# ---- block 1 ----
Fig. 1: block 1, where the registers sit
Drawn at 4 px/um. Other sequential cells in the stronger grey, the rest of the logic in the fainter grey.
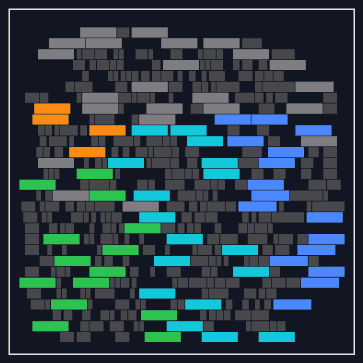

**src/rtl/display_scan_feeder.sv**
```systemverilog
// Binary-to-BCD front end for a 4-digit multiplexed 7-segment display.
// Sequential double-dabble conversion, digit refresh counter and per-slot BCD select.
module display_scan_feeder #(
  parameter int REFRESH_DIV = 100000,
  parameter bit BLANK_LZ    = 1'b1
) (
  input  logic        clk_in,
  input  logic        rst,
  input  logic [13:0] value_in,
  input  logic        load,
  output logic        busy,
  output logic        overflow,
  output logic [1:0]  refreshcounter,
  output logic [3:0]  digit_bcd
);

  localparam int PW = (REFRESH_DIV > 2) ? $clog2(REFRESH_DIV) : 1;
  localparam logic [PW-1:0] PRESC_MAX = PW'(REFRESH_DIV - 1);
  localparam logic [3:0] BLANK_CODE = 4'hA;
  localparam logic [3:0] DASH_CODE  = 4'hF;
  localparam logic [3:0] LEAD_RESET = BLANK_LZ ? BLANK_CODE : 4'h0;

  typedef enum logic [1:0] {IDLE, CONVERT, COMMIT} state_t;

  state_t      state, state_next;
  logic [13:0] bin;
  logic [16:0] bcd;
  logic [15:0] bcd_adj;
  logic [3:0]  shift_cnt;
  logic        over_cap;
  logic        over_next;
  logic [3:0]  disp [4];
  logic [3:0]  commit_digit [4];
  logic        lead;
  logic [PW-1:0] presc;

  always_ff @(posedge clk_in or posedge rst) begin
    if (rst) state <= IDLE;
    else     state <= state_next;
  end

  always_comb begin
    state_next = state;
    unique case (state)
      IDLE:    if (load) state_next = CONVERT;
      CONVERT: if (shift_cnt == 4'd13) state_next = COMMIT;
      COMMIT:  state_next = IDLE;
      default: state_next = IDLE;
    endcase
  end

  assign busy = (state != IDLE);

  always_comb begin
    bcd_adj = bcd[15:0];
    for (int unsigned i = 0; i < 4; i++) begin
      if (bcd[4*i +: 4] >= 4'd5) bcd_adj[4*i +: 4] = bcd[4*i +: 4] + 4'd3;
    end
  end

  always_ff @(posedge clk_in or posedge rst) begin
    if (rst) begin
      bin       <= '0;
      bcd       <= '0;
      shift_cnt <= '0;
      over_cap  <= 1'b0;
    end else begin
      unique case (state)
        IDLE: if (load) begin
          bin       <= value_in;
          bcd       <= '0;
          shift_cnt <= '0;
          over_cap  <= (value_in > 14'd9999);
        end
        CONVERT: begin
          {bcd, bin} <= {bcd_adj, bin, 1'b0};
          shift_cnt  <= shift_cnt + 4'd1;
        end
        default: ;
      endcase
    end
  end

  // Leading-zero blanking walks thousands->tens and stops at the first non-zero digit.
  always_comb begin
    over_next       = over_cap | bcd[16];
    commit_digit[0] = bcd[15:12];
    commit_digit[1] = bcd[11:8];
    commit_digit[2] = bcd[7:4];
    commit_digit[3] = bcd[3:0];
    lead            = BLANK_LZ;
    for (int unsigned i = 0; i < 3; i++) begin
      if (lead && commit_digit[i] == 4'h0) commit_digit[i] = BLANK_CODE;
      else                                 lead = 1'b0;
    end
    if (over_next) begin
      for (int unsigned i = 0; i < 4; i++) commit_digit[i] = DASH_CODE;
    end
  end

  always_ff @(posedge clk_in or posedge rst) begin
    if (rst) begin
      disp[0]  <= LEAD_RESET;
      disp[1]  <= LEAD_RESET;
      disp[2]  <= LEAD_RESET;
      disp[3]  <= 4'h0;
      overflow <= 1'b0;
    end else if (state == COMMIT) begin
      for (int unsigned i = 0; i < 4; i++) disp[i] <= commit_digit[i];
      overflow <= over_next;
    end
  end

  always_ff @(posedge clk_in or posedge rst) begin
    if (rst) begin
      presc          <= '0;
      refreshcounter <= '0;
    end else if (presc == PRESC_MAX) begin
      presc          <= '0;
      refreshcounter <= refreshcounter + 2'd1;
    end else begin
      presc <= presc + 1'b1;
    end
  end

  assign digit_bcd = disp[refreshcounter];

endmodule

```
**config.mk**
```make
export PLATFORM = sky130hd
export DESIGN_NAME = display_scan_feeder
export DESIGN_NICKNAME = d
export VERILOG_FILES = /design/src/rtl/display_scan_feeder.sv
export SDC_FILE = /design/constraint.sdc
export NUM_CORES = 1
export LEC_CHECK = 0
export CAP_MARGIN = 0
export CORE_MARGIN = 2
export CORE_UTILIZATION = 53
export DETAILED_ROUTE_END_ITERATION = 8
export GPL_TIMING_DRIVEN = 0
export HOLD_SLACK_MARGIN = 0.12
export PLACE_DENSITY_LB_ADDON = 0.2
export SETUP_SLACK_MARGIN = 0.02
export SKIP_CTS_REPAIR_TIMING = 1
export SYNTH_ARGS = -nofsm -noshare
export SYNTH_HDL_FRONTEND = slang
export SYNTH_SLANG_ARGS = --single-unit
```
**constraint.sdc**
```tcl
create_clock -name clk_in -period 2.38 [get_ports clk_in]
set_input_delay 0.476 -clock clk_in [delete_from_list [all_inputs] [get_ports clk_in]]
set_output_delay 0.476 -clock clk_in [all_outputs]
set_load 0.01 [all_outputs]
```
# ---- block 2 ----
`src/rtl/word_serializer_pkg.sv`:
```
// Shared definitions for the parallel-word serial link.
// The serializer and the matching deserializer both import this package.
package dffx;

  localparam int dff_bits_count = 8;

  localparam bit SER_PARITY_EVEN = 1'b1;

  typedef enum logic [1:0] {
    IDLE   = 2'd0,
    SHIFT  = 2'd1,
    PARITY = 2'd2
  } ser_state_t;

endpackage

```
`src/rtl/word_serializer.sv`:
```
// Transmit side of the parallel-word path: takes one word per handshake and
// emits it one bit per beat with first/last markers and an optional parity beat.
module word_serializer
  import dffx::*;
#(
  parameter int BITS_COUNT = dff_bits_count,
  parameter bit MSB_FIRST  = 1'b1,
  parameter bit PARITY_EN  = 1'b1
) (
  input  logic                  clk,
  input  logic                  reset_n,
  input  logic                  in_valid,
  output logic                  in_ready,
  input  logic [BITS_COUNT-1:0] in_data,
  output logic                  ser_valid,
  input  logic                  ser_ready,
  output logic                  ser_bit,
  output logic                  ser_first,
  output logic                  ser_last
);

  localparam int CNT_W = $clog2(BITS_COUNT + 1);
  localparam logic [CNT_W-1:0] LAST_DATA = CNT_W'(BITS_COUNT - 1);

  if (BITS_COUNT < 2) begin : g_bad_width
    $error("word_serializer: BITS_COUNT must be at least 2");
  end

  ser_state_t            state_q, state_d;
  logic [BITS_COUNT-1:0] shift_q, shift_d, shift_next;
  logic [CNT_W-1:0]      cnt_q, cnt_d;
  logic                  parity_q, parity_d;
  logic                  data_bit;
  logic                  last_data;
  logic                  fire;
  logic                  accept;

  // The outgoing bit always sits at one end of the shift register.
  if (MSB_FIRST) begin : g_msb_first
    assign data_bit   = shift_q[BITS_COUNT-1];
    assign shift_next = {shift_q[BITS_COUNT-2:0], 1'b0};
  end else begin : g_lsb_first
    assign data_bit   = shift_q[0];
    assign shift_next = {1'b0, shift_q[BITS_COUNT-1:1]};
  end

  assign last_data = (state_q == SHIFT) && (cnt_q == LAST_DATA);
  assign ser_valid = (state_q != IDLE);
  assign ser_bit   = (state_q == PARITY) ? parity_q : data_bit;
  assign ser_first = (state_q == SHIFT) && (cnt_q == '0);
  assign ser_last  = (state_q == PARITY) || (!PARITY_EN && last_data);
  assign fire      = ser_valid && ser_ready;

  // Combinational ser_ready -> in_ready path lets the next word load on the
  // final-beat edge so frames run back to back without an idle cycle.
  assign in_ready = reset_n && ((state_q == IDLE) || (fire && ser_last));
  assign accept   = in_valid && in_ready;

  always_comb begin
    state_d  = state_q;
    shift_d  = shift_q;
    cnt_d    = cnt_q;
    parity_d = parity_q;
    unique case (state_q)
      IDLE: ;
      SHIFT: begin
        if (fire) begin
          shift_d = shift_next;
          cnt_d   = cnt_q + CNT_W'(1);
          if (last_data) begin
            cnt_d   = '0;
            state_d = PARITY_EN ? PARITY : IDLE;
          end
        end
      end
      PARITY: begin
        if (fire) state_d = IDLE;
      end
      default: state_d = IDLE;
    endcase
    if (accept) begin
      state_d  = SHIFT;
      shift_d  = in_data;
      cnt_d    = '0;
      parity_d = (^in_data) ^ !SER_PARITY_EVEN;
    end
  end

  always_ff @(posedge clk or negedge reset_n) begin
    if (!reset_n) begin
      state_q  <= IDLE;
      shift_q  <= '0;
      cnt_q    <= '0;
      parity_q <= 1'b0;
    end else begin
      state_q  <= state_d;
      shift_q  <= shift_d;
      cnt_q    <= cnt_d;
      parity_q <= parity_d;
    end
  end

endmodule

```
`config.mk`:
```
export PLATFORM = sky130hd
export DESIGN_NAME = word_serializer
export DESIGN_NICKNAME = d
export VERILOG_FILES = /design/src/rtl/word_serializer_pkg.sv /design/src/rtl/word_serializer.sv
export SDC_FILE = /design/constraint.sdc
export NUM_CORES = 1
export LEC_CHECK = 0
export ABC_CLOCK_PERIOD_IN_PS = 1200
export CORE_ASPECT_RATIO = 0.9
export CORE_MARGIN = 2
export CORE_UTILIZATION = 47
export CTS_BUF_LIST = sky130_fd_sc_hd__clkbuf_4
export CTS_CLUSTER_DIAMETER = 150
export CTS_CLUSTER_SIZE = 30
export DETAILED_ROUTE_END_ITERATION = 8
export PLACE_DENSITY_LB_ADDON = 0.12
export SKIP_LAST_GASP = 1
export SYNTH_ARGS = -nofsm -noshare
export SYNTH_HDL_FRONTEND = slang
export SYNTH_SLANG_ARGS = --single-unit
```
`constraint.sdc`:
```
create_clock -name clk -period 1.2 [get_ports clk]
set_input_delay 0.24 -clock clk [delete_from_list [all_inputs] [get_ports clk]]
set_output_delay 0.24 -clock clk [all_outputs]
set_load 0.01 [all_outputs]
```
# ---- block 3 ----
--- src/rtl/dual_issue_ctrl_pkg.sv ---
`default_nettype none
// ============================================================================
// Module      : dual_issue_ctrl_pkg
// Description : Shared definitions for the dual-issue scheduler: scheduler
//               state encoding and the default register-address width.
// Revision    : 1.0 - initial release
// ============================================================================
package dual_issue_ctrl_pkg;

  // Default architectural register-address width (32 GPRs).
  localparam int RA_W_DEF = 5;

  // PAIR : slot0 not yet issued, the whole IF/ID pair is a candidate.
  // SPLIT: slot0 already went down lane 0, slot1 still pending.
  typedef enum logic {
    ST_PAIR  = 1'b0,
    ST_SPLIT = 1'b1
  } state_e;

endpackage
`default_nettype wire

--- src/rtl/dual_issue_ctrl_hazard_check.sv ---
`default_nettype none
// ============================================================================
// Module      : hazard_check
// Description : Load-use hazard detect for one decoded instruction against
//               the two in-EX load trackers (one per lane).
//   use_rs1/use_rs2 : source is actually read
//   rs1/rs2         : source register addresses
//   ld0_v/ld0_rd    : lane-0 load tracker (load now in EX)
//   ld1_v/ld1_rd    : lane-1 load tracker
//   luh             : 1 = instruction must wait for a load result
// Revision    : 1.0 - initial release
// ============================================================================
module hazard_check
  import dual_issue_ctrl_pkg::*;
#(
  parameter int RA_W = RA_W_DEF
) (
  input  logic            use_rs1,
  input  logic            use_rs2,
  input  logic [RA_W-1:0] rs1,
  input  logic [RA_W-1:0] rs2,
  input  logic            ld0_v,
  input  logic [RA_W-1:0] ld0_rd,
  input  logic            ld1_v,
  input  logic [RA_W-1:0] ld1_rd,
  output logic            luh
);

  logic w_hit0;
  logic w_hit1;

  // x0 is hardwired to zero, so a load targeting it never creates a hazard.
  always_comb begin
    w_hit0 = ld0_v && (ld0_rd != '0) &&
             ((use_rs1 && (rs1 == ld0_rd)) || (use_rs2 && (rs2 == ld0_rd)));
    w_hit1 = ld1_v && (ld1_rd != '0) &&
             ((use_rs1 && (rs1 == ld1_rd)) || (use_rs2 && (rs2 == ld1_rd)));
    luh    = w_hit0 || w_hit1;
  end

endmodule
`default_nettype wire

--- src/rtl/dual_issue_ctrl.sv ---
`default_nettype none
// ============================================================================
// Module      : dual_issue_ctrl
// Description : Issue scheduler for the two-issue pipeline. Decides each
//               cycle whether 0, 1 or 2 instructions of the IF/ID pair enter
//               EX, steering the per-lane ID/EX bubble inputs and holding
//               fetch while a pair is only partly issued.
//   clk, rst            : clock, synchronous active-high reset
//   flush               : EX redirect; kills the pair and any pending split
//   s0_* / s1_*         : decoded IF/ID slot info (slot0 = older)
//   lane0/1_stall       : 1 = bubble that lane's ID/EX register
//   lane0_sel           : 1 = lane 0 takes slot1 (second half of a split)
//   fetch_hold          : 1 = IF/ID pair must not advance
//   split               : registered, slot0 issued and slot1 pending
//   stall_cnt           : saturating count of lane-0 bubble cycles with work
// Revision    : 1.0 - initial release
// ============================================================================
module dual_issue_ctrl
  import dual_issue_ctrl_pkg::*;
#(
  parameter int RA_W  = RA_W_DEF,
  parameter int CNT_W = 32
) (
  input  logic             clk,
  input  logic             rst,
  input  logic             flush,
  input  logic             s0_valid,
  input  logic             s1_valid,
  input  logic [RA_W-1:0]  s0_rd,
  input  logic [RA_W-1:0]  s1_rd,
  input  logic [RA_W-1:0]  s0_rs1,
  input  logic [RA_W-1:0]  s0_rs2,
  input  logic [RA_W-1:0]  s1_rs1,
  input  logic [RA_W-1:0]  s1_rs2,
  input  logic             s0_use_rs1,
  input  logic             s0_use_rs2,
  input  logic             s1_use_rs1,
  input  logic             s1_use_rs2,
  input  logic             s0_wr,
  input  logic             s1_wr,
  input  logic             s0_load,
  input  logic             s1_load,
  input  logic             s0_mem,
  input  logic             s1_mem,
  input  logic             s0_ctrl,
  input  logic             s1_ctrl,
  output logic             lane0_stall,
  output logic             lane1_stall,
  output logic             lane0_sel,
  output logic             fetch_hold,
  output logic             split,
  output logic [CNT_W-1:0] stall_cnt
);

  state_e            state_q, state_d;
  logic              ld0_v_q, ld0_v_d;
  logic              ld1_v_q, ld1_v_d;
  logic [RA_W-1:0]   ld0_rd_q, ld0_rd_d;
  logic [RA_W-1:0]   ld1_rd_q, ld1_rd_d;
  logic [CNT_W-1:0]  stall_cnt_q, stall_cnt_d;

  logic w_luh0;
  logic w_luh1;
  logic w_raw;
  logic w_waw;
  logic w_mem2;
  logic w_pair_ok;

  // slot1 branch/jump status does not affect pairing; a younger control
  // instruction may share a pair with an older one.
  logic unused_s1_ctrl;
  assign unused_s1_ctrl = s1_ctrl;

  hazard_check #(.RA_W(RA_W)) u_hz_s0 (
    .use_rs1 (s0_use_rs1),
    .use_rs2 (s0_use_rs2),
    .rs1     (s0_rs1),
    .rs2     (s0_rs2),
    .ld0_v   (ld0_v_q),
    .ld0_rd  (ld0_rd_q),
    .ld1_v   (ld1_v_q),
    .ld1_rd  (ld1_rd_q),
    .luh     (w_luh0)
  );

  hazard_check #(.RA_W(RA_W)) u_hz_s1 (
    .use_rs1 (s1_use_rs1),
    .use_rs2 (s1_use_rs2),
    .rs1     (s1_rs1),
    .rs2     (s1_rs2),
    .ld0_v   (ld0_v_q),
    .ld0_rd  (ld0_rd_q),
    .ld1_v   (ld1_v_q),
    .ld1_rd  (ld1_rd_q),
    .luh     (w_luh1)
  );

  assign split     = (state_q == ST_SPLIT);
  assign stall_cnt = stall_cnt_q;

  // Intra-pair hazards that forbid slot1 from issuing alongside slot0.
  always_comb begin
    w_raw  = s0_wr && (s0_rd != '0) &&
             ((s1_use_rs1 && (s1_rs1 == s0_rd)) ||
              (s1_use_rs2 && (s1_rs2 == s0_rd)));
    w_waw  = s0_wr && s1_wr && (s0_rd == s1_rd) && (s0_rd != '0);
    w_mem2 = s0_mem && s1_mem;
    // Slot1 waits behind a control instruction so a redirect can kill it.
    w_pair_ok = s1_valid && !w_luh1 && !w_raw && !w_waw && !w_mem2 && !s0_ctrl;
  end

  always_comb begin
    state_d     = state_q;
    lane0_stall = 1'b1;
    lane1_stall = 1'b1;
    lane0_sel   = (state_q == ST_SPLIT);
    fetch_hold  = 1'b0;

    case (state_q)
      ST_PAIR: begin
        if (flush || !s0_valid) begin
          // nothing issues, pair may advance
        end else if (w_luh0) begin
          fetch_hold = 1'b1;
        end else begin
          lane0_stall = 1'b0;
          if (s1_valid) begin
            if (w_pair_ok) begin
              lane1_stall = 1'b0;
            end else begin
              fetch_hold = 1'b1;
              state_d    = ST_SPLIT;
            end
          end
        end
      end
      ST_SPLIT: begin
        if (flush) begin
          state_d = ST_PAIR;
        end else if (w_luh1) begin
          fetch_hold = 1'b1;
        end else begin
          lane0_stall = 1'b0;
          state_d     = ST_PAIR;
        end
      end
      default: state_d = ST_PAIR;
    endcase

    if (rst) begin
      state_d     = ST_PAIR;
      lane0_stall = 1'b1;
      lane1_stall = 1'b1;
      lane0_sel   = 1'b0;
      fetch_hold  = 1'b0;
    end

    // Trackers describe exactly what enters EX this cycle; a bubbled lane
    // carries no load.
    ld0_v_d  = !lane0_stall && (lane0_sel ? s1_load : s0_load);
    ld0_rd_d = ld0_v_d ? (lane0_sel ? s1_rd : s0_rd) : '0;
    ld1_v_d  = !lane1_stall && s1_load;
    ld1_rd_d = ld1_v_d ? s1_rd : '0;

    stall_cnt_d = stall_cnt_q;
    if (lane0_stall && (s0_valid || (state_q == ST_SPLIT)) &&
        (stall_cnt_q != {CNT_W{1'b1}})) begin
      stall_cnt_d = stall_cnt_q + {{(CNT_W-1){1'b0}}, 1'b1};
    end
  end

  always_ff @(posedge clk) begin
    if (rst) begin
      state_q     <= ST_PAIR;
      ld0_v_q     <= 1'b0;
      ld1_v_q     <= 1'b0;
      ld0_rd_q    <= '0;
      ld1_rd_q    <= '0;
      stall_cnt_q <= '0;
    end else begin
      state_q     <= state_d;
      ld0_v_q     <= ld0_v_d;
      ld1_v_q     <= ld1_v_d;
      ld0_rd_q    <= ld0_rd_d;
      ld1_rd_q    <= ld1_rd_d;
      stall_cnt_q <= stall_cnt_d;
    end
  end

endmodule
`default_nettype wire
--- config.mk ---
export PLATFORM = sky130hd
export DESIGN_NAME = dual_issue_ctrl
export DESIGN_NICKNAME = d
export VERILOG_FILES = /design/src/rtl/dual_issue_ctrl_pkg.sv /design/src/rtl/dual_issue_ctrl_hazard_check.sv /design/src/rtl/dual_issue_ctrl.sv
export SDC_FILE = /design/constraint.sdc
export NUM_CORES = 1
export LEC_CHECK = 0
export ABC_AREA = 1
export ABC_CLOCK_PERIOD_IN_PS = 3800
export CAP_MARGIN = 15
export CELL_PAD_IN_SITES_DETAIL_PLACEMENT = 0
export CELL_PAD_IN_SITES_GLOBAL_PLACEMENT = 1
export CORE_ASPECT_RATIO = 0.8
export CORE_MARGIN = 2
export CORE_UTILIZATION = 35
export DETAILED_ROUTE_END_ITERATION = 8
export GPL_ROUTABILITY_DRIVEN = 0
export PLACE_DENSITY_LB_ADDON = 0.1
export SYNTH_ARGS = -nofsm -noshare
export SYNTH_HDL_FRONTEND = slang
export SYNTH_SLANG_ARGS = --single-unit
--- constraint.sdc ---
create_clock -name clk -period 3.8 [get_ports clk]
set_input_delay 0.76 -clock clk [delete_from_list [all_inputs] [get_ports clk]]
set_output_delay 0.76 -clock clk [all_outputs]
set_load 0.005 [all_outputs]
# ---- block 4 ----
--- src/rtl/sample_feeder.sv ---
// Sample buffer that replays stored {x1,x2,t} samples to a neuron in epochs.
// Define SAMPLE_FEEDER_EPOCH_LIMIT_EN to abort a run after MAX_EPOCHS epochs.
module sample_feeder #(
  parameter int DEPTH      = 64,
  parameter int MAX_EPOCHS = 1024
) (
  input  logic        clk,
  input  logic        rst_n,
  input  logic        wr_en,
  input  logic [6:0]  wr_x1,
  input  logic [6:0]  wr_x2,
  input  logic [1:0]  wr_t,
  input  logic        clr,
  input  logic        go,
  input  logic        done,
  output logic [6:0]  X1Bus,
  output logic [6:0]  X2Bus,
  output logic [1:0]  tBus,
  output logic [31:0] nBus,
  output logic        start,
  output logic        busy,
  output logic        finished,
  output logic        full,
  output logic [15:0] epochs,
  output logic        timeout
);

  localparam int AW = $clog2(DEPTH);
`ifdef SAMPLE_FEEDER_EPOCH_LIMIT_EN
  localparam logic LIMIT_EN = 1'b1;
`else
  localparam logic LIMIT_EN = 1'b0;
`endif
  localparam logic [15:0] MAX_E = 16'(MAX_EPOCHS);

  typedef enum logic [1:0] {IDLE, LOAD, STREAM, FIN} state_t;

  state_t      state, state_nx;
  logic [AW:0] fill;
  logic [AW-1:0] rd_ptr;
  logic        load_cnt;
  logic        tout;
  logic [15:0] mem [DEPTH];
  logic [15:0] rd_word;
  logic        last, ep_sat, limit_hit;
  logic [15:0] ep_inc;
  logic        do_wr, do_clr, do_go, do_adv, do_wrap, do_abort;

  assign rd_word   = mem[rd_ptr];
  assign full      = (fill == (AW+1)'(DEPTH));
  assign last      = ({1'b0, rd_ptr} == fill - 1'b1);
  assign ep_sat    = (epochs == 16'hFFFF);
  assign ep_inc    = ep_sat ? epochs : epochs + 16'd1;
  assign limit_hit = LIMIT_EN && !ep_sat && (ep_inc == MAX_E);
  assign timeout   = LIMIT_EN & tout;

  always_ff @(posedge clk or negedge rst_n) begin
    if (!rst_n) state <= IDLE;
    else        state <= state_nx;
  end

  always_comb begin
    state_nx = state;
    do_wr    = 1'b0;
    do_clr   = 1'b0;
    do_go    = 1'b0;
    do_adv   = 1'b0;
    do_wrap  = 1'b0;
    do_abort = 1'b0;
    start    = 1'b0;
    busy     = 1'b1;
    nBus     = '0;
    X1Bus    = '0;
    X2Bus    = '0;
    tBus     = '0;
    unique case (state)
      IDLE: begin
        busy = 1'b0;
        // go beats clr and wr_en; an ignored go lets them through
        if (go && fill != '0) begin
          do_go    = 1'b1;
          state_nx = LOAD;
        end else if (clr) begin
          do_clr = 1'b1;
        end else if (wr_en && !full) begin
          do_wr = 1'b1;
        end
      end
      LOAD: begin
        start = 1'b1;
        nBus  = {{(31-AW){1'b0}}, fill};
        if (load_cnt) state_nx = STREAM;
      end
      STREAM: begin
        nBus  = {{(31-AW){1'b0}}, fill};
        {X1Bus, X2Bus, tBus} = rd_word;
        if (done) begin
          state_nx = FIN;
        end else begin
          do_adv = 1'b1;
          if (last) begin
            do_wrap = 1'b1;
            if (limit_hit) begin
              do_abort = 1'b1;
              state_nx = FIN;
            end
          end
        end
      end
      FIN: state_nx = IDLE;
    endcase
  end

  always_ff @(posedge clk or negedge rst_n) begin
    if (!rst_n) begin
      fill     <= '0;
      rd_ptr   <= '0;
      load_cnt <= 1'b0;
      epochs   <= '0;
      finished <= 1'b0;
      tout     <= 1'b0;
    end else begin
      if (do_clr) fill <= '0;
      if (do_wr)  fill <= fill + 1'b1;
      if (do_go) begin
        rd_ptr   <= '0;
        load_cnt <= 1'b0;
        epochs   <= '0;
        finished <= 1'b0;
        tout     <= 1'b0;
      end
      if (state == LOAD) load_cnt <= 1'b1;
      if (do_adv) rd_ptr <= do_wrap ? '0 : rd_ptr + 1'b1;
      if (do_wrap) epochs <= ep_inc;
      if (do_abort) tout <= 1'b1;
      if (state == FIN) finished <= 1'b1;
    end
  end

  // sample RAM keeps its contents through reset and clr
  always_ff @(posedge clk) begin
    if (do_wr) mem[fill[AW-1:0]] <= {wr_x1, wr_x2, wr_t};
  end

endmodule

--- config.mk ---
export PLATFORM = sky130hd
export DESIGN_NAME = sample_feeder
export DESIGN_NICKNAME = d
export VERILOG_FILES = /design/src/rtl/sample_feeder.sv
export SDC_FILE = /design/constraint.sdc
export NUM_CORES = 1
export LEC_CHECK = 0
export CAP_MARGIN = 10
export CORE_MARGIN = 8
export CORE_UTILIZATION = 32
export CTS_CLUSTER_DIAMETER = 60
export CTS_CLUSTER_SIZE = 20
export DETAILED_ROUTE_END_ITERATION = 8
export GPL_TIMING_DRIVEN = 0
export SETUP_SLACK_MARGIN = 0.15
export SLEW_MARGIN = 15
export SYNTH_ARGS = -nofsm -noshare
export SYNTH_HDL_FRONTEND = slang
export SYNTH_SLANG_ARGS = --single-unit
--- constraint.sdc ---
create_clock -name clk -period 4.3 [get_ports clk]
set_clock_uncertainty 0.15 [all_clocks]
set_input_delay 0.86 -clock clk [delete_from_list [all_inputs] [get_ports clk]]
set_output_delay 0.86 -clock clk [all_outputs]
set_load 0.02 [all_outputs]

## Gallery

Drive-strength map.
panel A
Drawn at 4 px/um.
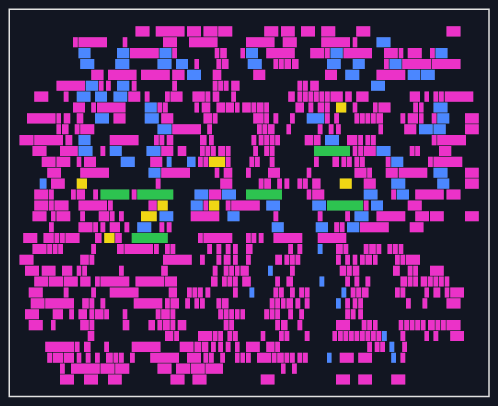
panel B
Drawn at 6 px/um.
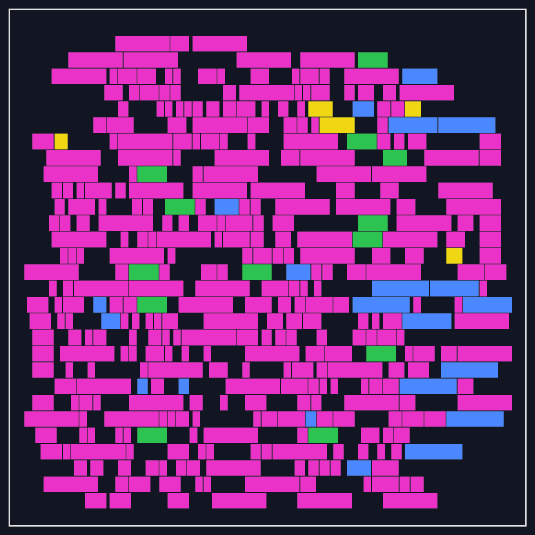
panel C
Drawn at 10 px/um.
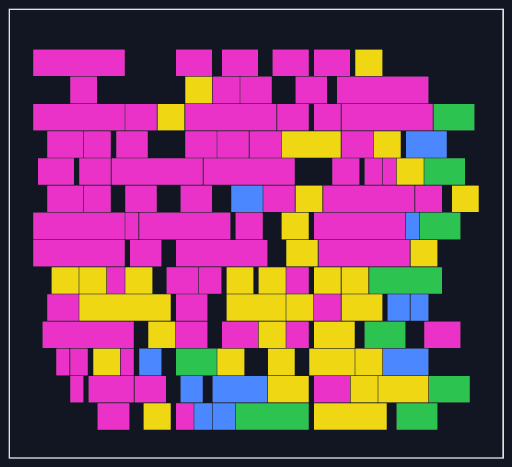
- block 1 = panel B
- block 2 = panel C
- block 3 = panel A

Key to panel B:
Key: yellow = _3 and _4 cells [cells 5]; blue = _2 cells [cells 21]; magenta = _0 and _1 cells [cells 339]; green = _6 and larger [cells 13]

Fig. 2: block 1, routed metal per tile
Drawn at 4 px/um. The die is cut into 17 by 17 equal tiles; black is low, pale yellow is high, scaled to the fullest tile. Values are wire area over tile area, all layers added.
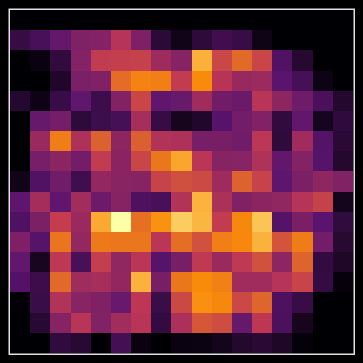
The emptiest ninth of the die: top right. The mean over all tiles is 0.15. The densest ninth of the die: middle. 15% of the tiles are nearly empty. 23% of the tiles are over half the peak. The fullest tile reaches 0.46.
GRT Total Usage: 0.215
total detailed-routing wirelength: 6.96 mm
via count: 2628
routed length per placed instance: 15.3 um

Fig. 3: block 1, clock wiring as the flow saved it
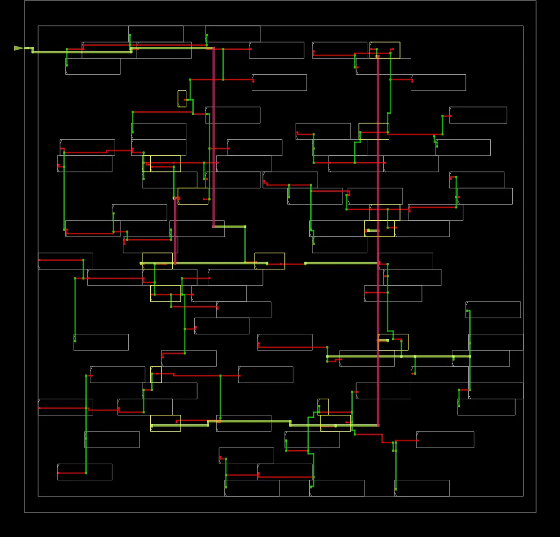
Clock Skews: 0.00686 ns
number of clock sinks seen by CTS: 74
Skew-Pair Late Insertion Delay: 0.35 ns
clock distribution power: 0.905 mW
Layout clock buffers: 14

About Fig. 1:
Key: green = bin [flops 14]; blue = disp [flops 16]; orange = shift_cnt [flops 4]; cyan = bcd [flops 17]

==> results_slide.txt, block 1 <==
Synthesis and Place & Route Summary

Pwr
  – Total power divided by cell area: 1170 nW/um^2
  – Internal Dissipation: 3.05 mW
  – Main power-consuming group: sequential cells
  – Seq. pwr: 2.12 mW

Clocking
  – Level count of the clock H-tree: 3
  – Number of buffers created by CTS: 9
  – CTS Root Buffer Type: clkbuf_8

Synth
  – Number of synthesized flops with an enable pin: 0
  – Number of cells in Yosys stat: 337
  – Sequential cell area fraction in the yosys report: 0.524
  – Yosys top cell area share: 0.479
  – Dominant cells by area after synthesis: dfrtp_1 48%, ha_1 4.6%, dfstp_2 4.4%
  – Synth Net Count: 367

Critical path
  – Origin of the worst setup path: refreshcounter[0]
  – Crit path launch type: flop

GRT
  – First-pass GRT wire length: 12.4 mm
  – Global route overflow: 0

Hold path
  – Hold wc startpoint: overflow

Die
  – Core Region: 6420 um^2
  – Well Taps: 77

Status
  – Status: finished clean

Final timing
  – FMAX: 0.437 GHz

Layout
  – Number of filler cells placed in the layout: 524
  – Final Cell Area: 4090 um^2
  – Ratio of cells with drive above 1 in the final layout: 0.103
  – Buffers excl. clock: 42
  – Fraction of area in clock buffers and inverters: 0.0447

Placed design
  – Detailed placement HPWL: 4.95 mm

Detailed routing
  – First-pass DRT Iterations: 6
-- block 1: cells in the final DEF (no fill, tap or decap), types with 11 or more instances in the layout --
cell type	synthesis	routed
nand3_1	26	26
clkbuf_8	0	12
o21ai_0	21	21
xnor2_1	15	15
nor2_1	40	40
clkbuf_1	14	15
dfrtp_1	68	67
clkdlybuf4s50_1	0	23
ha_1	13	13
inv_1	12	11
o22ai_1	12	12
nand2_1	18	18
-- block 1: cell families after synthesis --
group / Yosys count / synth area share
fa+ha+maj: 13 / 0.0458
mux: 8 / 0.0377
flops: 74 / 0.524
xor+xnor: 20 / 0.0514
buf+inv: 29 / 0.0331
compound gates: 74 / 0.141
simple gates: 119 / 0.167
-- block 1: per-layer routing --
metal | GRT usage | share of wire
met5 | 0 | 0
met4 | 0.0823 | 0.017
met3 | 0.0539 | 0.045
met2 | 0.330 | 0.46
met1 | 0.299 | 0.48
-- block 1: worst paths after layout --
path / end / slack (ns)
max: digit_bcd[2] / 0.09
min: overflow / 0.49
max reg2reg: disp[8] / 0.50
min reg2reg: overflow / 0.49
max in group asynchronous: refreshcounter[0] / 1.10
min in group asynchronous: presc[0] / 0.68
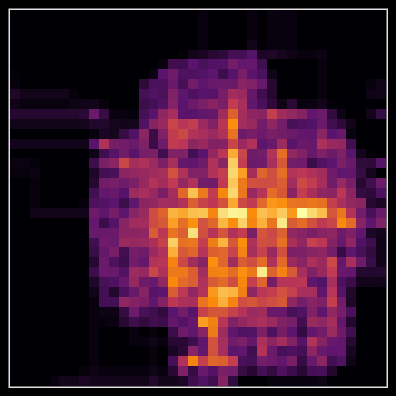
Fig. 4. Routed metal per tile (block 4).
Drawn at 1 px/um. The die is cut into 38 by 38 equal tiles; black is low, pale yellow is high, scaled to the fullest tile. Values are wire area over tile area, all layers added.
The densest ninth of the die: middle. 14% of the tiles are over half the peak. 35% of the tiles are nearly empty. The mean over all tiles is 0.13. The fullest tile reaches 0.60. The emptiest ninth of the die: top left.

==> results_slide.txt, block 4 <==
Synthesis and Place & Route Summary

GRT
  – Via count of the first global-routing pass: 21300
  – First-pass GRT wire length: 157 mm

Clocking
  – Number of buffers created by CTS: 76

Layout
  – Cell class ranked first by area: sequential cells
  – Sequential cell count: 1057
  – Combinational Area: 10300 um^2
  – Layout clock buffers: 90
  – Fraction of standard cell area that is sequential: 0.631
  – Count of inserted antenna diode cells: 4
  – Post-route insts no fill: 4043

Synth
  – Number of library cell types mapped by synthesis: 55
  – Number of cells in Yosys stat: 1946
  – Post-synth top area cell: edfxtp_1
  – Sequential cell area fraction in the yosys report: 0.760

Die
  – Number of placement rows: 132
  – Horizontal die dimension: 376 um
  – Floorplan Utilization: 0.322

Run
  – Reported max-cap violation count: 0

Placed design
  – Routability congestion estimate: 0.876
  – Buffers added on ports: 64

Pwr
  – Combinational Power: 8.34 mW
  – Clock power share: 0.269
  – Total power divided by cell area: 540 nW/um^2

Detailed routing
  – First-pass DRT Iterations: 6

Status
  – Violations in the final reports: negative setup slack
  – Status: finished, violations left

Final timing
  – Setup slack of the critical path after layout: -0.425 ns
  – Minimum clock period: 4.72 ns
  – Endpoints failing setup: 16
  – Worst slew margin relative to its limit: 0.283
[block 4: registers in the layout, indices dropped and copies added, names as in the netlist]
register	flops
mem	1024
epochs	16
fill	7
rd_ptr	6
state	2
finished	1
load_cnt	1
[block 4: placed cells by master (no fill, tap or decap), drive strengths merged, types with 27 or more instances in the layout]
cell type	instances
a21oi	32
buf	254
clkbuf	133
clkdlybuf4s50	31
dfrtp	33
edfxtp	1024
inv	27
mux2i	59
mux4	276
nand2	32
nor2	92
o21ai	35
[block 4: cell families after synthesis]
logic type | share of synthesized area
DFF | 0.760
muxes | 0.169
and+or+nand+nor | 0.0247
AOI/OAI and AO/OA | 0.0255
buffers and inverters | 0.0167
adders and majority gates | 0.00271
xor gates and xnor gates | 0.00190
other | 0.0000902
[block 4: worst min-delay path by stage]
stage / slack [ns] / depth (start not counted) / end
after floorplan: 0.30 / 1 / load_cnt
after global placement: 0.31 / 1 / load_cnt
after detailed placement: 0.34 / 1 / load_cnt
after CTS: 0.13 / 1 / epochs[15]
after global routing: 0.18 / 1 / rd_ptr[5]
final: 0.14 / 1 / rd_ptr[5]
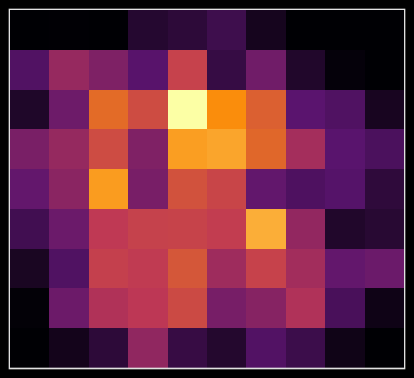
Fig. 5. Routed metal per tile (block 2).
Drawn at 8 px/um. The die is cut into 10 by 9 equal tiles; black is low, pale yellow is high, scaled to the fullest tile. Values are wire area over tile area, all layers added.
26% of the tiles are over half the peak. The densest ninth of the die: middle. The fullest tile reaches 0.45.

Fig. 6: block 2, where the registers sit
Drawn at 8 px/um. Other sequential cells in the stronger grey, the rest of the logic in the fainter grey.
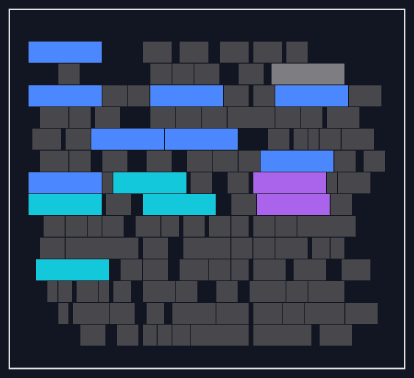
Key: blue = shift_q [flops 8]; purple = state_q [flops 2]; cyan = cnt_q [flops 4, where left middle]

==> results_slide.txt, block 2 <==
Synthesis and Place & Route Summary

Critical path
  – Cell count along the critical path: 3
  – Sum of buffers and inverters on the critical path: 1
  – CP Capture Type: output port
  – Register-to-Register Path Depth: 7
  – Timing endpoint of the critical path: ser_bit

Final timing
  – Endpoints failing setup: 20
  – Final max-slew violation count: 0
  – Setup slack of the critical path after layout: -0.389 ns

Status
  – Violations in the final reports: negative setup slack
  – Status: finished, violations left

Die
  – Floorplan Utilization: 0.510
  – Die footprint: 2200 um^2

Pwr
  – Lkg Pwr: 0.677 nW

Detailed routing
  – Total detailed-routing wirelength: 2.00 mm
  – Number of DRC markers after the initial detailed-route iteration: 7

Layout
  – Fraction of area in clock buffers and inverters: 0.0221
  – Combinational Area: 515 um^2
  – Cell class ranked first by area: combinational gates
  – Buffers excl. clock: 43

Synth
  – Number of library cell types mapped by synthesis: 33
  – Largest logic family: AND-OR/OR-AND gates
  – Average instance area after synthesis: 11.4 um^2
  – Synth warn: 0
  – Simple-gate area share of the yosys netlist: 0.197

Placed design
  – Buffers added on ports: 16
## block 2: power breakdown
part	leakage (nW)	switching (mW)	internal, mW
clock	0.0184	0.155	0.152
sequential	0.191	0.121	0.719
combinational	0.467	0.598	0.788
total	0.677	0.874	1.66
## block 2: per-layer routing
layer	global-route usage	wire length, um	share of wire
met2	0.386	1020	0.51
met1	0.265	890	0.44
met5	0	0	0
met4	0.0629	14	0.0070
met3	0.0629	76	0.038
## block 2: flip-flops by register name (all words and copies together) (netlist names)
| register | flops |
|---|---|
| parity_q | 1 |
| cnt_q | 4 |
| state_q | 2 |
| shift_q | 8 |
## block 2: metrics by stage
stage	worst slack, ns	TNS, ns	hold WS (ns)	total power, mW
final	-0.389	-4.31	0.0383	2.53
after CTS	-0.401	-4.29	0.0416	2.53
after global routing	-0.435	-5.47	0.0573	2.72
after floorplan	-0.0169	-0.0169	-0.0556	1.52
after detailed placement	-0.609	-8.62	0.467	2.06
after global placement	-0.585	-8.11	0.460	2.02
## block 2: timing repair
action,CTS,global route
gates cloned,1,0
buffers inserted,5,1
setup endpoints to repair,20,20
pin swaps,3,0
resized,35,2
Fig. 7: block 3, clock wiring as the flow saved it
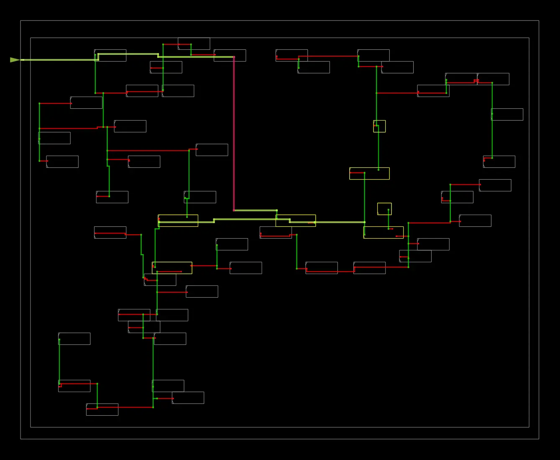
clock distribution power: 0.430 mW
sequential cell count: 45

==> results_slide.txt, block 3 <==
Synthesis and Place & Route Summary

Status
  – Status: finished clean

Final timing
  – Setup slack of the critical path after layout: 0.161 ns
  – Clock Skews: 0.00760 ns
  – Sum of negative setup slack: 0 ns
  – FMAX: 0.275 GHz
  – Endpoints failing setup: 0

Synth
  – Ranking of synthesized cells by instance count: 198 x nand2_1, 88 x nor2_1, 53 x inv_1
  – Synth warn: 0

Detailed routing
  – Remaining DRCs: 0

Die
  – Height of the die: 96.5 um

GRT
  – GRT Total Usage: 0.214

Layout
  – Area added between synthesis and finish: 27.9%
  – Nets@finish: 722

Clocking
  – Skew-Pair Late Insertion Delay: 0.29 ns

Pwr
  – Clock power share: 0.390

Hold path
  – Hold wc startpoint: stall_cnt[29]
  – Hold EP: stall_cnt[29]

Run
  – Reported max-cap violation count: 0

Critical path
  – Slowest stage delay, CP: 0.57 ns
==> block 3: sequential cells by signal, summed over array words and instances, names as in the netlist <==
signal / count
stall_cnt: 32
ld1_rd_q: 5
ld1_v_q: 1
ld0_v_q: 1
ld0_rd_q: 5
split: 1
==> block 3: per-stage QoR <==
step	instance area, um^2	total power, mW	instances	util
2_1_floorplan	3740	0.599	594	-
3_3_place_gp	4640	0.679	807	0.450
3_5_place_dp	4640	0.681	807	0.450
4_1_cts	4780	1.12	814	0.463
5_1_grt	4780	1.15	814	0.464
6_report	4780	1.10	814	0.464
==> block 3: logic make-up (layout without fill, tap and decap cells) <==
kind of cell / count (synthesis) / count (layout) / synth area share
and+or+nand+nor: 373 / 373 / 0.464
buffers and inverters: 77 / 157 / 0.0964
AOI/OAI and AO/OA: 71 / 71 / 0.132
DFF: 45 / 45 / 0.241
xor gates and xnor gates: 27 / 27 / 0.0632
adders and majority gates: 1 / 1 / 0.00335
==> block 3: layout make-up <==
cell class              count  area share
clock buffers               5      0.0262
clock inverters             2     0.00340
inverters                  64      0.0502
multi-input cells         472       0.518
flip-flops and latches     45       0.188
well taps                 140      0.0366
repair buffers             86       0.177

# ---- block 5 ----
Fig. 8: block 5, where the registers sit
Drawn at 2 px/um. Other sequential cells in the stronger grey, the rest of the logic in the fainter grey.
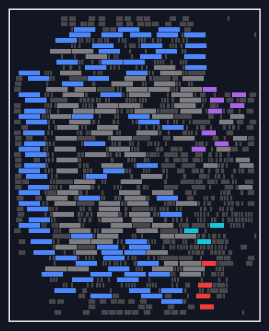

===== src/rtl/prbs_cfg_sequencer.sv =====
// Plays a captured PRBS parameter set into the channel register file as a
// protected burst of byte writes, with a one-deep pending slot for restarts.
`timescale 1ns/1ps
module prbs_cfg_sequencer #(
  parameter int SETUP_CYCLES = 2,
  parameter int GAP_CYCLES   = 1
) (
  input  logic        CLK_LOW,
  input  logic        reset,
  input  logic        cfg_start,
  input  logic [4:0]  cfg_field_mask,
  input  logic [4:0]  cfg_pn_select,
  input  logic [31:0] cfg_bit_rate,
  input  logic [7:0]  cfg_edge_time,
  input  logic [15:0] cfg_amplitude,
  input  logic [15:0] cfg_dc_offset,
  output logic        cfg_busy,
  output logic        cfg_done,
  output logic        cfg_overrun,
  output logic        cfg_protect,
  output logic        CH_CONFIG_WE,
  output logic [7:0]  CH_CONFIG_ADDR,
  output logic [7:0]  CH_CONFIG_DATA
);

  localparam logic [3:0] SETUP_LAST = 4'(SETUP_CYCLES - 1);
  localparam logic [3:0] GAP_LAST   = 4'((GAP_CYCLES > 0) ? GAP_CYCLES - 1 : 0);
  localparam logic [3:0] NUM_BYTES  = 4'd10;

  typedef struct packed {
    logic [4:0]  mask;
    logic [4:0]  pn;
    logic [31:0] rate;
    logic [7:0]  edge_time;
    logic [15:0] amp;
    logic [15:0] offset;
  } cfg_t;

  typedef enum logic [2:0] {
    S_IDLE, S_LOAD, S_PRE, S_WR, S_GAP, S_POST, S_DONE
  } state_t;

  state_t     state, state_n;
  cfg_t       cfg_in, sh, pd;
  logic       pend;
  logic [3:0] cnt, idx, wr_idx, first_idx, nxt_idx;
  logic       load_byte, reload, any_start;
  logic [4:0] next_mask;
  logic [7:0] wr_byte;

  function automatic logic byte_en(input logic [4:0] mask, input logic [3:0] i);
    case (i)
      4'd0:                   byte_en = mask[0];
      4'd1, 4'd2, 4'd3, 4'd4: byte_en = mask[1];
      4'd5:                   byte_en = mask[2];
      4'd6, 4'd7:             byte_en = mask[3];
      4'd8, 4'd9:             byte_en = mask[4];
      default:                byte_en = 1'b0;
    endcase
  endfunction

  // Lowest enabled byte index at or above 'from'; NUM_BYTES when none remain.
  function automatic logic [3:0] next_en(input logic [4:0] mask, input logic [3:0] from);
    logic [3:0] r;
    r = NUM_BYTES;
    for (int i = 9; i >= 0; i--) begin
      if (4'(i) >= from && byte_en(mask, 4'(i))) r = 4'(i);
    end
    return r;
  endfunction

  assign cfg_in    = {cfg_field_mask, cfg_pn_select, cfg_bit_rate, cfg_edge_time,
                      cfg_amplitude, cfg_dc_offset};
  assign first_idx = next_en(sh.mask, 4'd0);
  assign nxt_idx   = next_en(sh.mask, idx + 4'd1);
  assign any_start = cfg_start || pend;
  assign next_mask = cfg_start ? cfg_field_mask : pd.mask;
  assign reload    = (state == S_DONE) && any_start;

  always_comb begin
    state_n   = state;
    load_byte = 1'b0;
    wr_idx    = idx;
    case (state)
      S_IDLE: if (cfg_start) state_n = S_LOAD;
      // An empty set still takes the same two-cycle acknowledge latency.
      S_LOAD: begin
        if (sh.mask != 5'd0)  state_n = S_PRE;
        else if (cnt == 4'd1) state_n = S_DONE;
      end
      S_PRE: begin
        if (cnt == SETUP_LAST) begin
          state_n   = S_WR;
          load_byte = 1'b1;
          wr_idx    = first_idx;
        end
      end
      S_WR: begin
        if (nxt_idx == NUM_BYTES) begin
          state_n = S_POST;
        end else if (GAP_CYCLES == 0) begin
          state_n   = S_WR;
          load_byte = 1'b1;
          wr_idx    = nxt_idx;
        end else begin
          state_n = S_GAP;
        end
      end
      S_GAP: begin
        if (cnt == GAP_LAST) begin
          state_n   = S_WR;
          load_byte = 1'b1;
          wr_idx    = idx;
        end
      end
      S_POST: if (cnt == SETUP_LAST) state_n = S_DONE;
      S_DONE: begin
        if (any_start) state_n = (next_mask != 5'd0) ? S_PRE : S_DONE;
        else           state_n = S_IDLE;
      end
      default: state_n = S_IDLE;
    endcase
  end

  always_comb begin
    wr_byte = 8'h00;
    case (wr_idx)
      4'd0:    wr_byte = {3'b000, sh.pn};
      4'd1:    wr_byte = sh.rate[7:0];
      4'd2:    wr_byte = sh.rate[15:8];
      4'd3:    wr_byte = sh.rate[23:16];
      4'd4:    wr_byte = sh.rate[31:24];
      4'd5:    wr_byte = sh.edge_time;
      4'd6:    wr_byte = sh.amp[7:0];
      4'd7:    wr_byte = sh.amp[15:8];
      4'd8:    wr_byte = sh.offset[7:0];
      4'd9:    wr_byte = sh.offset[15:8];
      default: wr_byte = 8'h00;
    endcase
  end

  always_ff @(posedge CLK_LOW) begin
    if (reset) begin
      state          <= S_IDLE;
      cnt            <= 4'd0;
      idx            <= 4'd0;
      pend           <= 1'b0;
      cfg_overrun    <= 1'b0;
      CH_CONFIG_ADDR <= 8'h00;
      CH_CONFIG_DATA <= 8'h00;
    end else begin
      state       <= state_n;
      cnt         <= (state_n != state) ? 4'd0 : cnt + 4'd1;
      cfg_overrun <= cfg_start && (state != S_IDLE) && pend;
      if (load_byte) begin
        idx            <= wr_idx;
        CH_CONFIG_ADDR <= {4'h0, wr_idx};
        CH_CONFIG_DATA <= wr_byte;
      end else if (state == S_WR) begin
        idx <= nxt_idx;
      end
      if (reload)                               pend <= 1'b0;
      else if (cfg_start && (state != S_IDLE))  pend <= 1'b1;
    end
  end

  // Parameter sets are pure data and carry no reset.
  always_ff @(posedge CLK_LOW) begin
    if ((state == S_IDLE) && cfg_start) sh <= cfg_in;
    else if (reload)                    sh <= cfg_start ? cfg_in : pd;
    if (cfg_start && (state != S_IDLE)) pd <= cfg_in;
  end

  assign cfg_busy     = (state == S_PRE) || (state == S_WR) || (state == S_GAP) || (state == S_POST);
  assign cfg_protect  = cfg_busy;
  assign cfg_done     = (state == S_DONE);
  assign CH_CONFIG_WE = (state == S_WR);

endmodule


===== config.mk =====
export PLATFORM = sky130hd
export DESIGN_NAME = prbs_cfg_sequencer
export DESIGN_NICKNAME = d
export VERILOG_FILES = /design/src/rtl/prbs_cfg_sequencer.sv
export SDC_FILE = /design/constraint.sdc
export NUM_CORES = 1
export LEC_CHECK = 0
export ABC_AREA = 1
export CAP_MARGIN = 20
export CORE_ASPECT_RATIO = 1.25
export CORE_UTILIZATION = 45
export DETAILED_ROUTE_END_ITERATION = 10
export PLACE_DENSITY = 0.65
export SYNTH_ARGS = -nofsm -noshare
export SYNTH_HDL_FRONTEND = slang
export SYNTH_SLANG_ARGS = --single-unit

===== constraint.sdc =====
create_clock -name CLK_LOW -period 5.15 [get_ports CLK_LOW]
set_clock_uncertainty 0.05 [all_clocks]
set_input_delay 0.7725 -clock CLK_LOW [delete_from_list [all_inputs] [get_ports CLK_LOW]]
set_output_delay 0.7725 -clock CLK_LOW [all_outputs]
set_load 0.02 [all_outputs]

# ---- block 6 ----
<file path="src/rtl/bcd_2_digits_to_binary_converter.sv">
// Two-digit BCD to 7-bit binary converter using reverse double-dabble.
// A conversion takes seven shift/correct iterations followed by a single
// DONE cycle. Optional digit validation is compiled in with the macro
// BCD_DIGIT_CHECK_EN: a digit above 9 then skips straight to DONE and
// flags digit_err. Without the macro, digit_err is tied low.
module bcd_2_digits_to_binary_converter (
  input  logic       clk,
  input  logic       rst_n,
  input  logic       start,
  input  logic [3:0] bcd_val_1,
  input  logic [3:0] bcd_val_0,
  output logic [6:0] binary_val,
  output logic       busy,
  output logic       done,
  output logic       digit_err
);

  typedef enum logic [1:0] {
    IDLE  = 2'd0,
    SHIFT = 2'd1,
    DONE  = 2'd2
  } state_t;

  state_t      state_q, state_d;
  logic [14:0] work_q, work_d;
  logic [2:0]  cnt_q, cnt_d;
  logic [6:0]  bin_q, bin_d;

  // One reverse double-dabble step: shift right, then pull each BCD nibble
  // that now reads 8 or more back down by 3.
  function automatic logic [14:0] dabble_step(input logic [14:0] w);
    logic [14:0] s;
    s = w >> 1;
    if (s[14:11] >= 4'd8) s[14:11] = s[14:11] - 4'd3;
    if (s[10:7]  >= 4'd8) s[10:7]  = s[10:7]  - 4'd3;
    return s;
  endfunction

`ifdef BCD_DIGIT_CHECK_EN
  logic err_q, err_d;
  logic bad_digit;

  assign bad_digit = (bcd_val_1 > 4'd9) || (bcd_val_0 > 4'd9);
`endif

  // Next-state logic: accept a request in IDLE, iterate while the counter
  // is non-zero, then publish the result on the edge that enters DONE.
  always_comb begin
    state_d = state_q;
    work_d  = work_q;
    cnt_d   = cnt_q;
    bin_d   = bin_q;
`ifdef BCD_DIGIT_CHECK_EN
    err_d   = err_q;
`endif
    case (state_q)
      IDLE: begin
        if (start) begin
`ifdef BCD_DIGIT_CHECK_EN
          if (bad_digit) begin
            state_d = DONE;
            bin_d   = 7'd0;
            work_d  = 15'd0;
            cnt_d   = 3'd0;
            err_d   = 1'b1;
          end else begin
            state_d = SHIFT;
            work_d  = {bcd_val_1, bcd_val_0, 7'b0};
            cnt_d   = 3'd7;
            err_d   = 1'b0;
          end
`else
          state_d = SHIFT;
          work_d  = {bcd_val_1, bcd_val_0, 7'b0};
          cnt_d   = 3'd7;
`endif
        end
      end
      SHIFT: begin
        if (cnt_q != 3'd0) begin
          work_d = dabble_step(work_q);
          cnt_d  = cnt_q - 3'd1;
        end else begin
          state_d = DONE;
          bin_d   = work_q[6:0];
        end
      end
      DONE: begin
        state_d = IDLE;
`ifdef BCD_DIGIT_CHECK_EN
        err_d   = 1'b0;
`endif
      end
      default: begin
        state_d = IDLE;
      end
    endcase
  end

  // State and datapath registers; reset clears everything immediately.
  always_ff @(posedge clk or negedge rst_n) begin
    if (!rst_n) begin
      state_q <= IDLE;
      work_q  <= 15'd0;
      cnt_q   <= 3'd0;
      bin_q   <= 7'd0;
    end else begin
      state_q <= state_d;
      work_q  <= work_d;
      cnt_q   <= cnt_d;
      bin_q   <= bin_d;
    end
  end

`ifdef BCD_DIGIT_CHECK_EN
  // Remembers that the current DONE cycle came from an invalid digit.
  always_ff @(posedge clk or negedge rst_n) begin
    if (!rst_n) begin
      err_q <= 1'b0;
    end else begin
      err_q <= err_d;
    end
  end

  assign digit_err = (state_q == DONE) && err_q;
`else
  assign digit_err = 1'b0;
`endif

  assign binary_val = bin_q;
  assign busy       = (state_q != IDLE);
  assign done       = (state_q == DONE);

endmodule
</file>
<file path="config.mk">
export PLATFORM = sky130hd
export DESIGN_NAME = bcd_2_digits_to_binary_converter
export DESIGN_NICKNAME = d
export VERILOG_FILES = /design/src/rtl/bcd_2_digits_to_binary_converter.sv
export SDC_FILE = /design/constraint.sdc
export NUM_CORES = 1
export LEC_CHECK = 0
export ABC_AREA = 0
export CAP_MARGIN = 0
export CELL_PAD_IN_SITES_DETAIL_PLACEMENT = 2
export CELL_PAD_IN_SITES_GLOBAL_PLACEMENT = 2
export CORE_UTILIZATION = 36
export CTS_CLUSTER_DIAMETER = 200
export DETAILED_ROUTE_END_ITERATION = 8
export PLACE_DENSITY = 0.84
export SLEW_MARGIN = 20
export SYNTH_ARGS = -nofsm -noshare
export SYNTH_HDL_FRONTEND = slang
export SYNTH_SLANG_ARGS = --single-unit
</file>
<file path="constraint.sdc">
create_clock -name clk -period 2.65 [get_ports clk]
set_input_delay 0.53 -clock clk [delete_from_list [all_inputs] [get_ports clk]]
set_output_delay 0.53 -clock clk [all_outputs]
set_load 0.05 [all_outputs]
</file>
# ---- block 7 ----
`src/rtl/esl_clk_check_pkg.sv`:
```
// Shared types for the clock-check sequencing controller: FSM state
// encoding, error cause codes and counter widths.
package esl_clk_check_pkg;

  // Width of the consecutive-failure counter (thresholds up to 7).
  localparam int FAIL_CNT_W = 3;

  // Width of the clear-phase cycle counter (clear lengths up to 15).
  localparam int CLR_CNT_W = 4;

  typedef enum logic [2:0] {
    ST_IDLE  = 3'd0,
    ST_CLEAR = 3'd1,
    ST_COUNT = 3'd2,
    ST_SNAP  = 3'd3,
    ST_EVAL  = 3'd4,
    ST_ERROR = 3'd5
  } state_e;

  typedef enum logic [1:0] {
    ERR_NONE    = 2'd0,
    ERR_SLOW    = 2'd1,
    ERR_FAST    = 2'd2,
    ERR_TIMEOUT = 2'd3
  } err_code_e;

endpackage

```
`src/rtl/esl_clk_check_ctrl.sv`:
```
// Clock-check sequencing controller (reference-clock domain).
// Clears the window and monitored-clock counters, runs one reference window,
// snapshots the monitored count, checks it against [MON_MIN, MON_MAX] and
// raises a sticky error after ERR_THRESHOLD consecutive failing windows.
// Optional feature: define ESL_CLK_CHECK_SNAP_TIMEOUT_EN to add a snapshot
// acknowledge timeout (SNAP_TIMEOUT cycles, reported as err_code 3).
module esl_clk_check_ctrl
  import esl_clk_check_pkg::*;
#(
  parameter int                    COUNT_BITS    = 25,
  parameter logic [COUNT_BITS-1:0] MON_MIN       = '0,
  parameter logic [COUNT_BITS-1:0] MON_MAX       = '1,
  parameter int                    CLR_CYCLES    = 4,
  parameter int                    ERR_THRESHOLD = 2,
  parameter int                    SNAP_TIMEOUT  = 64
) (
  input  logic                  ref_clk,
  input  logic                  ref_rst_n,
  input  logic                  start_check,
  input  logic                  err_clear,
  input  logic                  ref_clk_tc_reached,
  output logic                  reset_ref_clk_count,
  output logic                  en_ref_clk_count,
  output logic                  mon_count_clr,
  output logic                  mon_snap_req,
  input  logic                  mon_snap_ack,
  input  logic [COUNT_BITS-1:0] mon_count,
  output logic                  clk_ok,
  output logic                  clk_err,
  output logic [1:0]            err_code,
  output logic                  check_done
);

  localparam logic [CLR_CNT_W-1:0]  CLR_LAST   = CLR_CNT_W'(CLR_CYCLES - 1);
  localparam logic [FAIL_CNT_W-1:0] FAIL_LIMIT = FAIL_CNT_W'(ERR_THRESHOLD);

  // Elaboration-time guard on the legal parameter ranges.
  if (CLR_CYCLES < 1 || CLR_CYCLES > 15 || ERR_THRESHOLD < 1 || ERR_THRESHOLD > 7 ||
      SNAP_TIMEOUT < 2 || SNAP_TIMEOUT > 255) begin : g_param_check
    $error("esl_clk_check_ctrl: parameter out of range");
  end

  state_e                  state_q, state_d;
  logic [CLR_CNT_W-1:0]    clr_cnt_q, clr_cnt_d;
  logic [FAIL_CNT_W-1:0]   fail_cnt_q, fail_cnt_d;
  logic [FAIL_CNT_W-1:0]   fail_inc;
  logic [COUNT_BITS-1:0]   snap_q, snap_d;
  err_code_e               err_code_q, err_code_d;
  err_code_e               eval_code;
  logic                    clk_ok_q, clk_ok_d;
  logic                    clk_err_q, clk_err_d;
  logic                    check_done_q, check_done_d;
  logic                    reset_ref_q, reset_ref_d;
  logic                    en_ref_q, en_ref_d;
  logic                    mon_clr_q, mon_clr_d;
  logic                    snap_req_q, snap_req_d;

`ifdef ESL_CLK_CHECK_SNAP_TIMEOUT_EN
  localparam logic [7:0] TMR_LAST = 8'(SNAP_TIMEOUT - 1);
  logic [7:0] tmr_q, tmr_d;
  logic       timed_out_q, timed_out_d;
`endif

  // Band check of a latched monitored count.
  function automatic err_code_e classify(input logic [COUNT_BITS-1:0] cnt,
                                         input logic [COUNT_BITS-1:0] lo,
                                         input logic [COUNT_BITS-1:0] hi);
    if (cnt < lo) return ERR_SLOW;
    if (cnt > hi) return ERR_FAST;
    return ERR_NONE;
  endfunction

  // Next-state, status and strobe computation; strobes follow the next state
  // so that every output is a registered Moore output aligned with its state.
  always_comb begin
    // NOTE: every variable written here gets a default first, so no path
    // leaves one unassigned and no latch is inferred.
    state_d      = state_q;
    clr_cnt_d    = '0;
    fail_cnt_d   = fail_cnt_q;
    snap_d       = snap_q;
    clk_ok_d     = clk_ok_q;
    err_code_d   = err_code_q;
    check_done_d = 1'b0;
    eval_code    = classify(snap_q, MON_MIN, MON_MAX);
    fail_inc     = (fail_cnt_q == FAIL_LIMIT) ? FAIL_LIMIT : fail_cnt_q + 3'd1;
`ifdef ESL_CLK_CHECK_SNAP_TIMEOUT_EN
    tmr_d       = '0;
    timed_out_d = 1'b0;
    if (timed_out_q) eval_code = ERR_TIMEOUT;
`endif

    unique case (state_q)
      ST_IDLE: begin
        if (start_check) state_d = ST_CLEAR;
      end
      ST_CLEAR: begin
        if (!start_check)            state_d = ST_IDLE;
        else if (clr_cnt_q == CLR_LAST) state_d = ST_COUNT;
        else                         clr_cnt_d = clr_cnt_q + 1'b1;
      end
      ST_COUNT: begin
        if (!start_check)            state_d = ST_IDLE;
        else if (ref_clk_tc_reached) state_d = ST_SNAP;
      end
      ST_SNAP: begin
        if (!start_check) begin
          state_d = ST_IDLE;
        end else if (mon_snap_ack) begin
          snap_d  = mon_count;
          state_d = ST_EVAL;
        end
`ifdef ESL_CLK_CHECK_SNAP_TIMEOUT_EN
        else if (tmr_q == TMR_LAST) begin
          timed_out_d = 1'b1;
          state_d     = ST_EVAL;
        end else begin
          tmr_d = tmr_q + 8'd1;
        end
`endif
      end
      ST_EVAL: begin
        check_done_d = 1'b1;
        if (eval_code == ERR_NONE) begin
          fail_cnt_d = '0;
          clk_ok_d   = 1'b1;
          err_code_d = ERR_NONE;
          state_d    = start_check ? ST_CLEAR : ST_IDLE;
        end else begin
          fail_cnt_d = fail_inc;
          clk_ok_d   = 1'b0;
          err_code_d = eval_code;
          if (fail_inc == FAIL_LIMIT) state_d = ST_ERROR;
          else                        state_d = start_check ? ST_CLEAR : ST_IDLE;
        end
      end
      ST_ERROR: begin
        if (err_clear) begin
          fail_cnt_d = '0;
          err_code_d = ERR_NONE;
          state_d    = ST_IDLE;
        end
      end
      default: state_d = ST_IDLE;
    endcase

    reset_ref_d = (state_d == ST_CLEAR);
    mon_clr_d   = (state_d == ST_CLEAR);
    en_ref_d    = (state_d == ST_COUNT);
    snap_req_d  = (state_d == ST_SNAP);
    clk_err_d   = (state_d == ST_ERROR);
  end

  // State, status and output registers.
  always_ff @(posedge ref_clk or negedge ref_rst_n) begin
    if (!ref_rst_n) begin
      state_q      <= ST_IDLE;
      clr_cnt_q    <= '0;
      fail_cnt_q   <= '0;
      // NOTE: the snapshot is a data register but is still reset, so an
      // evaluation can never compare an unknown value.
      snap_q       <= '0;
      err_code_q   <= ERR_NONE;
      clk_ok_q     <= 1'b0;
      clk_err_q    <= 1'b0;
      check_done_q <= 1'b0;
      reset_ref_q  <= 1'b0;
      en_ref_q     <= 1'b0;
      mon_clr_q    <= 1'b0;
      snap_req_q   <= 1'b0;
`ifdef ESL_CLK_CHECK_SNAP_TIMEOUT_EN
      tmr_q        <= '0;
      timed_out_q  <= 1'b0;
`endif
    end else begin
      // NOTE: non-blocking assignments so every register samples the values
      // from before this edge, independent of statement order.
      state_q      <= state_d;
      clr_cnt_q    <= clr_cnt_d;
      fail_cnt_q   <= fail_cnt_d;
      snap_q       <= snap_d;
      err_code_q   <= err_code_d;
      clk_ok_q     <= clk_ok_d;
      clk_err_q    <= clk_err_d;
      check_done_q <= check_done_d;
      reset_ref_q  <= reset_ref_d;
      en_ref_q     <= en_ref_d;
      mon_clr_q    <= mon_clr_d;
      snap_req_q   <= snap_req_d;
`ifdef ESL_CLK_CHECK_SNAP_TIMEOUT_EN
      tmr_q        <= tmr_d;
      timed_out_q  <= timed_out_d;
`endif
    end
  end

  assign reset_ref_clk_count = reset_ref_q;
  assign en_ref_clk_count    = en_ref_q;
  assign mon_count_clr       = mon_clr_q;
  assign mon_snap_req        = snap_req_q;
  assign clk_ok              = clk_ok_q;
  assign clk_err             = clk_err_q;
  assign err_code            = err_code_q;
  assign check_done          = check_done_q;

endmodule

```
`config.mk`:
```
export PLATFORM = sky130hd
export DESIGN_NAME = esl_clk_check_ctrl
export DESIGN_NICKNAME = d
export VERILOG_FILES = /design/src/rtl/esl_clk_check_pkg.sv /design/src/rtl/esl_clk_check_ctrl.sv
export SDC_FILE = /design/constraint.sdc
export NUM_CORES = 1
export LEC_CHECK = 0
export CAP_MARGIN = 0
export CORE_UTILIZATION = 33
export CTS_CLUSTER_SIZE = 8
export DETAILED_ROUTE_END_ITERATION = 10
export MAX_ROUTING_LAYER = met4
export PLACE_DENSITY = 0.73
export SETUP_SLACK_MARGIN = 0.05
export SLEW_MARGIN = 10
export SYNTH_ARGS = -nofsm -noshare
export SYNTH_HDL_FRONTEND = slang
export SYNTH_SLANG_ARGS = --single-unit
```
`constraint.sdc`:
```
create_clock -name ref_clk -period 1.67 [get_ports ref_clk]
set_clock_uncertainty 0.05 [all_clocks]
set_input_delay 0.501 -clock ref_clk [delete_from_list [all_inputs] [get_ports ref_clk]]
set_output_delay 0.501 -clock ref_clk [all_outputs]
set_load 0.05 [all_outputs]
```
# ---- block 8 ----
==> config.mk <==
export PLATFORM = sky130hd
export DESIGN_NAME = icache_responder_flat
export DESIGN_NICKNAME = d
export VERILOG_FILES = /design/src/rtl/icache_responder_if.sv /design/src/rtl/icache_responder.sv /design/src/flat_wrapper.sv
export SDC_FILE = /design/constraint.sdc
export NUM_CORES = 2
export LEC_CHECK = 0
export ABC_AREA = 1
export CAP_MARGIN = 30
export CORE_UTILIZATION = 40
export DETAILED_ROUTE_END_ITERATION = 16
export PLACE_DENSITY_LB_ADDON = 0.3
export SLEW_MARGIN = 40
export SYNTH_ARGS = -nofsm -noshare
export SYNTH_HDL_FRONTEND = slang
export SYNTH_SLANG_ARGS = --single-unit
==> constraint.sdc <==
create_clock -name clk -period 4.36 [get_ports clk]
set_input_delay 0.872 -clock clk [delete_from_list [all_inputs] [get_ports clk]]
set_output_delay 0.872 -clock clk [all_outputs]
set_load 0.01 [all_outputs]
==> src/rtl/icache_responder_if.sv <==
// icache_responder_if: fetch-side lookup and memory-refill signals of the instruction cache
//   pc, pc_valid, flush         fetch request and cache invalidate (into the cache)
//   instruction, hit, busy      lookup result and FSM activity (out of the cache)
//   mem_req, mem_addr           refill request and word address (out of the cache)
//   mem_rdata, mem_rvalid       refill return data (into the cache)
interface icache_responder_if;
  logic [31:0] pc;
  logic        pc_valid;
  logic        flush;
  logic [31:0] instruction;
  logic        hit;
  logic        busy;
  logic        mem_req;
  logic [31:0] mem_addr;
  logic [31:0] mem_rdata;
  logic        mem_rvalid;
  modport master (
    output pc, pc_valid, flush, mem_rdata, mem_rvalid,
    input  instruction, hit, busy, mem_req, mem_addr
  );
  modport slave (
    input  pc, pc_valid, flush, mem_rdata, mem_rvalid,
    output instruction, hit, busy, mem_req, mem_addr
  );
endinterface

==> src/rtl/icache_responder.sv <==
// icache_responder: direct-mapped instruction cache with in-order line refill from memory
//   clk    rising-edge clock
//   rst_n  synchronous active-low reset
//   bus    slave side of icache_responder_if (fetch lookup + memory refill)
module icache_responder #(
  parameter int          LINES    = 16,
  parameter int          WORDS    = 4,
  parameter logic [31:0] NOP_WORD = 32'h0000_0000
) (
  input logic               clk,
  input logic               rst_n,
  icache_responder_if.slave bus
);
  localparam int OB = $clog2(WORDS);
  localparam int IB = $clog2(LINES);
  localparam int TW = 30 - OB - IB;
  typedef enum logic [1:0] {IDLE, REFILL, COMMIT} state_t;
  state_t state, state_n;
  logic [OB-1:0]    off, cnt;
  logic [IB-1:0]    idx, line_idx;
  logic [TW-1:0]    tag, line_tag;
  logic [IB+TW-1:0] line_base;
  logic [LINES-1:0] valid;
  logic [TW-1:0]    tags [LINES];
  logic [31:0]      data [LINES*WORDS];
  logic             unused_ok;
  assign off       = bus.pc[OB+1:2];
  assign idx       = bus.pc[OB+IB+1:OB+2];
  assign tag       = bus.pc[31:OB+IB+2];
  assign line_idx  = line_base[IB-1:0];
  assign line_tag  = line_base[IB+TW-1:IB];
  assign unused_ok = ^bus.pc[1:0];
  assign bus.hit         = bus.pc_valid & (state == IDLE) & valid[idx] & (tags[idx] == tag) & ~bus.flush;
  assign bus.instruction = bus.hit ? data[{idx, off}] : NOP_WORD;
  assign bus.mem_req     = state == REFILL;
  assign bus.mem_addr    = {line_base, cnt, 2'b00};
  assign bus.busy        = state != IDLE;
  // flush has priority in every state: it aborts a refill and cancels a pending commit
  always_comb begin
    state_n = state;
    if (bus.flush) state_n = IDLE;
    else if (state == IDLE && bus.pc_valid && !bus.hit) state_n = REFILL;
    else if (state == REFILL && bus.mem_rvalid && &cnt) state_n = COMMIT;
    else if (state == COMMIT) state_n = IDLE;
  end
  always_ff @(posedge clk)
    if (!rst_n) state <= IDLE;
    else state <= state_n;
  always_ff @(posedge clk)
    if (!rst_n) begin
      valid     <= '0;
      cnt       <= '0;
      line_base <= '0;
    end else begin
      if (state == IDLE && state_n == REFILL) begin
        line_base <= bus.pc[31:OB+2];
        cnt       <= '0;
      end
      if (state == REFILL && bus.mem_rvalid && !bus.flush) cnt <= cnt + 1'b1;
      if (state == COMMIT) valid[line_idx] <= 1'b1;
      if (bus.flush) valid <= '0;
    end
  // array contents need no reset: a line is only visible once its valid bit is set
  always_ff @(posedge clk) begin
    if (state == REFILL && bus.mem_rvalid) data[{line_idx, cnt}] <= bus.mem_rdata;
    if (state == COMMIT) tags[line_idx] <= line_tag;
  end
endmodule

==> src/flat_wrapper.sv <==
// flat-port wrapper written by rule: the top's interface ports become plain ports
module icache_responder_flat 
#(
  parameter int          LINES    = 16,
  parameter int          WORDS    = 4,
  parameter logic [31:0] NOP_WORD = 32'h0000_0000
)
  (clk, rst_n, bus_pc, bus_pc_valid, bus_flush, bus_mem_rdata, bus_mem_rvalid, bus_instruction, bus_hit, bus_busy, bus_mem_req, bus_mem_addr);
  icache_responder_if bus_i ();
  input logic clk;
  input logic rst_n;
  input wire logic [$bits(bus_i.pc)-1:0] bus_pc;
  input wire logic [$bits(bus_i.pc_valid)-1:0] bus_pc_valid;
  input wire logic [$bits(bus_i.flush)-1:0] bus_flush;
  input wire logic [$bits(bus_i.mem_rdata)-1:0] bus_mem_rdata;
  input wire logic [$bits(bus_i.mem_rvalid)-1:0] bus_mem_rvalid;
  output wire logic [$bits(bus_i.instruction)-1:0] bus_instruction;
  output wire logic [$bits(bus_i.hit)-1:0] bus_hit;
  output wire logic [$bits(bus_i.busy)-1:0] bus_busy;
  output wire logic [$bits(bus_i.mem_req)-1:0] bus_mem_req;
  output wire logic [$bits(bus_i.mem_addr)-1:0] bus_mem_addr;
  assign bus_i.pc = bus_pc;
  assign bus_i.pc_valid = bus_pc_valid;
  assign bus_i.flush = bus_flush;
  assign bus_i.mem_rdata = bus_mem_rdata;
  assign bus_i.mem_rvalid = bus_mem_rvalid;
  assign bus_instruction = bus_i.instruction;
  assign bus_hit = bus_i.hit;
  assign bus_busy = bus_i.busy;
  assign bus_mem_req = bus_i.mem_req;
  assign bus_mem_addr = bus_i.mem_addr;
  icache_responder #(.LINES(LINES), .WORDS(WORDS), .NOP_WORD(NOP_WORD)) u_core (.clk(clk), .rst_n(rst_n), .bus(bus_i));
endmodule

==> gallery <==
Routed metal per tile.
image #1
Drawn at 2 px/um. The die is cut into 25 by 31 equal tiles; black is low, pale yellow is high, scaled to the fullest tile. Values are wire area over tile area, all layers added.
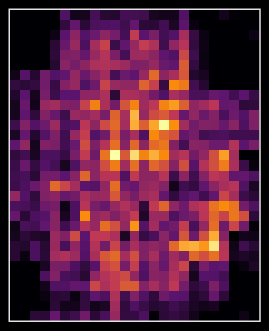
image #2
Drawn at 6 px/um. The die is cut into 12 by 12 equal tiles; black is low, pale yellow is high, scaled to the fullest tile. Values are wire area over tile area, all layers added.
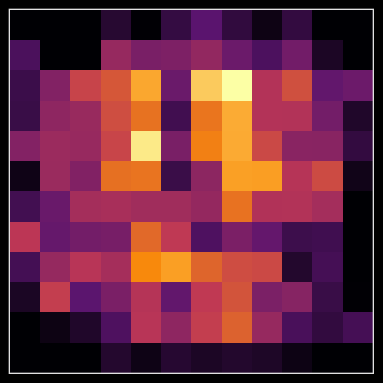
image #3
Drawn at 8 px/um. The die is cut into 9 by 9 equal tiles; black is low, pale yellow is high, scaled to the fullest tile. Values are wire area over tile area, all layers added.
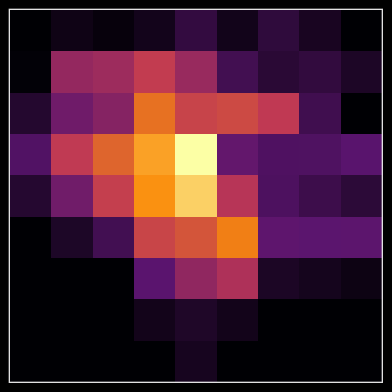
image #4
The die is cut into 25 by 25 equal tiles; black is low, pale yellow is high, scaled to the fullest tile. Values are wire area over tile area, all layers added.
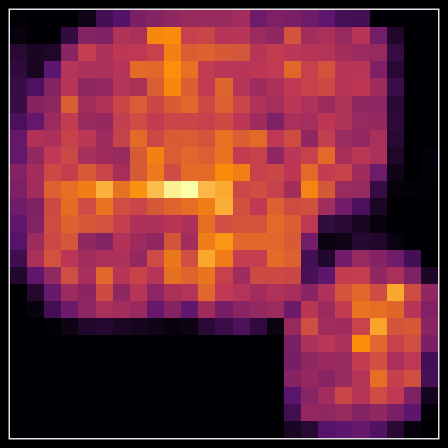
Of these, smallest die: image #3
image #1: block 5
image #4: block 8
image #2: block 6
image #3: block 7

Key to image #3:
The fullest tile reaches 0.40. 28% of the tiles are nearly empty. The mean over all tiles is 0.090.

Fig. 9: block 8, where the registers sit
Drawn at 1 px/um. Other sequential cells in the stronger grey, the rest of the logic in the fainter grey.
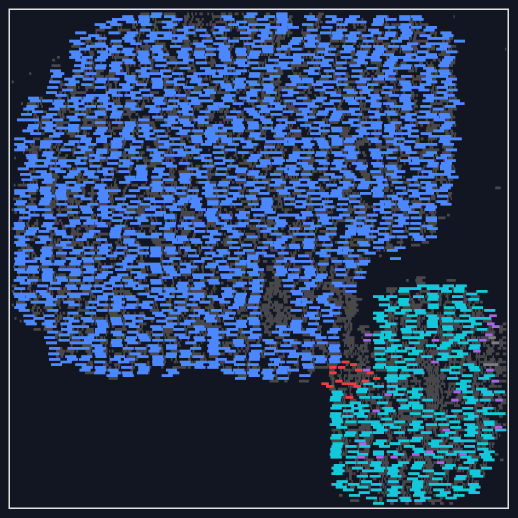
Key: cyan = u_core.tags [flops 384, where bottom right]; red = u_core.valid [flops 16]; blue = u_core.data [flops 2048]; purple = u_core.line_base [flops 28, where bottom right]

Fig. 10: block 8, clock wiring as the flow saved it
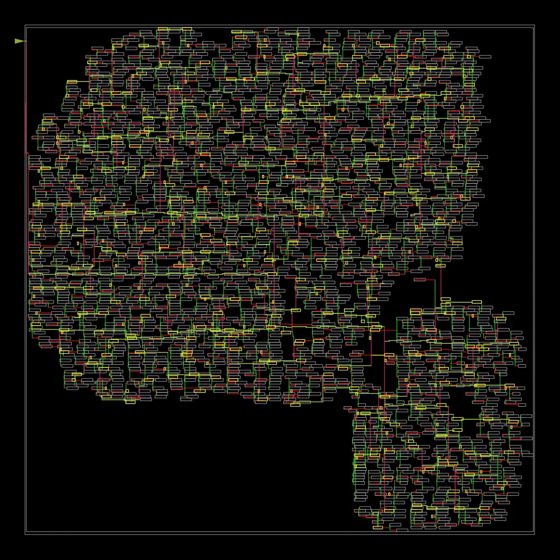
Clock Skews: 0.115 ns
number of clock sinks seen by CTS: 2480
clock distribution power: 22.2 mW
Skew-Pair Late Insertion Delay: 0.95 ns
Layout clock buffers: 353

==> results_slide.txt, block 8 <==
Synthesis and Place & Route Summary

Status
  – Status: finished, violations left
  – Violations in the final reports: negative setup slack

Final timing
  – Endpoints failing setup: 11
  – Least-Margin Pin Slew: 0.883 ns
  – Setup slack of the critical path after layout: -0.0914 ns

Placed design
  – Placed cell areas: 109000 um^2

Clocking
  – Largest buffer count on any clock path: 4

Die
  – Well Taps: 3202

Detailed routing
  – Met3 Routed Length: 32.9 mm
  – Via count: 67400

Synth
  – Sequential cell area fraction in the yosys report: 0.753

Layout
  – Area taken by flip-flops and latches: 74000 um^2
  – Fraction of standard cell area that is sequential: 0.624

Pwr
  – Fraction of power spent switching nets: 0.221

Critical path
  – Cells traversed along the worst timing path: buf_16 > buf_16 > buf_12 > o211ai_1 > nand3_1 > nand3_2 > nand2_1 > nand2_2 > nand4_1 > nor3_4 > nand3_2 > nor2_4 > buf_12 > buf_16 > buf_8 > and3_4 > buf_6
  – Setup slack on the worst flop-to-flop path: 1.27 ns
  – Reg-to-reg startpoint: u_core.line_base[2]

GRT
  – GRT Total Usage: 0.247
[block 8: kinds of logic after synthesis]
kind of cell	after synthesis	share of synthesized area
flip-flops	2480	0.753
AND/OR/NAND/NOR	2448	0.0995
AND-OR/OR-AND	1823	0.118
buffers and inverters	704	0.0289
XOR/XNOR	1	0.0000892
adder cells (fa/ha/maj)	1	0.000127
other	1	0.0000382
[block 8: worst paths after layout]
kind	to	cells after the start
worst max-delay path	bus_instruction[3]	17
worst min-delay path	u_core.data[32][5]	1
worst max register to register	u_core.data[56][16]	5
worst min register to register	u_core.valid[5]	2
[block 8: power by group through the flow]
stage | combinational [mW] | sequential (mW) | clock (mW)
floorplan | 1.50 | 26.7 | 0
global placement | 3.19 | 26.8 | 0
detailed placement | 3.24 | 26.8 | 0
CTS | 3.32 | 26.2 | 22.4
global route | 3.69 | 26.2 | 23.3
finish | 3.46 | 26.2 | 22.2
[block 8: metal layers]
| layer | up-vias | GRT usage |
|---|---|---|
| li1 | 29000 | - |
| met1 | 33900 | 0.333 |
| met2 | 3774 | 0.392 |
| met3 | 661 | 0.0534 |
| met4 | 22 | 0.0953 |
| met5 | - | 0 |
Fig. 11: block 6, where the registers sit
Drawn at 6 px/um. Other cells in grey.
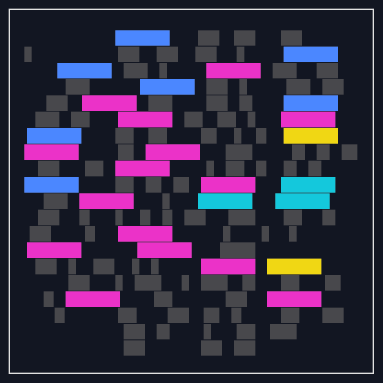
Key: cyan = cnt_q [flops 3]; yellow = state_q [flops 2]; blue = binary_val [flops 7]; magenta = work_q [flops 15]

==> results_slide.txt, block 6 <==
Synthesis and Place & Route Summary

Status
  – Status: finished clean

Placed design
  – Routability congestion estimate: 0.706

Synth
  – AND-OR/OR-AND Cells, Area Fraction: 0.146
  – Number of library cell types mapped by synthesis: 29

Clocking
  – Post-CTS Setup Bufs: 0
  – Level count of the clock H-tree: 1
  – CTS Root Buffer Type: clkbuf_4

Critical path
  – Register-to-Register Path Depth: 5

Layout
  – Sequential cell count: 27
  – Area added between synthesis and finish: 20.2%

Die
  – Die footprint: 3650 um^2
  – Height of the die: 60.4 um
  – Number of placement rows: 20

Pwr
  – Lkg Pwr: 0.683 nW

GRT
  – First-pass GRT wire length: 4.31 mm
  – Initial antenna violation count: 0
block 6: metrics by stage:
stage	setup slack (ns)	instance area [um^2]	std cells	total power [mW]	hold slack (ns)
after floorplan	1.03	1230	102	1.51	0.234
after global placement	0.478	1450	161	1.73	0.467
after detailed placement	0.413	1450	161	1.79	0.474
after CTS	0.324	1480	165	1.97	0.496
after global routing	0.257	1480	165	2.10	0.517
final	0.363	1480	165	1.93	0.492
block 6: worst max-delay path by stage:
stage,slack (ns),depth (start not counted),to,from
after floorplan,1.03,1,done,state_q[0]
after global placement,0.48,4,work_q[14],start
after detailed placement,0.41,4,work_q[14],start
after CTS,0.32,3,busy,state_q[0]
after global routing,0.26,3,busy,state_q[0]
final,0.36,3,busy,state_q[0]
block 6: registers in the layout, summed over array words and instances (netlist names):
| signal | count |
|---|---|
| work_q | 15 |
| cnt_q | 3 |
| state_q | 2 |
| binary_val | 7 |
block 6: logic make-up after synthesis:
family,after synthesis
buffers and inverters,12
AND/OR/NAND/NOR,20
AND-OR/OR-AND,24
flip-flops,27
adder cells (fa/ha/maj),4
other,1
multiplexers,12
XOR/XNOR,2
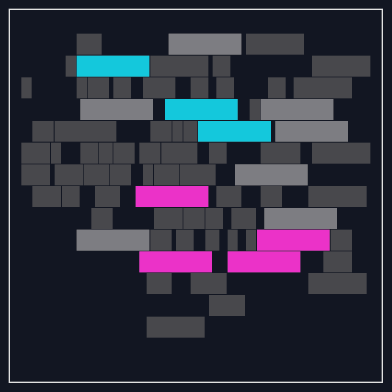
Fig. 12. Where the registers sit (block 7).
Drawn at 8 px/um. Other sequential cells in the stronger grey, the rest of the logic in the fainter grey.
Key: magenta = clr_cnt_q [flops 4]; cyan = state_q [flops 3]

==> results_slide.txt, block 7 <==
Synthesis and Place & Route Summary

Die
  – Height of the die: 46.4 um

Layout
  – Combinational Area: 273 um^2
  – Largest register FFs: 4
  – Number of filler cells placed in the layout: 157
  – Final Cell Area: 953 um^2

Clocking
  – Number of gates resized after CTS: 0
  – Post-CTS Setup Bufs: 0

Synth
  – Dominant cells by area after synthesis: dfrtp_1 54%, nand2b_1 4.8%, buf_4 3.5%
  – Average instance area after synthesis: 11.4 um^2
  – Xor and xnor area share after synthesis: 0.0269
  – AND-OR/OR-AND Cells, Area Fraction: 0.0307

Hold path
  – Worst Hold Class: reg -> reg

Final timing
  – Sum of negative setup slack: 0 ns

Run
  – Number of warnings in the stage logs: 51

Status
  – Status: finished clean

Placed design
  – Buffers added on ports: 13
==> block 7: cells in the final DEF, fill, tap and decap left out, drive strengths merged, types with 2 or more instances in the layout <==
| master | count |
|---|---|
| nor4 | 2 |
| nand2b | 5 |
| clkbuf | 4 |
| or2 | 2 |
| nor2 | 4 |
| dfrtp | 14 |
| nand2 | 2 |
| buf | 14 |
| inv | 2 |
| nand3 | 2 |
| clkdlybuf4s50 | 5 |
==> block 7: path summary, 6_finish.rpt <==
kind                                          to  slack (ns)  cells past startpoint
worst max-delay path                  state_q[0]        0.09                      4
min in group asynchronous             state_q[0]        0.47                      2
max in group asynchronous       en_ref_clk_count        0.93                      2
worst max register to register      clr_cnt_q[2]        0.13                      4
worst min register to register      clr_cnt_q[0]        0.42                      1
worst min-delay path                clr_cnt_q[0]        0.42                      1
==> block 7: worst max-delay path: stages <==
cell and delay (ns):
clkdlybuf4s50_1 0.42, or4bb_1 0.53, o221ai_1 0.15, or2_1 0.16
==> block 7: routing by layer <==
layer / routed length [um] / track usage
met1: 484 / 0.166
met2: 655 / 0.231
met3: 68 / 0.0588
met4: 10 / 0.0529
met5: 0 / -
Fig. 13: block 5, drive-strength map
Drawn at 3 px/um.
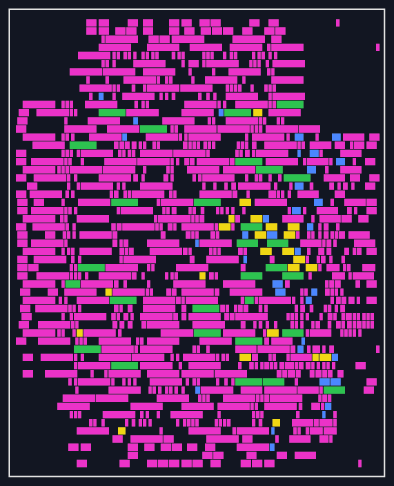
Key: yellow = _3 and _4 cells [cells 23]; blue = _2 cells [cells 34]; magenta = _0 and _1 cells [cells 859]; green = _6 and larger [cells 29]

Fig. 14: block 5, M3 wires
Drawn at 3 px/um.
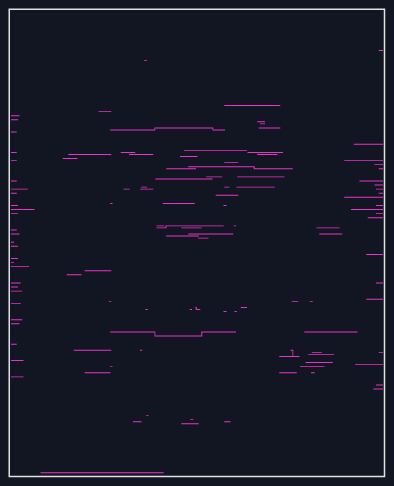
The longest straight run is 40.7 um. The layer holds 4.1% of the routed length. The wires run mostly horizontal.

About Fig. 8:
Key: red = cnt [flops 4, where bottom right]; cyan = state [flops 3]; blue = pd [flops 82]; purple = CH_CONFIG_DATA [flops 8]
Another 92 sequential cells are not coloured.
Seq. pwr: 1.89 mW
area taken by flip-flops and latches: 5430 um^2
fraction of standard cell area that is sequential: 0.533

==> results_slide.txt, block 5 <==
Synthesis and Place & Route Summary

Status
  – Status: finished clean

GRT
  – GRT Total Usage: 0.190
  – M1 GR Usage: 0.245
  – Peak-usage layer in the global routing report: met2

Synth
  – Average instance area after synthesis: 10.1 um^2
  – Number of library cell types mapped by synthesis: 36
  – Number of synthesized flops with an enable pin: 164
  – Sequential cell area fraction in the yosys report: 0.642
  – Async S/R FF share, synth: 0

Die
  – Horizontal die dimension: 125 um
  – Height of the die: 155 um
  – Floorplan Utilization: 0.464

Placed design
  – Number of cells in the design after placement: 1140

Detailed routing
  – Via count: 5868
  – Remaining antenna violation count: 0
  – Routed length per placed instance: 15.0 um
  – Met3 Routed Length: 722 um

Layout
  – Ratio of cells with drive above 1 in the final layout: 0.0910

Final timing
  – Final max-slew violation count: 0
  – Setup repair after global routing missed its margin: no

Clocking
  – TritonCTS clock tree: done
  – Skew-Pair Late Insertion Delay: 0.43 ns

Pwr
  – Part of the power in combinational logic: 0.120
[block 5: logic make-up after synthesis]
family          after synthesis  share of synthesized area
flops                       189                      0.642
xor+xnor                      3                    0.00311
other cells                   1                   0.000443
buf+inv                      80                     0.0435
fa+ha+maj                     6                    0.00888
simple gates                528                      0.280
compound gates               31                     0.0226
[block 5: cell type report]
class,instances,area share
Sequential cell,189,0.533
Clock inverter,11,0.00639
Timing Repair Buffer,105,0.104
Tap cell,228,0.0280
Inverter,47,0.0178
Multi-Input combinational cell,572,0.264
Clock buffer,21,0.0463
[block 5: registers in the layout, summed over array words and instances (netlist names)]
name	flops
CH_CONFIG_ADDR	4
CH_CONFIG_DATA	8
cfg_overrun	1
cnt	4
idx	4
pd	82
pend	1
sh	82
state	3
[block 5: final timing paths]
check,startpoint,to,slack (ns),cells after the start
setup / recovery,state[2],cfg_protect,2.34,5
setup reg to reg,state[2],sh[44],2.71,4
hold reg to reg,CH_CONFIG_ADDR[0],CH_CONFIG_ADDR[0],0.42,2
hold / removal,CH_CONFIG_ADDR[0],CH_CONFIG_ADDR[0],0.42,2

# ---- block 9 ----
### src/rtl/ifstage_prefetch_pkg.sv
// Shared definitions for the instruction-fetch front end: FSM state encodings,
// PC arithmetic constants and the word-alignment helper.
package ifstage_pkg;

    typedef logic [1:0] fetch_state_t;

    localparam fetch_state_t S_IDLE = 2'd0;
    localparam fetch_state_t S_WAIT = 2'd1;
    localparam fetch_state_t S_DROP = 2'd2;

    localparam logic [31:0] PC_INCR          = 32'd4;
    localparam logic [31:0] DEFAULT_RESET_PC = 32'h0000_0000;

    function automatic logic [31:0] align_word(input logic [31:0] addr);
        return addr & ~32'd3;
    endfunction

endpackage

### src/rtl/ifstage_prefetch_if.sv
// Bundle of the fetch unit's memory, redirect and decode-side signals.
// The fetch unit uses the master view; memory/execute/decode use the slave view.
interface ifstage_prefetch_if;

    logic        Br_valid;
    logic [31:0] Br_target;
    logic        IMem_req;
    logic [31:0] IMem_addr;
    logic        IMem_ack;
    logic [31:0] IMem_rdata;
    logic [31:0] Instr;
    logic [31:0] Instr_PC;
    logic        Instr_valid;
    logic        Instr_ready;

    modport master (
        input  Br_valid, Br_target, IMem_ack, IMem_rdata, Instr_ready,
        output IMem_req, IMem_addr, Instr, Instr_PC, Instr_valid
    );

    modport slave (
        output Br_valid, Br_target, IMem_ack, IMem_rdata, Instr_ready,
        input  IMem_req, IMem_addr, Instr, Instr_PC, Instr_valid
    );

endinterface

### src/rtl/ifstage_prefetch_queue.sv
// Small FIFO of {PC, instruction} pairs with flush. The head and valid flag are
// registered: they are computed from next-cycle pointer state, so outputs never glitch.
module ifstage_queue #(
    parameter int DEPTH = 2,
    parameter int WIDTH = 64,
    parameter int CW    = $clog2(DEPTH) + 1
) (
    input  logic             clk,
    input  logic             rst_n,
    input  logic             push,
    input  logic [WIDTH-1:0] push_data,
    input  logic             pop,
    input  logic             flush,
    output logic [CW-1:0]    count,
    output logic             head_valid,
    output logic [WIDTH-1:0] head_data
);

    localparam int PW = $clog2(DEPTH);
    localparam logic [CW-1:0] DEPTH_C = CW'(DEPTH);

    logic [WIDTH-1:0] mem_r [DEPTH];
    logic [PW-1:0]    wr_ptr_r, rd_ptr_r, wr_ptr_s, rd_ptr_s;
    logic [CW-1:0]    count_r, count_s;
    logic             push_eff_s, pop_eff_s;
    logic [WIDTH-1:0] head_s;
    logic [WIDTH-1:0] head_r;
    logic             valid_r;

    // Qualify push/pop: flush wins, pop needs data, push needs a free slot (or a pop).
    always_comb begin
        pop_eff_s  = pop && (count_r != {CW{1'b0}}) && !flush;
        push_eff_s = push && !flush && ((count_r < DEPTH_C) || pop_eff_s);
    end

    // Next pointer/count state.
    always_comb begin
        wr_ptr_s = wr_ptr_r;
        rd_ptr_s = rd_ptr_r;
        count_s  = count_r;
        if (flush) begin
            wr_ptr_s = {PW{1'b0}};
            rd_ptr_s = {PW{1'b0}};
            count_s  = {CW{1'b0}};
        end else begin
            wr_ptr_s = push_eff_s ? (wr_ptr_r + PW'(1'b1)) : wr_ptr_r;
            rd_ptr_s = pop_eff_s  ? (rd_ptr_r + PW'(1'b1)) : rd_ptr_r;
            count_s  = count_r + CW'(push_eff_s) - CW'(pop_eff_s);
        end
    end

    // Head seen next cycle; a push landing on the new read slot bypasses the array.
    always_comb begin
        head_s = {WIDTH{1'b0}};
        if (count_s == {CW{1'b0}}) begin
            head_s = {WIDTH{1'b0}};
        end else if (push_eff_s && (wr_ptr_r == rd_ptr_s)) begin
            head_s = push_data;
        end else begin
            head_s = mem_r[rd_ptr_s];
        end
    end

    // Pointer, count and registered head state.
    always_ff @(posedge clk or negedge rst_n) begin
        if (!rst_n) begin
            wr_ptr_r <= {PW{1'b0}};
            rd_ptr_r <= {PW{1'b0}};
            count_r  <= {CW{1'b0}};
            head_r   <= {WIDTH{1'b0}};
            valid_r  <= 1'b0;
        end else begin
            wr_ptr_r <= wr_ptr_s;
            rd_ptr_r <= rd_ptr_s;
            count_r  <= count_s;
            head_r   <= head_s;
            valid_r  <= (count_s != {CW{1'b0}});
        end
    end

    // Storage array.
    always_ff @(posedge clk or negedge rst_n) begin
        if (!rst_n) begin
            for (int i = 0; i < DEPTH; i++) begin
                mem_r[i] <= {WIDTH{1'b0}};
            end
        end else if (push_eff_s) begin
            mem_r[wr_ptr_r] <= push_data;
        end
    end

    assign count      = count_r;
    assign head_valid = valid_r;
    assign head_data  = head_r;

endmodule

### src/rtl/ifstage_prefetch.sv
// Instruction-fetch front end: fetch PC, single-outstanding memory read FSM,
// and an instruction queue presenting {PC, word} pairs to decode.
module ifstage_prefetch
    import ifstage_pkg::*;
#(
    parameter logic [31:0] RESET_PC    = DEFAULT_RESET_PC,
    parameter int          QUEUE_DEPTH = 2
) (
    input  logic               Clk,
    input  logic               Reset,
    ifstage_prefetch_if.master bus
);

    localparam int CW = $clog2(QUEUE_DEPTH) + 1;
    localparam logic [CW-1:0] DEPTH_C = CW'(QUEUE_DEPTH);

    fetch_state_t  state_r, state_s;
    logic [31:0]   fpc_r, fpc_s;
    logic          req_r, req_s;
    logic [31:0]   addr_r, addr_s;
    logic          push_s, pop_s, room_s;
    logic [CW-1:0] count_s;
    logic          head_valid_s;
    logic [63:0]   head_data_s;

    assign room_s = (count_s < DEPTH_C);
    assign pop_s  = head_valid_s && bus.Instr_ready && !bus.Br_valid;

    // State register.
    always_ff @(posedge Clk or negedge Reset) begin
        if (!Reset) begin
            state_r <= S_IDLE;
        end else begin
            state_r <= state_s;
        end
    end

    // Next-state logic.
    always_comb begin
        state_s = state_r;
        case (state_r)
            S_IDLE: begin
                if (!bus.Br_valid && room_s) state_s = S_WAIT;
                else                         state_s = S_IDLE;
            end
            S_WAIT: begin
                if (bus.IMem_ack)      state_s = S_IDLE;
                else if (bus.Br_valid) state_s = S_DROP;
                else                   state_s = S_WAIT;
            end
            S_DROP: begin
                if (bus.IMem_ack) state_s = S_IDLE;
                else              state_s = S_DROP;
            end
            default: state_s = S_IDLE;
        endcase
    end

    // Next values of the registered outputs, fetch PC and queue push.
    always_comb begin
        req_s  = req_r;
        addr_s = addr_r;
        fpc_s  = fpc_r;
        push_s = 1'b0;
        case (state_r)
            S_IDLE: begin
                if (!bus.Br_valid && room_s) begin
                    req_s  = 1'b1;
                    addr_s = fpc_r;
                end else begin
                    req_s  = 1'b0;
                end
            end
            S_WAIT: begin
                if (bus.IMem_ack) begin
                    req_s = 1'b0;
                    if (!bus.Br_valid) begin
                        push_s = 1'b1;
                        fpc_s  = fpc_r + PC_INCR;
                    end else begin
                        push_s = 1'b0;
                    end
                end else begin
                    req_s = 1'b1;
                end
            end
            S_DROP: begin
                if (bus.IMem_ack) req_s = 1'b0;
                else              req_s = 1'b1;
            end
            default: begin
                req_s = 1'b0;
            end
        endcase
        // A redirect overrides any increment.
        if (bus.Br_valid) begin
            fpc_s = align_word(bus.Br_target);
        end else begin
            fpc_s = fpc_s;
        end
    end

    // Output and fetch-PC registers.
    always_ff @(posedge Clk or negedge Reset) begin
        if (!Reset) begin
            req_r  <= 1'b0;
            addr_r <= RESET_PC;
            fpc_r  <= RESET_PC;
        end else begin
            req_r  <= req_s;
            addr_r <= addr_s;
            fpc_r  <= fpc_s;
        end
    end

    ifstage_queue #(
        .DEPTH (QUEUE_DEPTH),
        .WIDTH (64),
        .CW    (CW)
    ) u_queue (
        .clk        (Clk),
        .rst_n      (Reset),
        .push       (push_s),
        .push_data  ({fpc_r, bus.IMem_rdata}),
        .pop        (pop_s),
        .flush      (bus.Br_valid),
        .count      (count_s),
        .head_valid (head_valid_s),
        .head_data  (head_data_s)
    );

    assign bus.IMem_req    = req_r;
    assign bus.IMem_addr   = addr_r;
    assign bus.Instr_valid = head_valid_s;
    assign bus.Instr       = head_data_s[31:0];
    assign bus.Instr_PC    = head_data_s[63:32];

endmodule
### src/flat_wrapper.sv
// flat-port wrapper written by rule: the top's interface ports become plain ports
module ifstage_prefetch_flat import ifstage_pkg::*;
#(
    parameter logic [31:0] RESET_PC    = DEFAULT_RESET_PC,
    parameter int          QUEUE_DEPTH = 2
)
  (Clk, Reset, bus_Br_valid, bus_Br_target, bus_IMem_ack, bus_IMem_rdata, bus_Instr_ready, bus_IMem_req, bus_IMem_addr, bus_Instr, bus_Instr_PC, bus_Instr_valid);
  ifstage_prefetch_if bus_i ();
  input  logic Clk;
  input  logic Reset;
  input wire logic [$bits(bus_i.Br_valid)-1:0] bus_Br_valid;
  input wire logic [$bits(bus_i.Br_target)-1:0] bus_Br_target;
  input wire logic [$bits(bus_i.IMem_ack)-1:0] bus_IMem_ack;
  input wire logic [$bits(bus_i.IMem_rdata)-1:0] bus_IMem_rdata;
  input wire logic [$bits(bus_i.Instr_ready)-1:0] bus_Instr_ready;
  output wire logic [$bits(bus_i.IMem_req)-1:0] bus_IMem_req;
  output wire logic [$bits(bus_i.IMem_addr)-1:0] bus_IMem_addr;
  output wire logic [$bits(bus_i.Instr)-1:0] bus_Instr;
  output wire logic [$bits(bus_i.Instr_PC)-1:0] bus_Instr_PC;
  output wire logic [$bits(bus_i.Instr_valid)-1:0] bus_Instr_valid;
  assign bus_i.Br_valid = bus_Br_valid;
  assign bus_i.Br_target = bus_Br_target;
  assign bus_i.IMem_ack = bus_IMem_ack;
  assign bus_i.IMem_rdata = bus_IMem_rdata;
  assign bus_i.Instr_ready = bus_Instr_ready;
  assign bus_IMem_req = bus_i.IMem_req;
  assign bus_IMem_addr = bus_i.IMem_addr;
  assign bus_Instr = bus_i.Instr;
  assign bus_Instr_PC = bus_i.Instr_PC;
  assign bus_Instr_valid = bus_i.Instr_valid;
  ifstage_prefetch #(.RESET_PC(RESET_PC), .QUEUE_DEPTH(QUEUE_DEPTH)) u_core (.Clk(Clk), .Reset(Reset), .bus(bus_i));
endmodule
### config.mk
export PLATFORM = sky130hd
export DESIGN_NAME = ifstage_prefetch_flat
export DESIGN_NICKNAME = d
export VERILOG_FILES = /design/src/rtl/ifstage_prefetch_pkg.sv /design/src/rtl/ifstage_prefetch_if.sv /design/src/rtl/ifstage_prefetch_queue.sv /design/src/rtl/ifstage_prefetch.sv /design/src/flat_wrapper.sv
export SDC_FILE = /design/constraint.sdc
export NUM_CORES = 1
export LEC_CHECK = 0
export CAP_MARGIN = 15
export CORE_ASPECT_RATIO = 0.5
export CORE_MARGIN = 2
export CORE_UTILIZATION = 40
export CTS_BUF_LIST = sky130_fd_sc_hd__clkbuf_16
export CTS_CLUSTER_SIZE = 8
export DETAILED_ROUTE_END_ITERATION = 10
export PLACE_DENSITY_LB_ADDON = 0.12
export SLEW_MARGIN = 30
export SYNTH_ARGS = -nofsm -noshare
export SYNTH_HDL_FRONTEND = slang
export SYNTH_SLANG_ARGS = --single-unit
### constraint.sdc
create_clock -name Clk -period 3.3 [get_ports Clk]
set_clock_uncertainty 0.05 [all_clocks]
set_input_delay 0.825 -clock Clk [delete_from_list [all_inputs] [get_ports Clk]]
set_output_delay 0.825 -clock Clk [all_outputs]
set_load 0.1 [all_outputs]
# ---- block 10 ----
## config.mk

```make
export PLATFORM = sky130hd
export DESIGN_NAME = rle_encoder
export DESIGN_NICKNAME = d
export VERILOG_FILES = /design/src/rtl/logip_pkg.sv /design/src/rtl/rle_outq.sv /design/src/rtl/rle_encoder.sv
export SDC_FILE = /design/constraint.sdc
export NUM_CORES = 1
export LEC_CHECK = 0
export ABC_AREA = 1
export CAP_MARGIN = 20
export CORE_MARGIN = 8
export CORE_UTILIZATION = 40
export DETAILED_ROUTE_END_ITERATION = 7
export GPL_TIMING_DRIVEN = 0
export PLACE_DENSITY = 0.6
export SLEW_MARGIN = 20
export SYNTH_ARGS = -nofsm -noshare
export SYNTH_HDL_FRONTEND = slang
export SYNTH_HIERARCHICAL = 1
export SYNTH_SLANG_ARGS = --single-unit
```

## constraint.sdc

```tcl
create_clock -name clk_i -period 6.72 [get_ports clk_i]
set_clock_uncertainty 0.05 [all_clocks]
set_input_delay 2.016 -clock clk_i [delete_from_list [all_inputs] [get_ports clk_i]]
set_output_delay 2.016 -clock clk_i [all_outputs]
set_load 0.05 [all_outputs]
```

## src/rtl/logip_pkg.sv

```systemverilog
// Shared logic-analyser definitions: RLE flag position and literal/count word builder.
// Used by the RLE encoder, the capture memory controller and the host-side decoder tests.
// Words are built in a 64-bit container and truncated to the channel width by the user.
package logip_pkg;

  // Widest channel count the helpers below can build words for.
  localparam int RLE_MAX_CHLS = 64;

  typedef logic [RLE_MAX_CHLS-1:0] rle_word_t;

  typedef enum logic {
    RLE_LIT = 1'b0,
    RLE_CNT = 1'b1
  } rle_kind_t;

  // The top channel carries the literal/count flag when RLE is enabled.
  function automatic int rle_flag_bit(input int chls);
    return chls - 1;
  endfunction

  // Payload is masked to the bits below the flag, then the flag is set from kind.
  function automatic rle_word_t rle_word(input int chls, input rle_kind_t kind,
                                         input rle_word_t payload);
    rle_word_t mask;
    mask = (rle_word_t'(1) << rle_flag_bit(chls)) - rle_word_t'(1);
    return (payload & mask) | (rle_word_t'(kind) << rle_flag_bit(chls));
  endfunction

endpackage

```

## src/rtl/rle_outq.sv

```systemverilog
// 2-entry fall-through output queue with ordered dual push and one pop per cycle.
// Latency: zero when empty (push0 is visible on head in the same cycle).
// Backpressure: none; the consumer always pops the head when it is valid.
// Ports: clk_i/rst_in clock and async active-low reset; push0/dat0 and push1/dat1
//        ordered pushes (push1 only with push0); head is the word popped this cycle;
//        empty reports that no word is stored.
module rle_outq #(
  parameter int W = 32
) (
  input  logic         clk_i,
  input  logic         rst_in,
  input  logic         push0,
  input  logic [W-1:0] dat0,
  input  logic         push1,
  input  logic [W-1:0] dat1,
  output logic [W-1:0] head,
  output logic         empty
);

  logic [W-1:0] mem0_q, mem1_q, mem0_d, mem1_d;
  logic [1:0]   cnt_q, cnt_d;

  assign empty = (cnt_q == 2'd0);
  // When nothing is stored the incoming word bypasses straight to the head.
  assign head  = empty ? dat0 : mem0_q;

  // The head is always popped when valid; the rest of {stored, dat0, dat1}
  // is compacted into the two slots.
  always_comb begin
    mem0_d = mem0_q;
    mem1_d = mem1_q;
    cnt_d  = cnt_q;
    case (cnt_q)
      2'd0: begin
        if (push1) begin
          mem0_d = dat1;
          cnt_d  = 2'd1;
        end
      end
      2'd1: begin
        mem0_d = dat0;
        mem1_d = dat1;
        cnt_d  = {1'b0, push0} + {1'b0, push1};
      end
      default: begin
        mem0_d = mem1_q;
        mem1_d = dat0;
        cnt_d  = 2'd1 + {1'b0, push0};
      end
    endcase
  end

  always_ff @(posedge clk_i or negedge rst_in) begin
    if (!rst_in) begin
      mem0_q <= '0;
      mem1_q <= '0;
      cnt_q  <= 2'd0;
    end else begin
      mem0_q <= mem0_d;
      mem1_q <= mem1_d;
      cnt_q  <= cnt_d;
    end
  end

  // A third stored word would be lost; push1 alone would reorder the pair.
  overflow_chk: assert property (@(posedge clk_i) disable iff (!rst_in)
    !((cnt_q == 2'd2) && push1) && !(push1 && !push0));

endmodule

```

## src/rtl/rle_encoder.sv

```systemverilog
// SUMP-style run-length encoder: literals with MSB clear, repeat counts with MSB set.
// Latency: one cycle to data_o; the second word of a count+literal pair follows a cycle later.
// Backpressure: none; the 2-entry output queue absorbs the double word on a value change.
// Ports: clk_i/rst_in clock and async active-low reset; en_i RLE enable (0 = pass-through);
//        flush_i closes the run; smpls_i/stb_i sample input; data_o/stb_o encoded output.
module rle_encoder
  import logip_pkg::*;
#(
  parameter int CHLS = 32
) (
  input  logic            clk_i,
  input  logic            rst_in,
  input  logic            en_i,
  input  logic            flush_i,
  input  logic [CHLS-1:0] smpls_i,
  input  logic            stb_i,
  output logic [CHLS-1:0] data_o,
  output logic            stb_o
);

  localparam int W = CHLS - 1;
  localparam logic [W-1:0] CNT_MAX = '1;

  logic [W-1:0]    last_q, last_d, cnt_q, cnt_d, cnt_eff, cw_val;
  logic            have_q, have_d, have_eff, fpend_q, fpend_d, en_q;
  logic            cw_en, lit_en;
  logic [CHLS-1:0] cw_word, lit_rle, lit_word;
  logic            push0, push1, q_empty;
  logic [CHLS-1:0] dat0, q_head;

  assign cw_word = CHLS'(rle_word(CHLS, RLE_CNT, rle_word_t'(cw_val)));
  assign lit_rle = CHLS'(rle_word(CHLS, RLE_LIT, rle_word_t'(smpls_i)));

  always_comb begin
    last_d   = last_q;
    have_d   = have_q;
    cnt_d    = cnt_q;
    fpend_d  = 1'b0;
    have_eff = have_q;
    cnt_eff  = cnt_q;
    cw_en    = 1'b0;
    cw_val   = cnt_q;
    lit_en   = 1'b0;
    lit_word = lit_rle;
    if (!en_i) begin
      // Falling enable closes the run; a same-cycle strobe goes out after the count.
      cw_en    = en_q && (cnt_q != '0);
      lit_en   = stb_i;
      lit_word = smpls_i;
      last_d   = '0;
      have_d   = 1'b0;
      cnt_d    = '0;
    end else begin
      // Flush (immediate or deferred from a flush+strobe cycle) happens before
      // any strobe in this cycle, so such a strobe starts a fresh run.
      if (fpend_q || (flush_i && !stb_i)) begin
        cw_en    = (cnt_q != '0);
        have_eff = 1'b0;
        cnt_eff  = '0;
      end
      have_d = have_eff;
      cnt_d  = cnt_eff;
      if (stb_i) begin
        fpend_d = flush_i;
        if (!have_eff) begin
          lit_en = 1'b1;
          last_d = smpls_i[W-1:0];
          have_d = 1'b1;
          cnt_d  = '0;
        end else if (smpls_i[W-1:0] == last_q) begin
          if (cnt_q + W'(1) == CNT_MAX) begin
            cw_en  = 1'b1;
            cw_val = CNT_MAX;
            cnt_d  = '0;
          end else begin
            cnt_d = cnt_q + W'(1);
          end
        end else begin
          cw_en  = (cnt_q != '0);
          lit_en = 1'b1;
          last_d = smpls_i[W-1:0];
          cnt_d  = '0;
        end
      end
    end
  end

  // Count word always precedes the literal when both are produced.
  assign push0 = cw_en | lit_en;
  assign push1 = cw_en & lit_en;
  assign dat0  = cw_en ? cw_word : lit_word;

  rle_outq #(.W(CHLS)) u_outq (
    .clk_i (clk_i),
    .rst_in(rst_in),
    .push0 (push0),
    .dat0  (dat0),
    .push1 (push1),
    .dat1  (lit_word),
    .head  (q_head),
    .empty (q_empty)
  );

  always_ff @(posedge clk_i or negedge rst_in) begin
    if (!rst_in) begin
      last_q  <= '0;
      have_q  <= 1'b0;
      cnt_q   <= '0;
      fpend_q <= 1'b0;
      en_q    <= 1'b0;
      data_o  <= '0;
      stb_o   <= 1'b0;
    end else begin
      last_q  <= last_d;
      have_q  <= have_d;
      cnt_q   <= cnt_d;
      fpend_q <= fpend_d;
      en_q    <= en_i;
      stb_o   <= push0 || !q_empty;
      if (push0 || !q_empty) data_o <= q_head;
    end
  end

endmodule
```

Fig. 15: block 9, M3 wires
Drawn at 2 px/um.
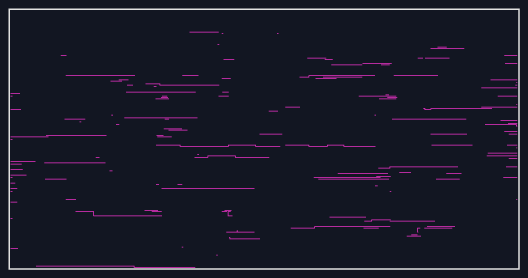
The layer carries 1600 um of wire. The longest straight run is 49.0 um.
via count: 9543
met3 track demand over resource: 0.0368
total detailed-routing wirelength: 34.8 mm

==> results_slide.txt, block 9 <==
Synthesis and Place & Route Summary

Status
  – Status: finished clean

Critical path
  – Crit path launch type: input port
  – Register-to-Register Path Depth: 12
  – Cells traversed along the worst timing path: clkdlybuf4s50_1 > a21bo_2 > nand2_1 > ha_1 > inv_1 > ha_1 > xnor3_1 > nor2_1 > nor2_4 > buf_12 > a311oi_1

Layout
  – Fraction of standard cell area that is sequential: 0.411
  – Area taken by flip-flops and latches: 6360 um^2
  – Inverters excl. clock: 18
  – Dominant logic cell types in the final layout: 252 x dfrtp_1, 164 x nand2_1, 144 x mux2_2
  – Layout clock buffers: 39
  – Count of inserted antenna diode cells: 0

Synth
  – Post-synthesis instance area: 12500 um^2
  – Average instance area after synthesis: 11.3 um^2

Pwr
  – Clock power share: 0.297
  – Internal Dissipation: 7.15 mW
  – Fraction of power spent switching nets: 0.374

Clocking
  – Post-CTS Setup Bufs: 0
  – Post-CTS clock slew at the launch and capture registers of the worst setup and hold paths: 0.05 ns

Die
  – Floorplan Utilization: 0.409
  – Core Region: 30600 um^2
  – Die footprint: 32800 um^2

Final timing
  – Endpoints failing setup: 0
  – Final worst hold slack: 0.236 ns

Detailed routing
  – Detail-routed via count per cell: 5.71
==> block 9: worst max-delay path, delay by kind of cell <==
kind	cells	cell delay (ns)
simple gates	3	0.38
compound gates	2	0.51
buf+inv	3	0.83
fa+ha+maj	2	0.41
xor+xnor	1	0.20
==> block 9: kinds of logic (layout without fill, tap and decap cells) <==
logic type | Yosys count | after routing | synth area share
flops | 254 | 254 | 0.508
fa+ha+maj | 7 | 7 | 0.00700
other cells | 1 | 4 | 0.000300
xor+xnor | 16 | 16 | 0.0123
buf+inv | 128 | 265 | 0.0458
simple gates | 375 | 375 | 0.172
mux | 209 | 209 | 0.183
compound gates | 119 | 119 | 0.0719
==> block 9: sequential cells by signal (all words and copies together), names as in the netlist <==
signal / count
u_core.u_queue.head_data: 62
u_core.fpc_r: 30
u_core.bus.IMem_addr: 30
u_core.u_queue.head_valid: 1
u_core.u_queue.rd_ptr_r: 1
u_core.u_queue.mem_r: 124
u_core.bus.IMem_req: 1
u_core.u_queue.count: 2
u_core.state_r: 2
u_core.u_queue.wr_ptr_r: 1
==> block 9: layer usage <==
metal | share of wire | track usage
met1 | 0.46 | 0.302
met4 | 0.014 | 0.0495
met2 | 0.48 | 0.348
met3 | 0.046 | 0.0368
met5 | 0 | 0
Fig. 16: block 10, where the registers sit
Drawn at 2 px/um. Other sequential cells in the stronger grey, the rest of the logic in the fainter grey.
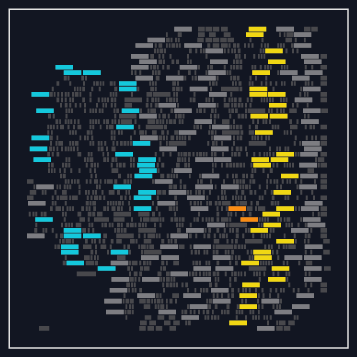
Key: yellow = u_outq/mem0_q [flops 32, where a vertical strip on the right]; cyan = cnt_q [flops 31]; orange = u_outq/cnt_q [flops 2]
area taken by flip-flops and latches: 4100 um^2
Seq. pwr: 1.44 mW

Fig. 17: block 10, M3 wires
Drawn at 3 px/um.
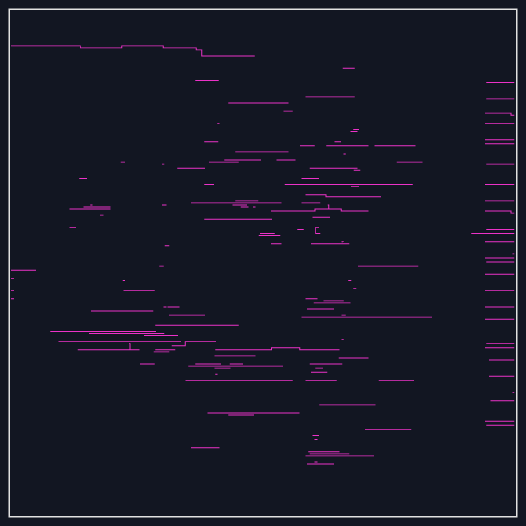
The longest straight run is 43.2 um. The layer carries 1430 um of wire.
total detailed-routing wirelength: 27.0 mm
met3 track demand over resource: 0.0359
via count: 8788

==> results_slide.txt, block 10 <==
Synthesis and Place & Route Summary

Final timing
  – Least-Margin Pin Slew: 0.696 ns
  – Endpoints failing setup: 0
  – Worst slew margin relative to its limit: 0.533

Synth
  – Async S/R FF share, synth: 1.00
  – Post-synth top area cell: dfrtp_1
  – Number of synthesized flops with an enable pin: 0

Critical path
  – Data arrival time of the critical path: 5.34 ns
  – Category of the most critical setup path: in -> reg
  – Origin of the worst setup path: smpls_i[29]
  – Cells traversed along the worst timing path: clkdlybuf4s50_1 > inv_1 > nand2_1 > nand4_1 > nor2_1 > nand2_1 > nor2_1 > nand2_1 > nand3_1 > nand2_1 > nand2_1 > clkbuf_1 > nand2_4 > buf_4 > o21ai_0 > nand3_1 > nand3_1 > nand2_1 > nand2_1
  – CP Capture Type: flop
  – Largest driver fanout on the critical path: 10

Clocking
  – Post-CTS clock slew at the launch and capture registers of the worst setup and hold paths: 0.08 ns
  – Number of buffers created by CTS: 17
  – Largest buffer count on any clock path: 2
  – Level count of the clock H-tree: 4

Placed design
  – Detailed placement HPWL: 20.9 mm
  – Routability congestion estimate: 0.895

GRT
  – Global route overflow: 0
  – Maximum number of pins on one net before global-route repair: 86

Die
  – Height of the die: 169 um
  – Die footprint: 28500 um^2

Hold path
  – Hold wc startpoint: data_o[13]
  – Hold EP: data_o[13]

Status
  – Status: finished clean

Layout
  – Area added between synthesis and finish: 18.2%
-- block 10: state kept, by name, summed over array words and instances, names as in the netlist --
| signal | cells |
|---|---|
| cnt_q | 31 |
| data_o | 32 |
| u_outq/mem1_q | 32 |
| en_q | 1 |
| u_outq/cnt_q | 2 |
| have_q | 1 |
| stb_o | 1 |
| fpend_q | 1 |
| last_q | 31 |
| u_outq/mem0_q | 32 |
-- block 10: per-layer routing --
layer	up-vias	part of all wire	routed length (um)	track usage
li1	4519	-	-	-
met1	4012	0.47	12800	0.267
met2	224	0.45	12300	0.306
met3	33	0.053	1430	0.0359
met4	0	0.019	516	0.0567
met5	-	0	0	0
-- block 10: per-stage QoR --
step	std cells	hold slack (ns)	setup slack [ns]	total power [mW]	TNS (ns)
global route	1801	0.436	1.32	4.57	0
finish	1801	0.419	1.70	4.25	0
floorplan	1381	0.399	2.60	2.74	0
CTS	1801	0.426	1.73	4.29	0
detailed placement	1769	0.408	1.30	3.31	0
global placement	1768	0.404	-3.57	3.27	-582.06
-- block 10: cells by family after synthesis --
family                     synth area share
and+or+nand+nor                       0.415
buffers and inverters                0.0727
DFF                                   0.440
xor gates and xnor gates             0.0141
adders and majority gates           0.00537
AOI/OAI and AO/OA                    0.0529

# ---- block 11 ----
[src/rtl/basic_fifo_pkg.sv]
// Shared types and default sizes for the basic_fifo block.
package basic_fifo_pkg;

  localparam int DATA_WIDTH_DEF = 8;
  localparam int DEPTH_DEF      = 32;

  typedef enum logic [1:0] {
    EMPTY = 2'b00,
    OTHER = 2'b01,
    FULL  = 2'b10
  } fifo_state_t;

endpackage

[src/rtl/basic_fifo_ram.sv]
// Dual-port storage for basic_fifo: synchronous write, asynchronous read.
module basic_fifo_ram #(
  parameter int DATA_WIDTH = 8,
  parameter int DEPTH      = 32,
  parameter int ADDR_WIDTH = $clog2(DEPTH)
) (
  input  logic                  i_clock,
  input  logic                  i_wrEn,
  input  logic [ADDR_WIDTH-1:0] i_wrAddr,
  input  logic [DATA_WIDTH-1:0] i_wrData,
  input  logic [ADDR_WIDTH-1:0] i_rdAddr,
  output logic [DATA_WIDTH-1:0] o_rdData
);

  logic [DATA_WIDTH-1:0] r_mem [DEPTH];

  // Contents are never cleared; reset only rewinds the pointers in the parent.
  always_ff @(posedge i_clock) begin
    if (i_wrEn) begin
      r_mem[i_wrAddr] <= i_wrData;
    end
  end

  assign o_rdData = r_mem[i_rdAddr];

endmodule

[src/rtl/basic_fifo.sv]
// Single-clock first-word-fall-through FIFO with EMPTY/OTHER/FULL control FSM.
// Define BASIC_FIFO_ERR_FLAGS_EN to add sticky ERR_OVF / ERR_UDF outputs.
module basic_fifo
  import basic_fifo_pkg::*;
#(
  parameter int DATA_WIDTH = DATA_WIDTH_DEF,
  parameter int DEPTH      = DEPTH_DEF,
  parameter int ADDR_WIDTH = $clog2(DEPTH)
) (
  input  logic                  CLOCK,
  input  logic                  RESET,
  input  logic                  CLEAR,
  input  logic                  WRITE,
  input  logic                  READ,
  input  logic [DATA_WIDTH-1:0] DATA_IN,
  output logic [DATA_WIDTH-1:0] DATA_OUT,
  output logic                  F_FULL,
  output logic                  F_EMPTY,
`ifdef BASIC_FIFO_ERR_FLAGS_EN
  output logic                  ERR_OVF,
  output logic                  ERR_UDF,
`endif
  output logic [ADDR_WIDTH:0]   USE_DW
);

  localparam logic [ADDR_WIDTH-1:0] PTR_ONE  = (ADDR_WIDTH)'(1);
  localparam logic [ADDR_WIDTH:0]   CNT_ONE  = (ADDR_WIDTH+1)'(1);
  localparam logic [ADDR_WIDTH:0]   CNT_LAST = (ADDR_WIDTH+1)'(DEPTH-1);

  fifo_state_t             r_state;
  fifo_state_t             w_stateNext;
  logic [ADDR_WIDTH-1:0]   r_wrPtr;
  logic [ADDR_WIDTH-1:0]   r_rdPtr;
  logic [ADDR_WIDTH:0]     r_useDw;
  logic                    w_wrOk;
  logic                    w_rdOk;
  logic                    w_flush;
  logic [DATA_WIDTH-1:0]   w_ramData;

  assign w_flush = RESET | CLEAR;
  // A write into a full FIFO is only accepted when a same-cycle read frees a slot.
  assign w_wrOk  = WRITE & ((r_state != FULL) | READ);
  assign w_rdOk  = READ & (r_state != EMPTY);

  basic_fifo_ram #(
    .DATA_WIDTH (DATA_WIDTH),
    .DEPTH      (DEPTH),
    .ADDR_WIDTH (ADDR_WIDTH)
  ) u_ram (
    .i_clock  (CLOCK),
    .i_wrEn   (w_wrOk),
    .i_wrAddr (r_wrPtr),
    .i_wrData (DATA_IN),
    .i_rdAddr (r_rdPtr),
    .o_rdData (w_ramData)
  );

  always_ff @(posedge CLOCK) begin
    if (w_flush) begin
      r_state <= EMPTY;
      r_wrPtr <= '0;
      r_rdPtr <= '0;
      r_useDw <= '0;
    end else begin
      r_state <= w_stateNext;
      if (w_wrOk) r_wrPtr <= r_wrPtr + PTR_ONE;
      if (w_rdOk) r_rdPtr <= r_rdPtr + PTR_ONE;
      case ({w_wrOk, w_rdOk})
        2'b10:   r_useDw <= r_useDw + CNT_ONE;
        2'b01:   r_useDw <= r_useDw - CNT_ONE;
        default: r_useDw <= r_useDw;
      endcase
    end
  end

  // Transitions only happen on a one-sided operation at the occupancy boundary.
  always_comb begin
    w_stateNext = r_state;
    case (r_state)
      EMPTY: if (w_wrOk) w_stateNext = OTHER;
      OTHER: begin
        if (w_rdOk && !w_wrOk && (r_useDw == CNT_ONE)) begin
          w_stateNext = EMPTY;
        end else if (w_wrOk && !w_rdOk && (r_useDw == CNT_LAST)) begin
          w_stateNext = FULL;
        end
      end
      FULL:  if (w_rdOk && !w_wrOk) w_stateNext = OTHER;
      default: w_stateNext = EMPTY;
    endcase
  end

  always_comb begin
    F_EMPTY  = (r_state == EMPTY);
    F_FULL   = (r_state == FULL);
    DATA_OUT = (r_state == EMPTY) ? '0 : w_ramData;
  end

  assign USE_DW = r_useDw;

`ifdef BASIC_FIFO_ERR_FLAGS_EN
  logic r_errOvf;
  logic r_errUdf;

  always_ff @(posedge CLOCK) begin
    if (w_flush) begin
      r_errOvf <= 1'b0;
      r_errUdf <= 1'b0;
    end else begin
      if (WRITE && !w_wrOk) r_errOvf <= 1'b1;
      if (READ && (r_state == EMPTY)) r_errUdf <= 1'b1;
    end
  end

  assign ERR_OVF = r_errOvf;
  assign ERR_UDF = r_errUdf;
`endif

endmodule

[config.mk]
export PLATFORM = sky130hd
export DESIGN_NAME = basic_fifo
export DESIGN_NICKNAME = d
export VERILOG_FILES = /design/src/rtl/basic_fifo_pkg.sv /design/src/rtl/basic_fifo_ram.sv /design/src/rtl/basic_fifo.sv
export SDC_FILE = /design/constraint.sdc
export NUM_CORES = 1
export LEC_CHECK = 0
export CELL_PAD_IN_SITES_DETAIL_PLACEMENT = 1
export CELL_PAD_IN_SITES_GLOBAL_PLACEMENT = 1
export CORE_MARGIN = 2
export CORE_UTILIZATION = 45
export DETAILED_ROUTE_END_ITERATION = 16
export GPL_ROUTABILITY_DRIVEN = 0
export GPL_TIMING_DRIVEN = 0
export PLACE_DENSITY = 0.8
export SYNTH_ARGS = -nofsm -noshare
export SYNTH_HDL_FRONTEND = slang
export SYNTH_SLANG_ARGS = --single-unit
[constraint.sdc]
create_clock -name CLOCK -period 3.35 [get_ports CLOCK]
set_input_delay 0.5025 -clock CLOCK [delete_from_list [all_inputs] [get_ports CLOCK]]
set_output_delay 0.5025 -clock CLOCK [all_outputs]
set_load 0.05 [all_outputs]
Fig. 18: block 11, clock wiring as the flow saved it
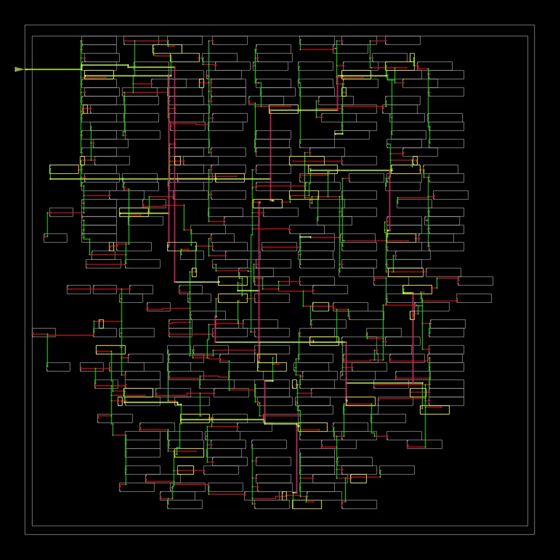
Layout clock buffers: 40
number of buffers created by CTS: 28
clock distribution power: 3.02 mW
Skew-Pair Late Insertion Delay: 0.55 ns

==> results_slide.txt <==
Synthesis and Place & Route Summary

Layout
  – Fraction of area in clock buffers and inverters: 0.0698
  – Register ranked first by flip-flop count: u_ram.r_mem
  – Number of filler cells placed in the layout: 2151
  – Share of the core filled with cells: 0.522
  – #MultiIn Comb: 257

Clocking
  – Number of gates resized after CTS: 41
  – Largest buffer count on any clock path: 3

Critical path
  – Cell count along the critical path: 8

Pwr
  – Part of the power in combinational logic: 0.025
  – Lkg Pwr: 3.93 nW
  – Flop pwr share: 0.545
  – Internal Dissipation: 5.64 mW

Synth
  – Post-synth top area cell: edfxtp_1
  – Dominant cells by area after synthesis: edfxtp_1 69%, mux4_2 11%, dfxtp_1 4.1%
  – Number of cells in Yosys stat: 572
  – Number of library cell types mapped by synthesis: 43

Final timing
  – Setup slack of the critical path after layout: 0.0984 ns
  – Clock Skews: 0.0200 ns
  – Worst slew margin relative to its limit: 0.0851
  – Setup repair after global routing missed its margin: no
  – Minimum clock period: 3.25 ns

GRT
  – Maximum number of pins on one net before global-route repair: 33

Status
  – Status: finished clean

Detailed routing
  – Routed length per placed instance: 26.2 um
  – Total detailed-routing wirelength: 25.5 mm
cell usage in the layout (no fill, tap or decap), types with 11 or more instances in the layout:
| cell type | count |
|---|---|
| buf_2 | 11 |
| mux4_2 | 54 |
| clkdlybuf4s50_1 | 20 |
| edfxtp_1 | 256 |
| clkbuf_16 | 28 |
| a21oi_1 | 12 |
| nand2_1 | 19 |
| clkbuf_1 | 14 |
| dfxtp_1 | 23 |
| nor2_1 | 52 |
| mux2i_1 | 23 |
power groups by stage:
stage,Clock [mW],Combinational (mW),Sequential (mW)
after global placement,0,0.163,3.89
final,3.02,0.173,3.82
after floorplan,0,0.0692,3.90
after detailed placement,0,0.174,3.90
after CTS,3.05,0.174,3.82
after global routing,3.16,0.185,3.82
cells by family after synthesis:
logic type | share of synthesized area
AND-OR/OR-AND | 0.0232
multiplexers | 0.157
buffers and inverters | 0.0203
XOR/XNOR | 0.00944
flip-flops | 0.732
adder cells (fa/ha/maj) | 0.0112
AND/OR/NAND/NOR | 0.0472
layer usage:
layer | GRT usage | routed length, um
met1 | 0.276 | 10600
met2 | 0.331 | 12700
met3 | 0.0247 | 1470
met4 | 0.0649 | 725
met5 | 0 | 0


## Gallery

M3 wires.
picture 1
Drawn at 3 px/um.
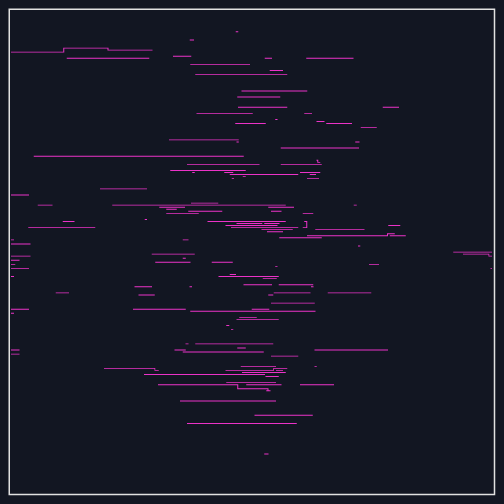
picture 2
Drawn at 8 px/um.
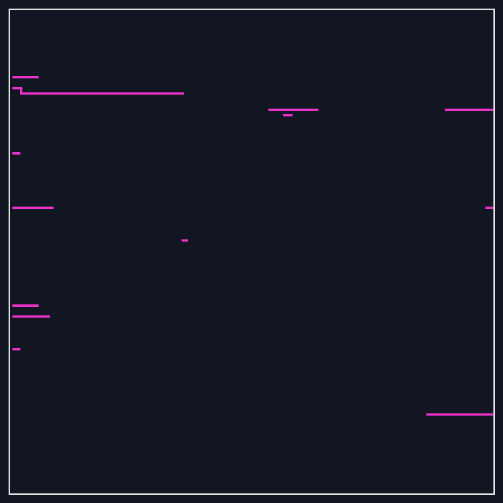
picture 3
Drawn at 4 px/um.
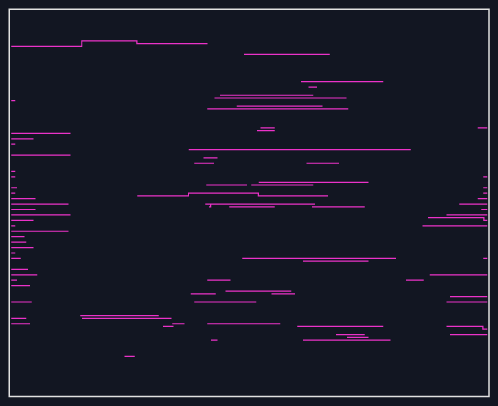
picture 4
Drawn at 1 px/um.
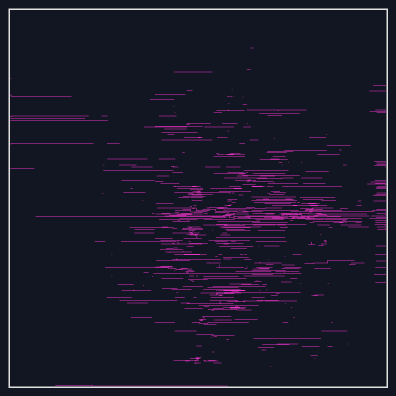
picture 5
Drawn at 10 px/um.
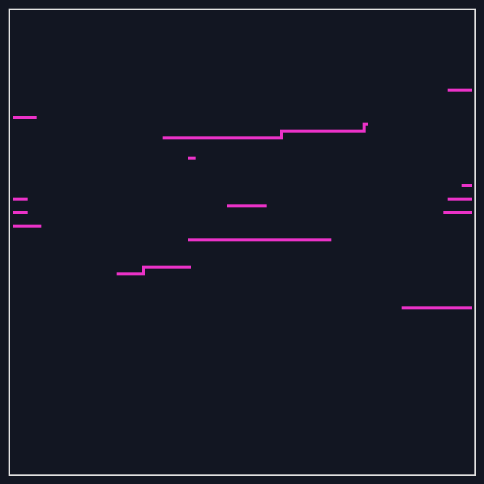
picture 6
Drawn at 10 px/um.
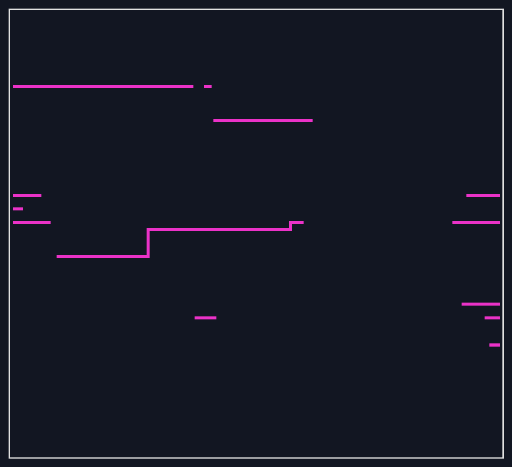
Of these, largest die: picture 4
picture 6: block 2
picture 4: block 4
picture 5: block 7
picture 1: block 11
picture 3: block 3
picture 2: block 6

Key to picture 5:
12 nets have wire on it. The wires run mostly horizontal.


==> notes/layouts.md <==
Pictures saved along the way, in no particular order.

Clock wiring as the flow saved it.
Plate I
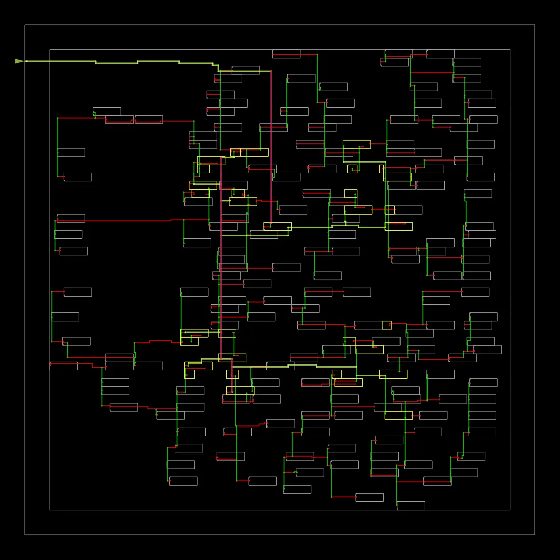
Plate II
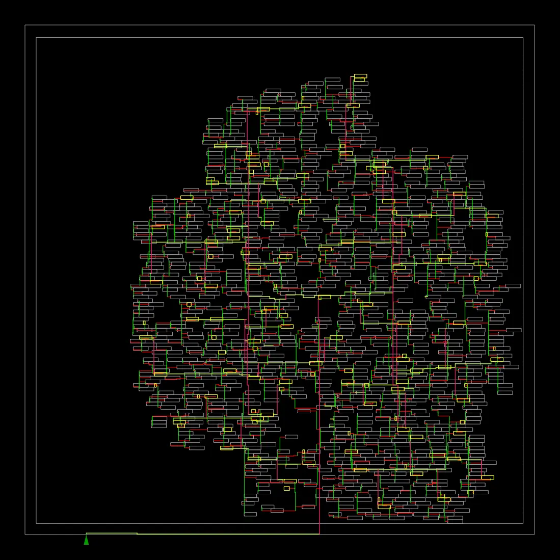
Plate III
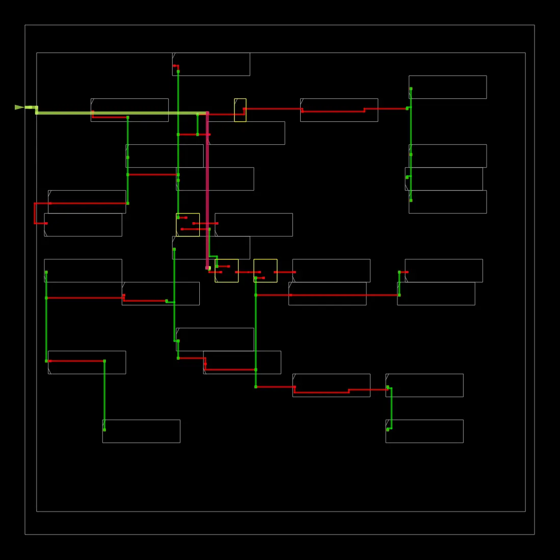
Plate IV
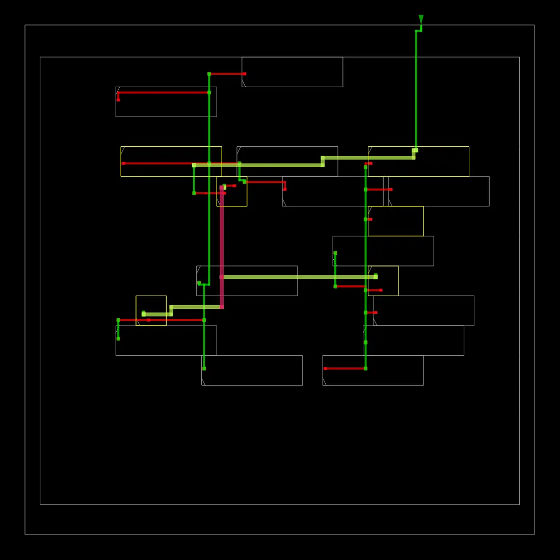
Plate V
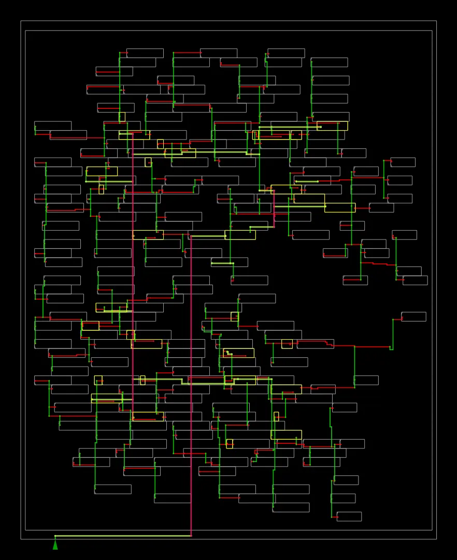
Plate VI
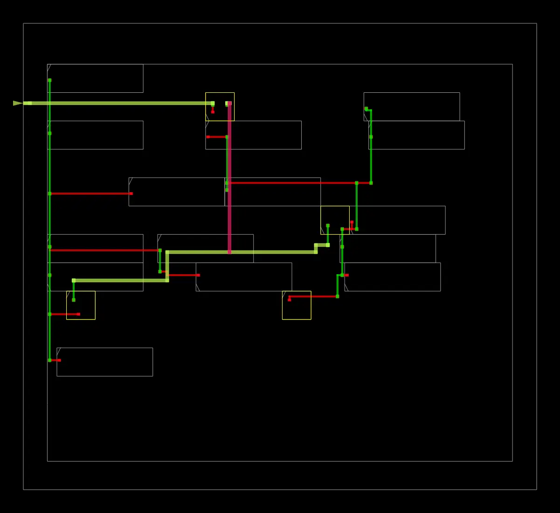
- Plate I = block 10
- Plate IV = block 7
- Plate II = block 4
- Plate III = block 6
- Plate VI = block 2
- Plate V = block 5
- most sequential cells: Plate II
- most clock buffers: Plate II

Power figures rest on the tool's default switching activity, not on a simulated workload.
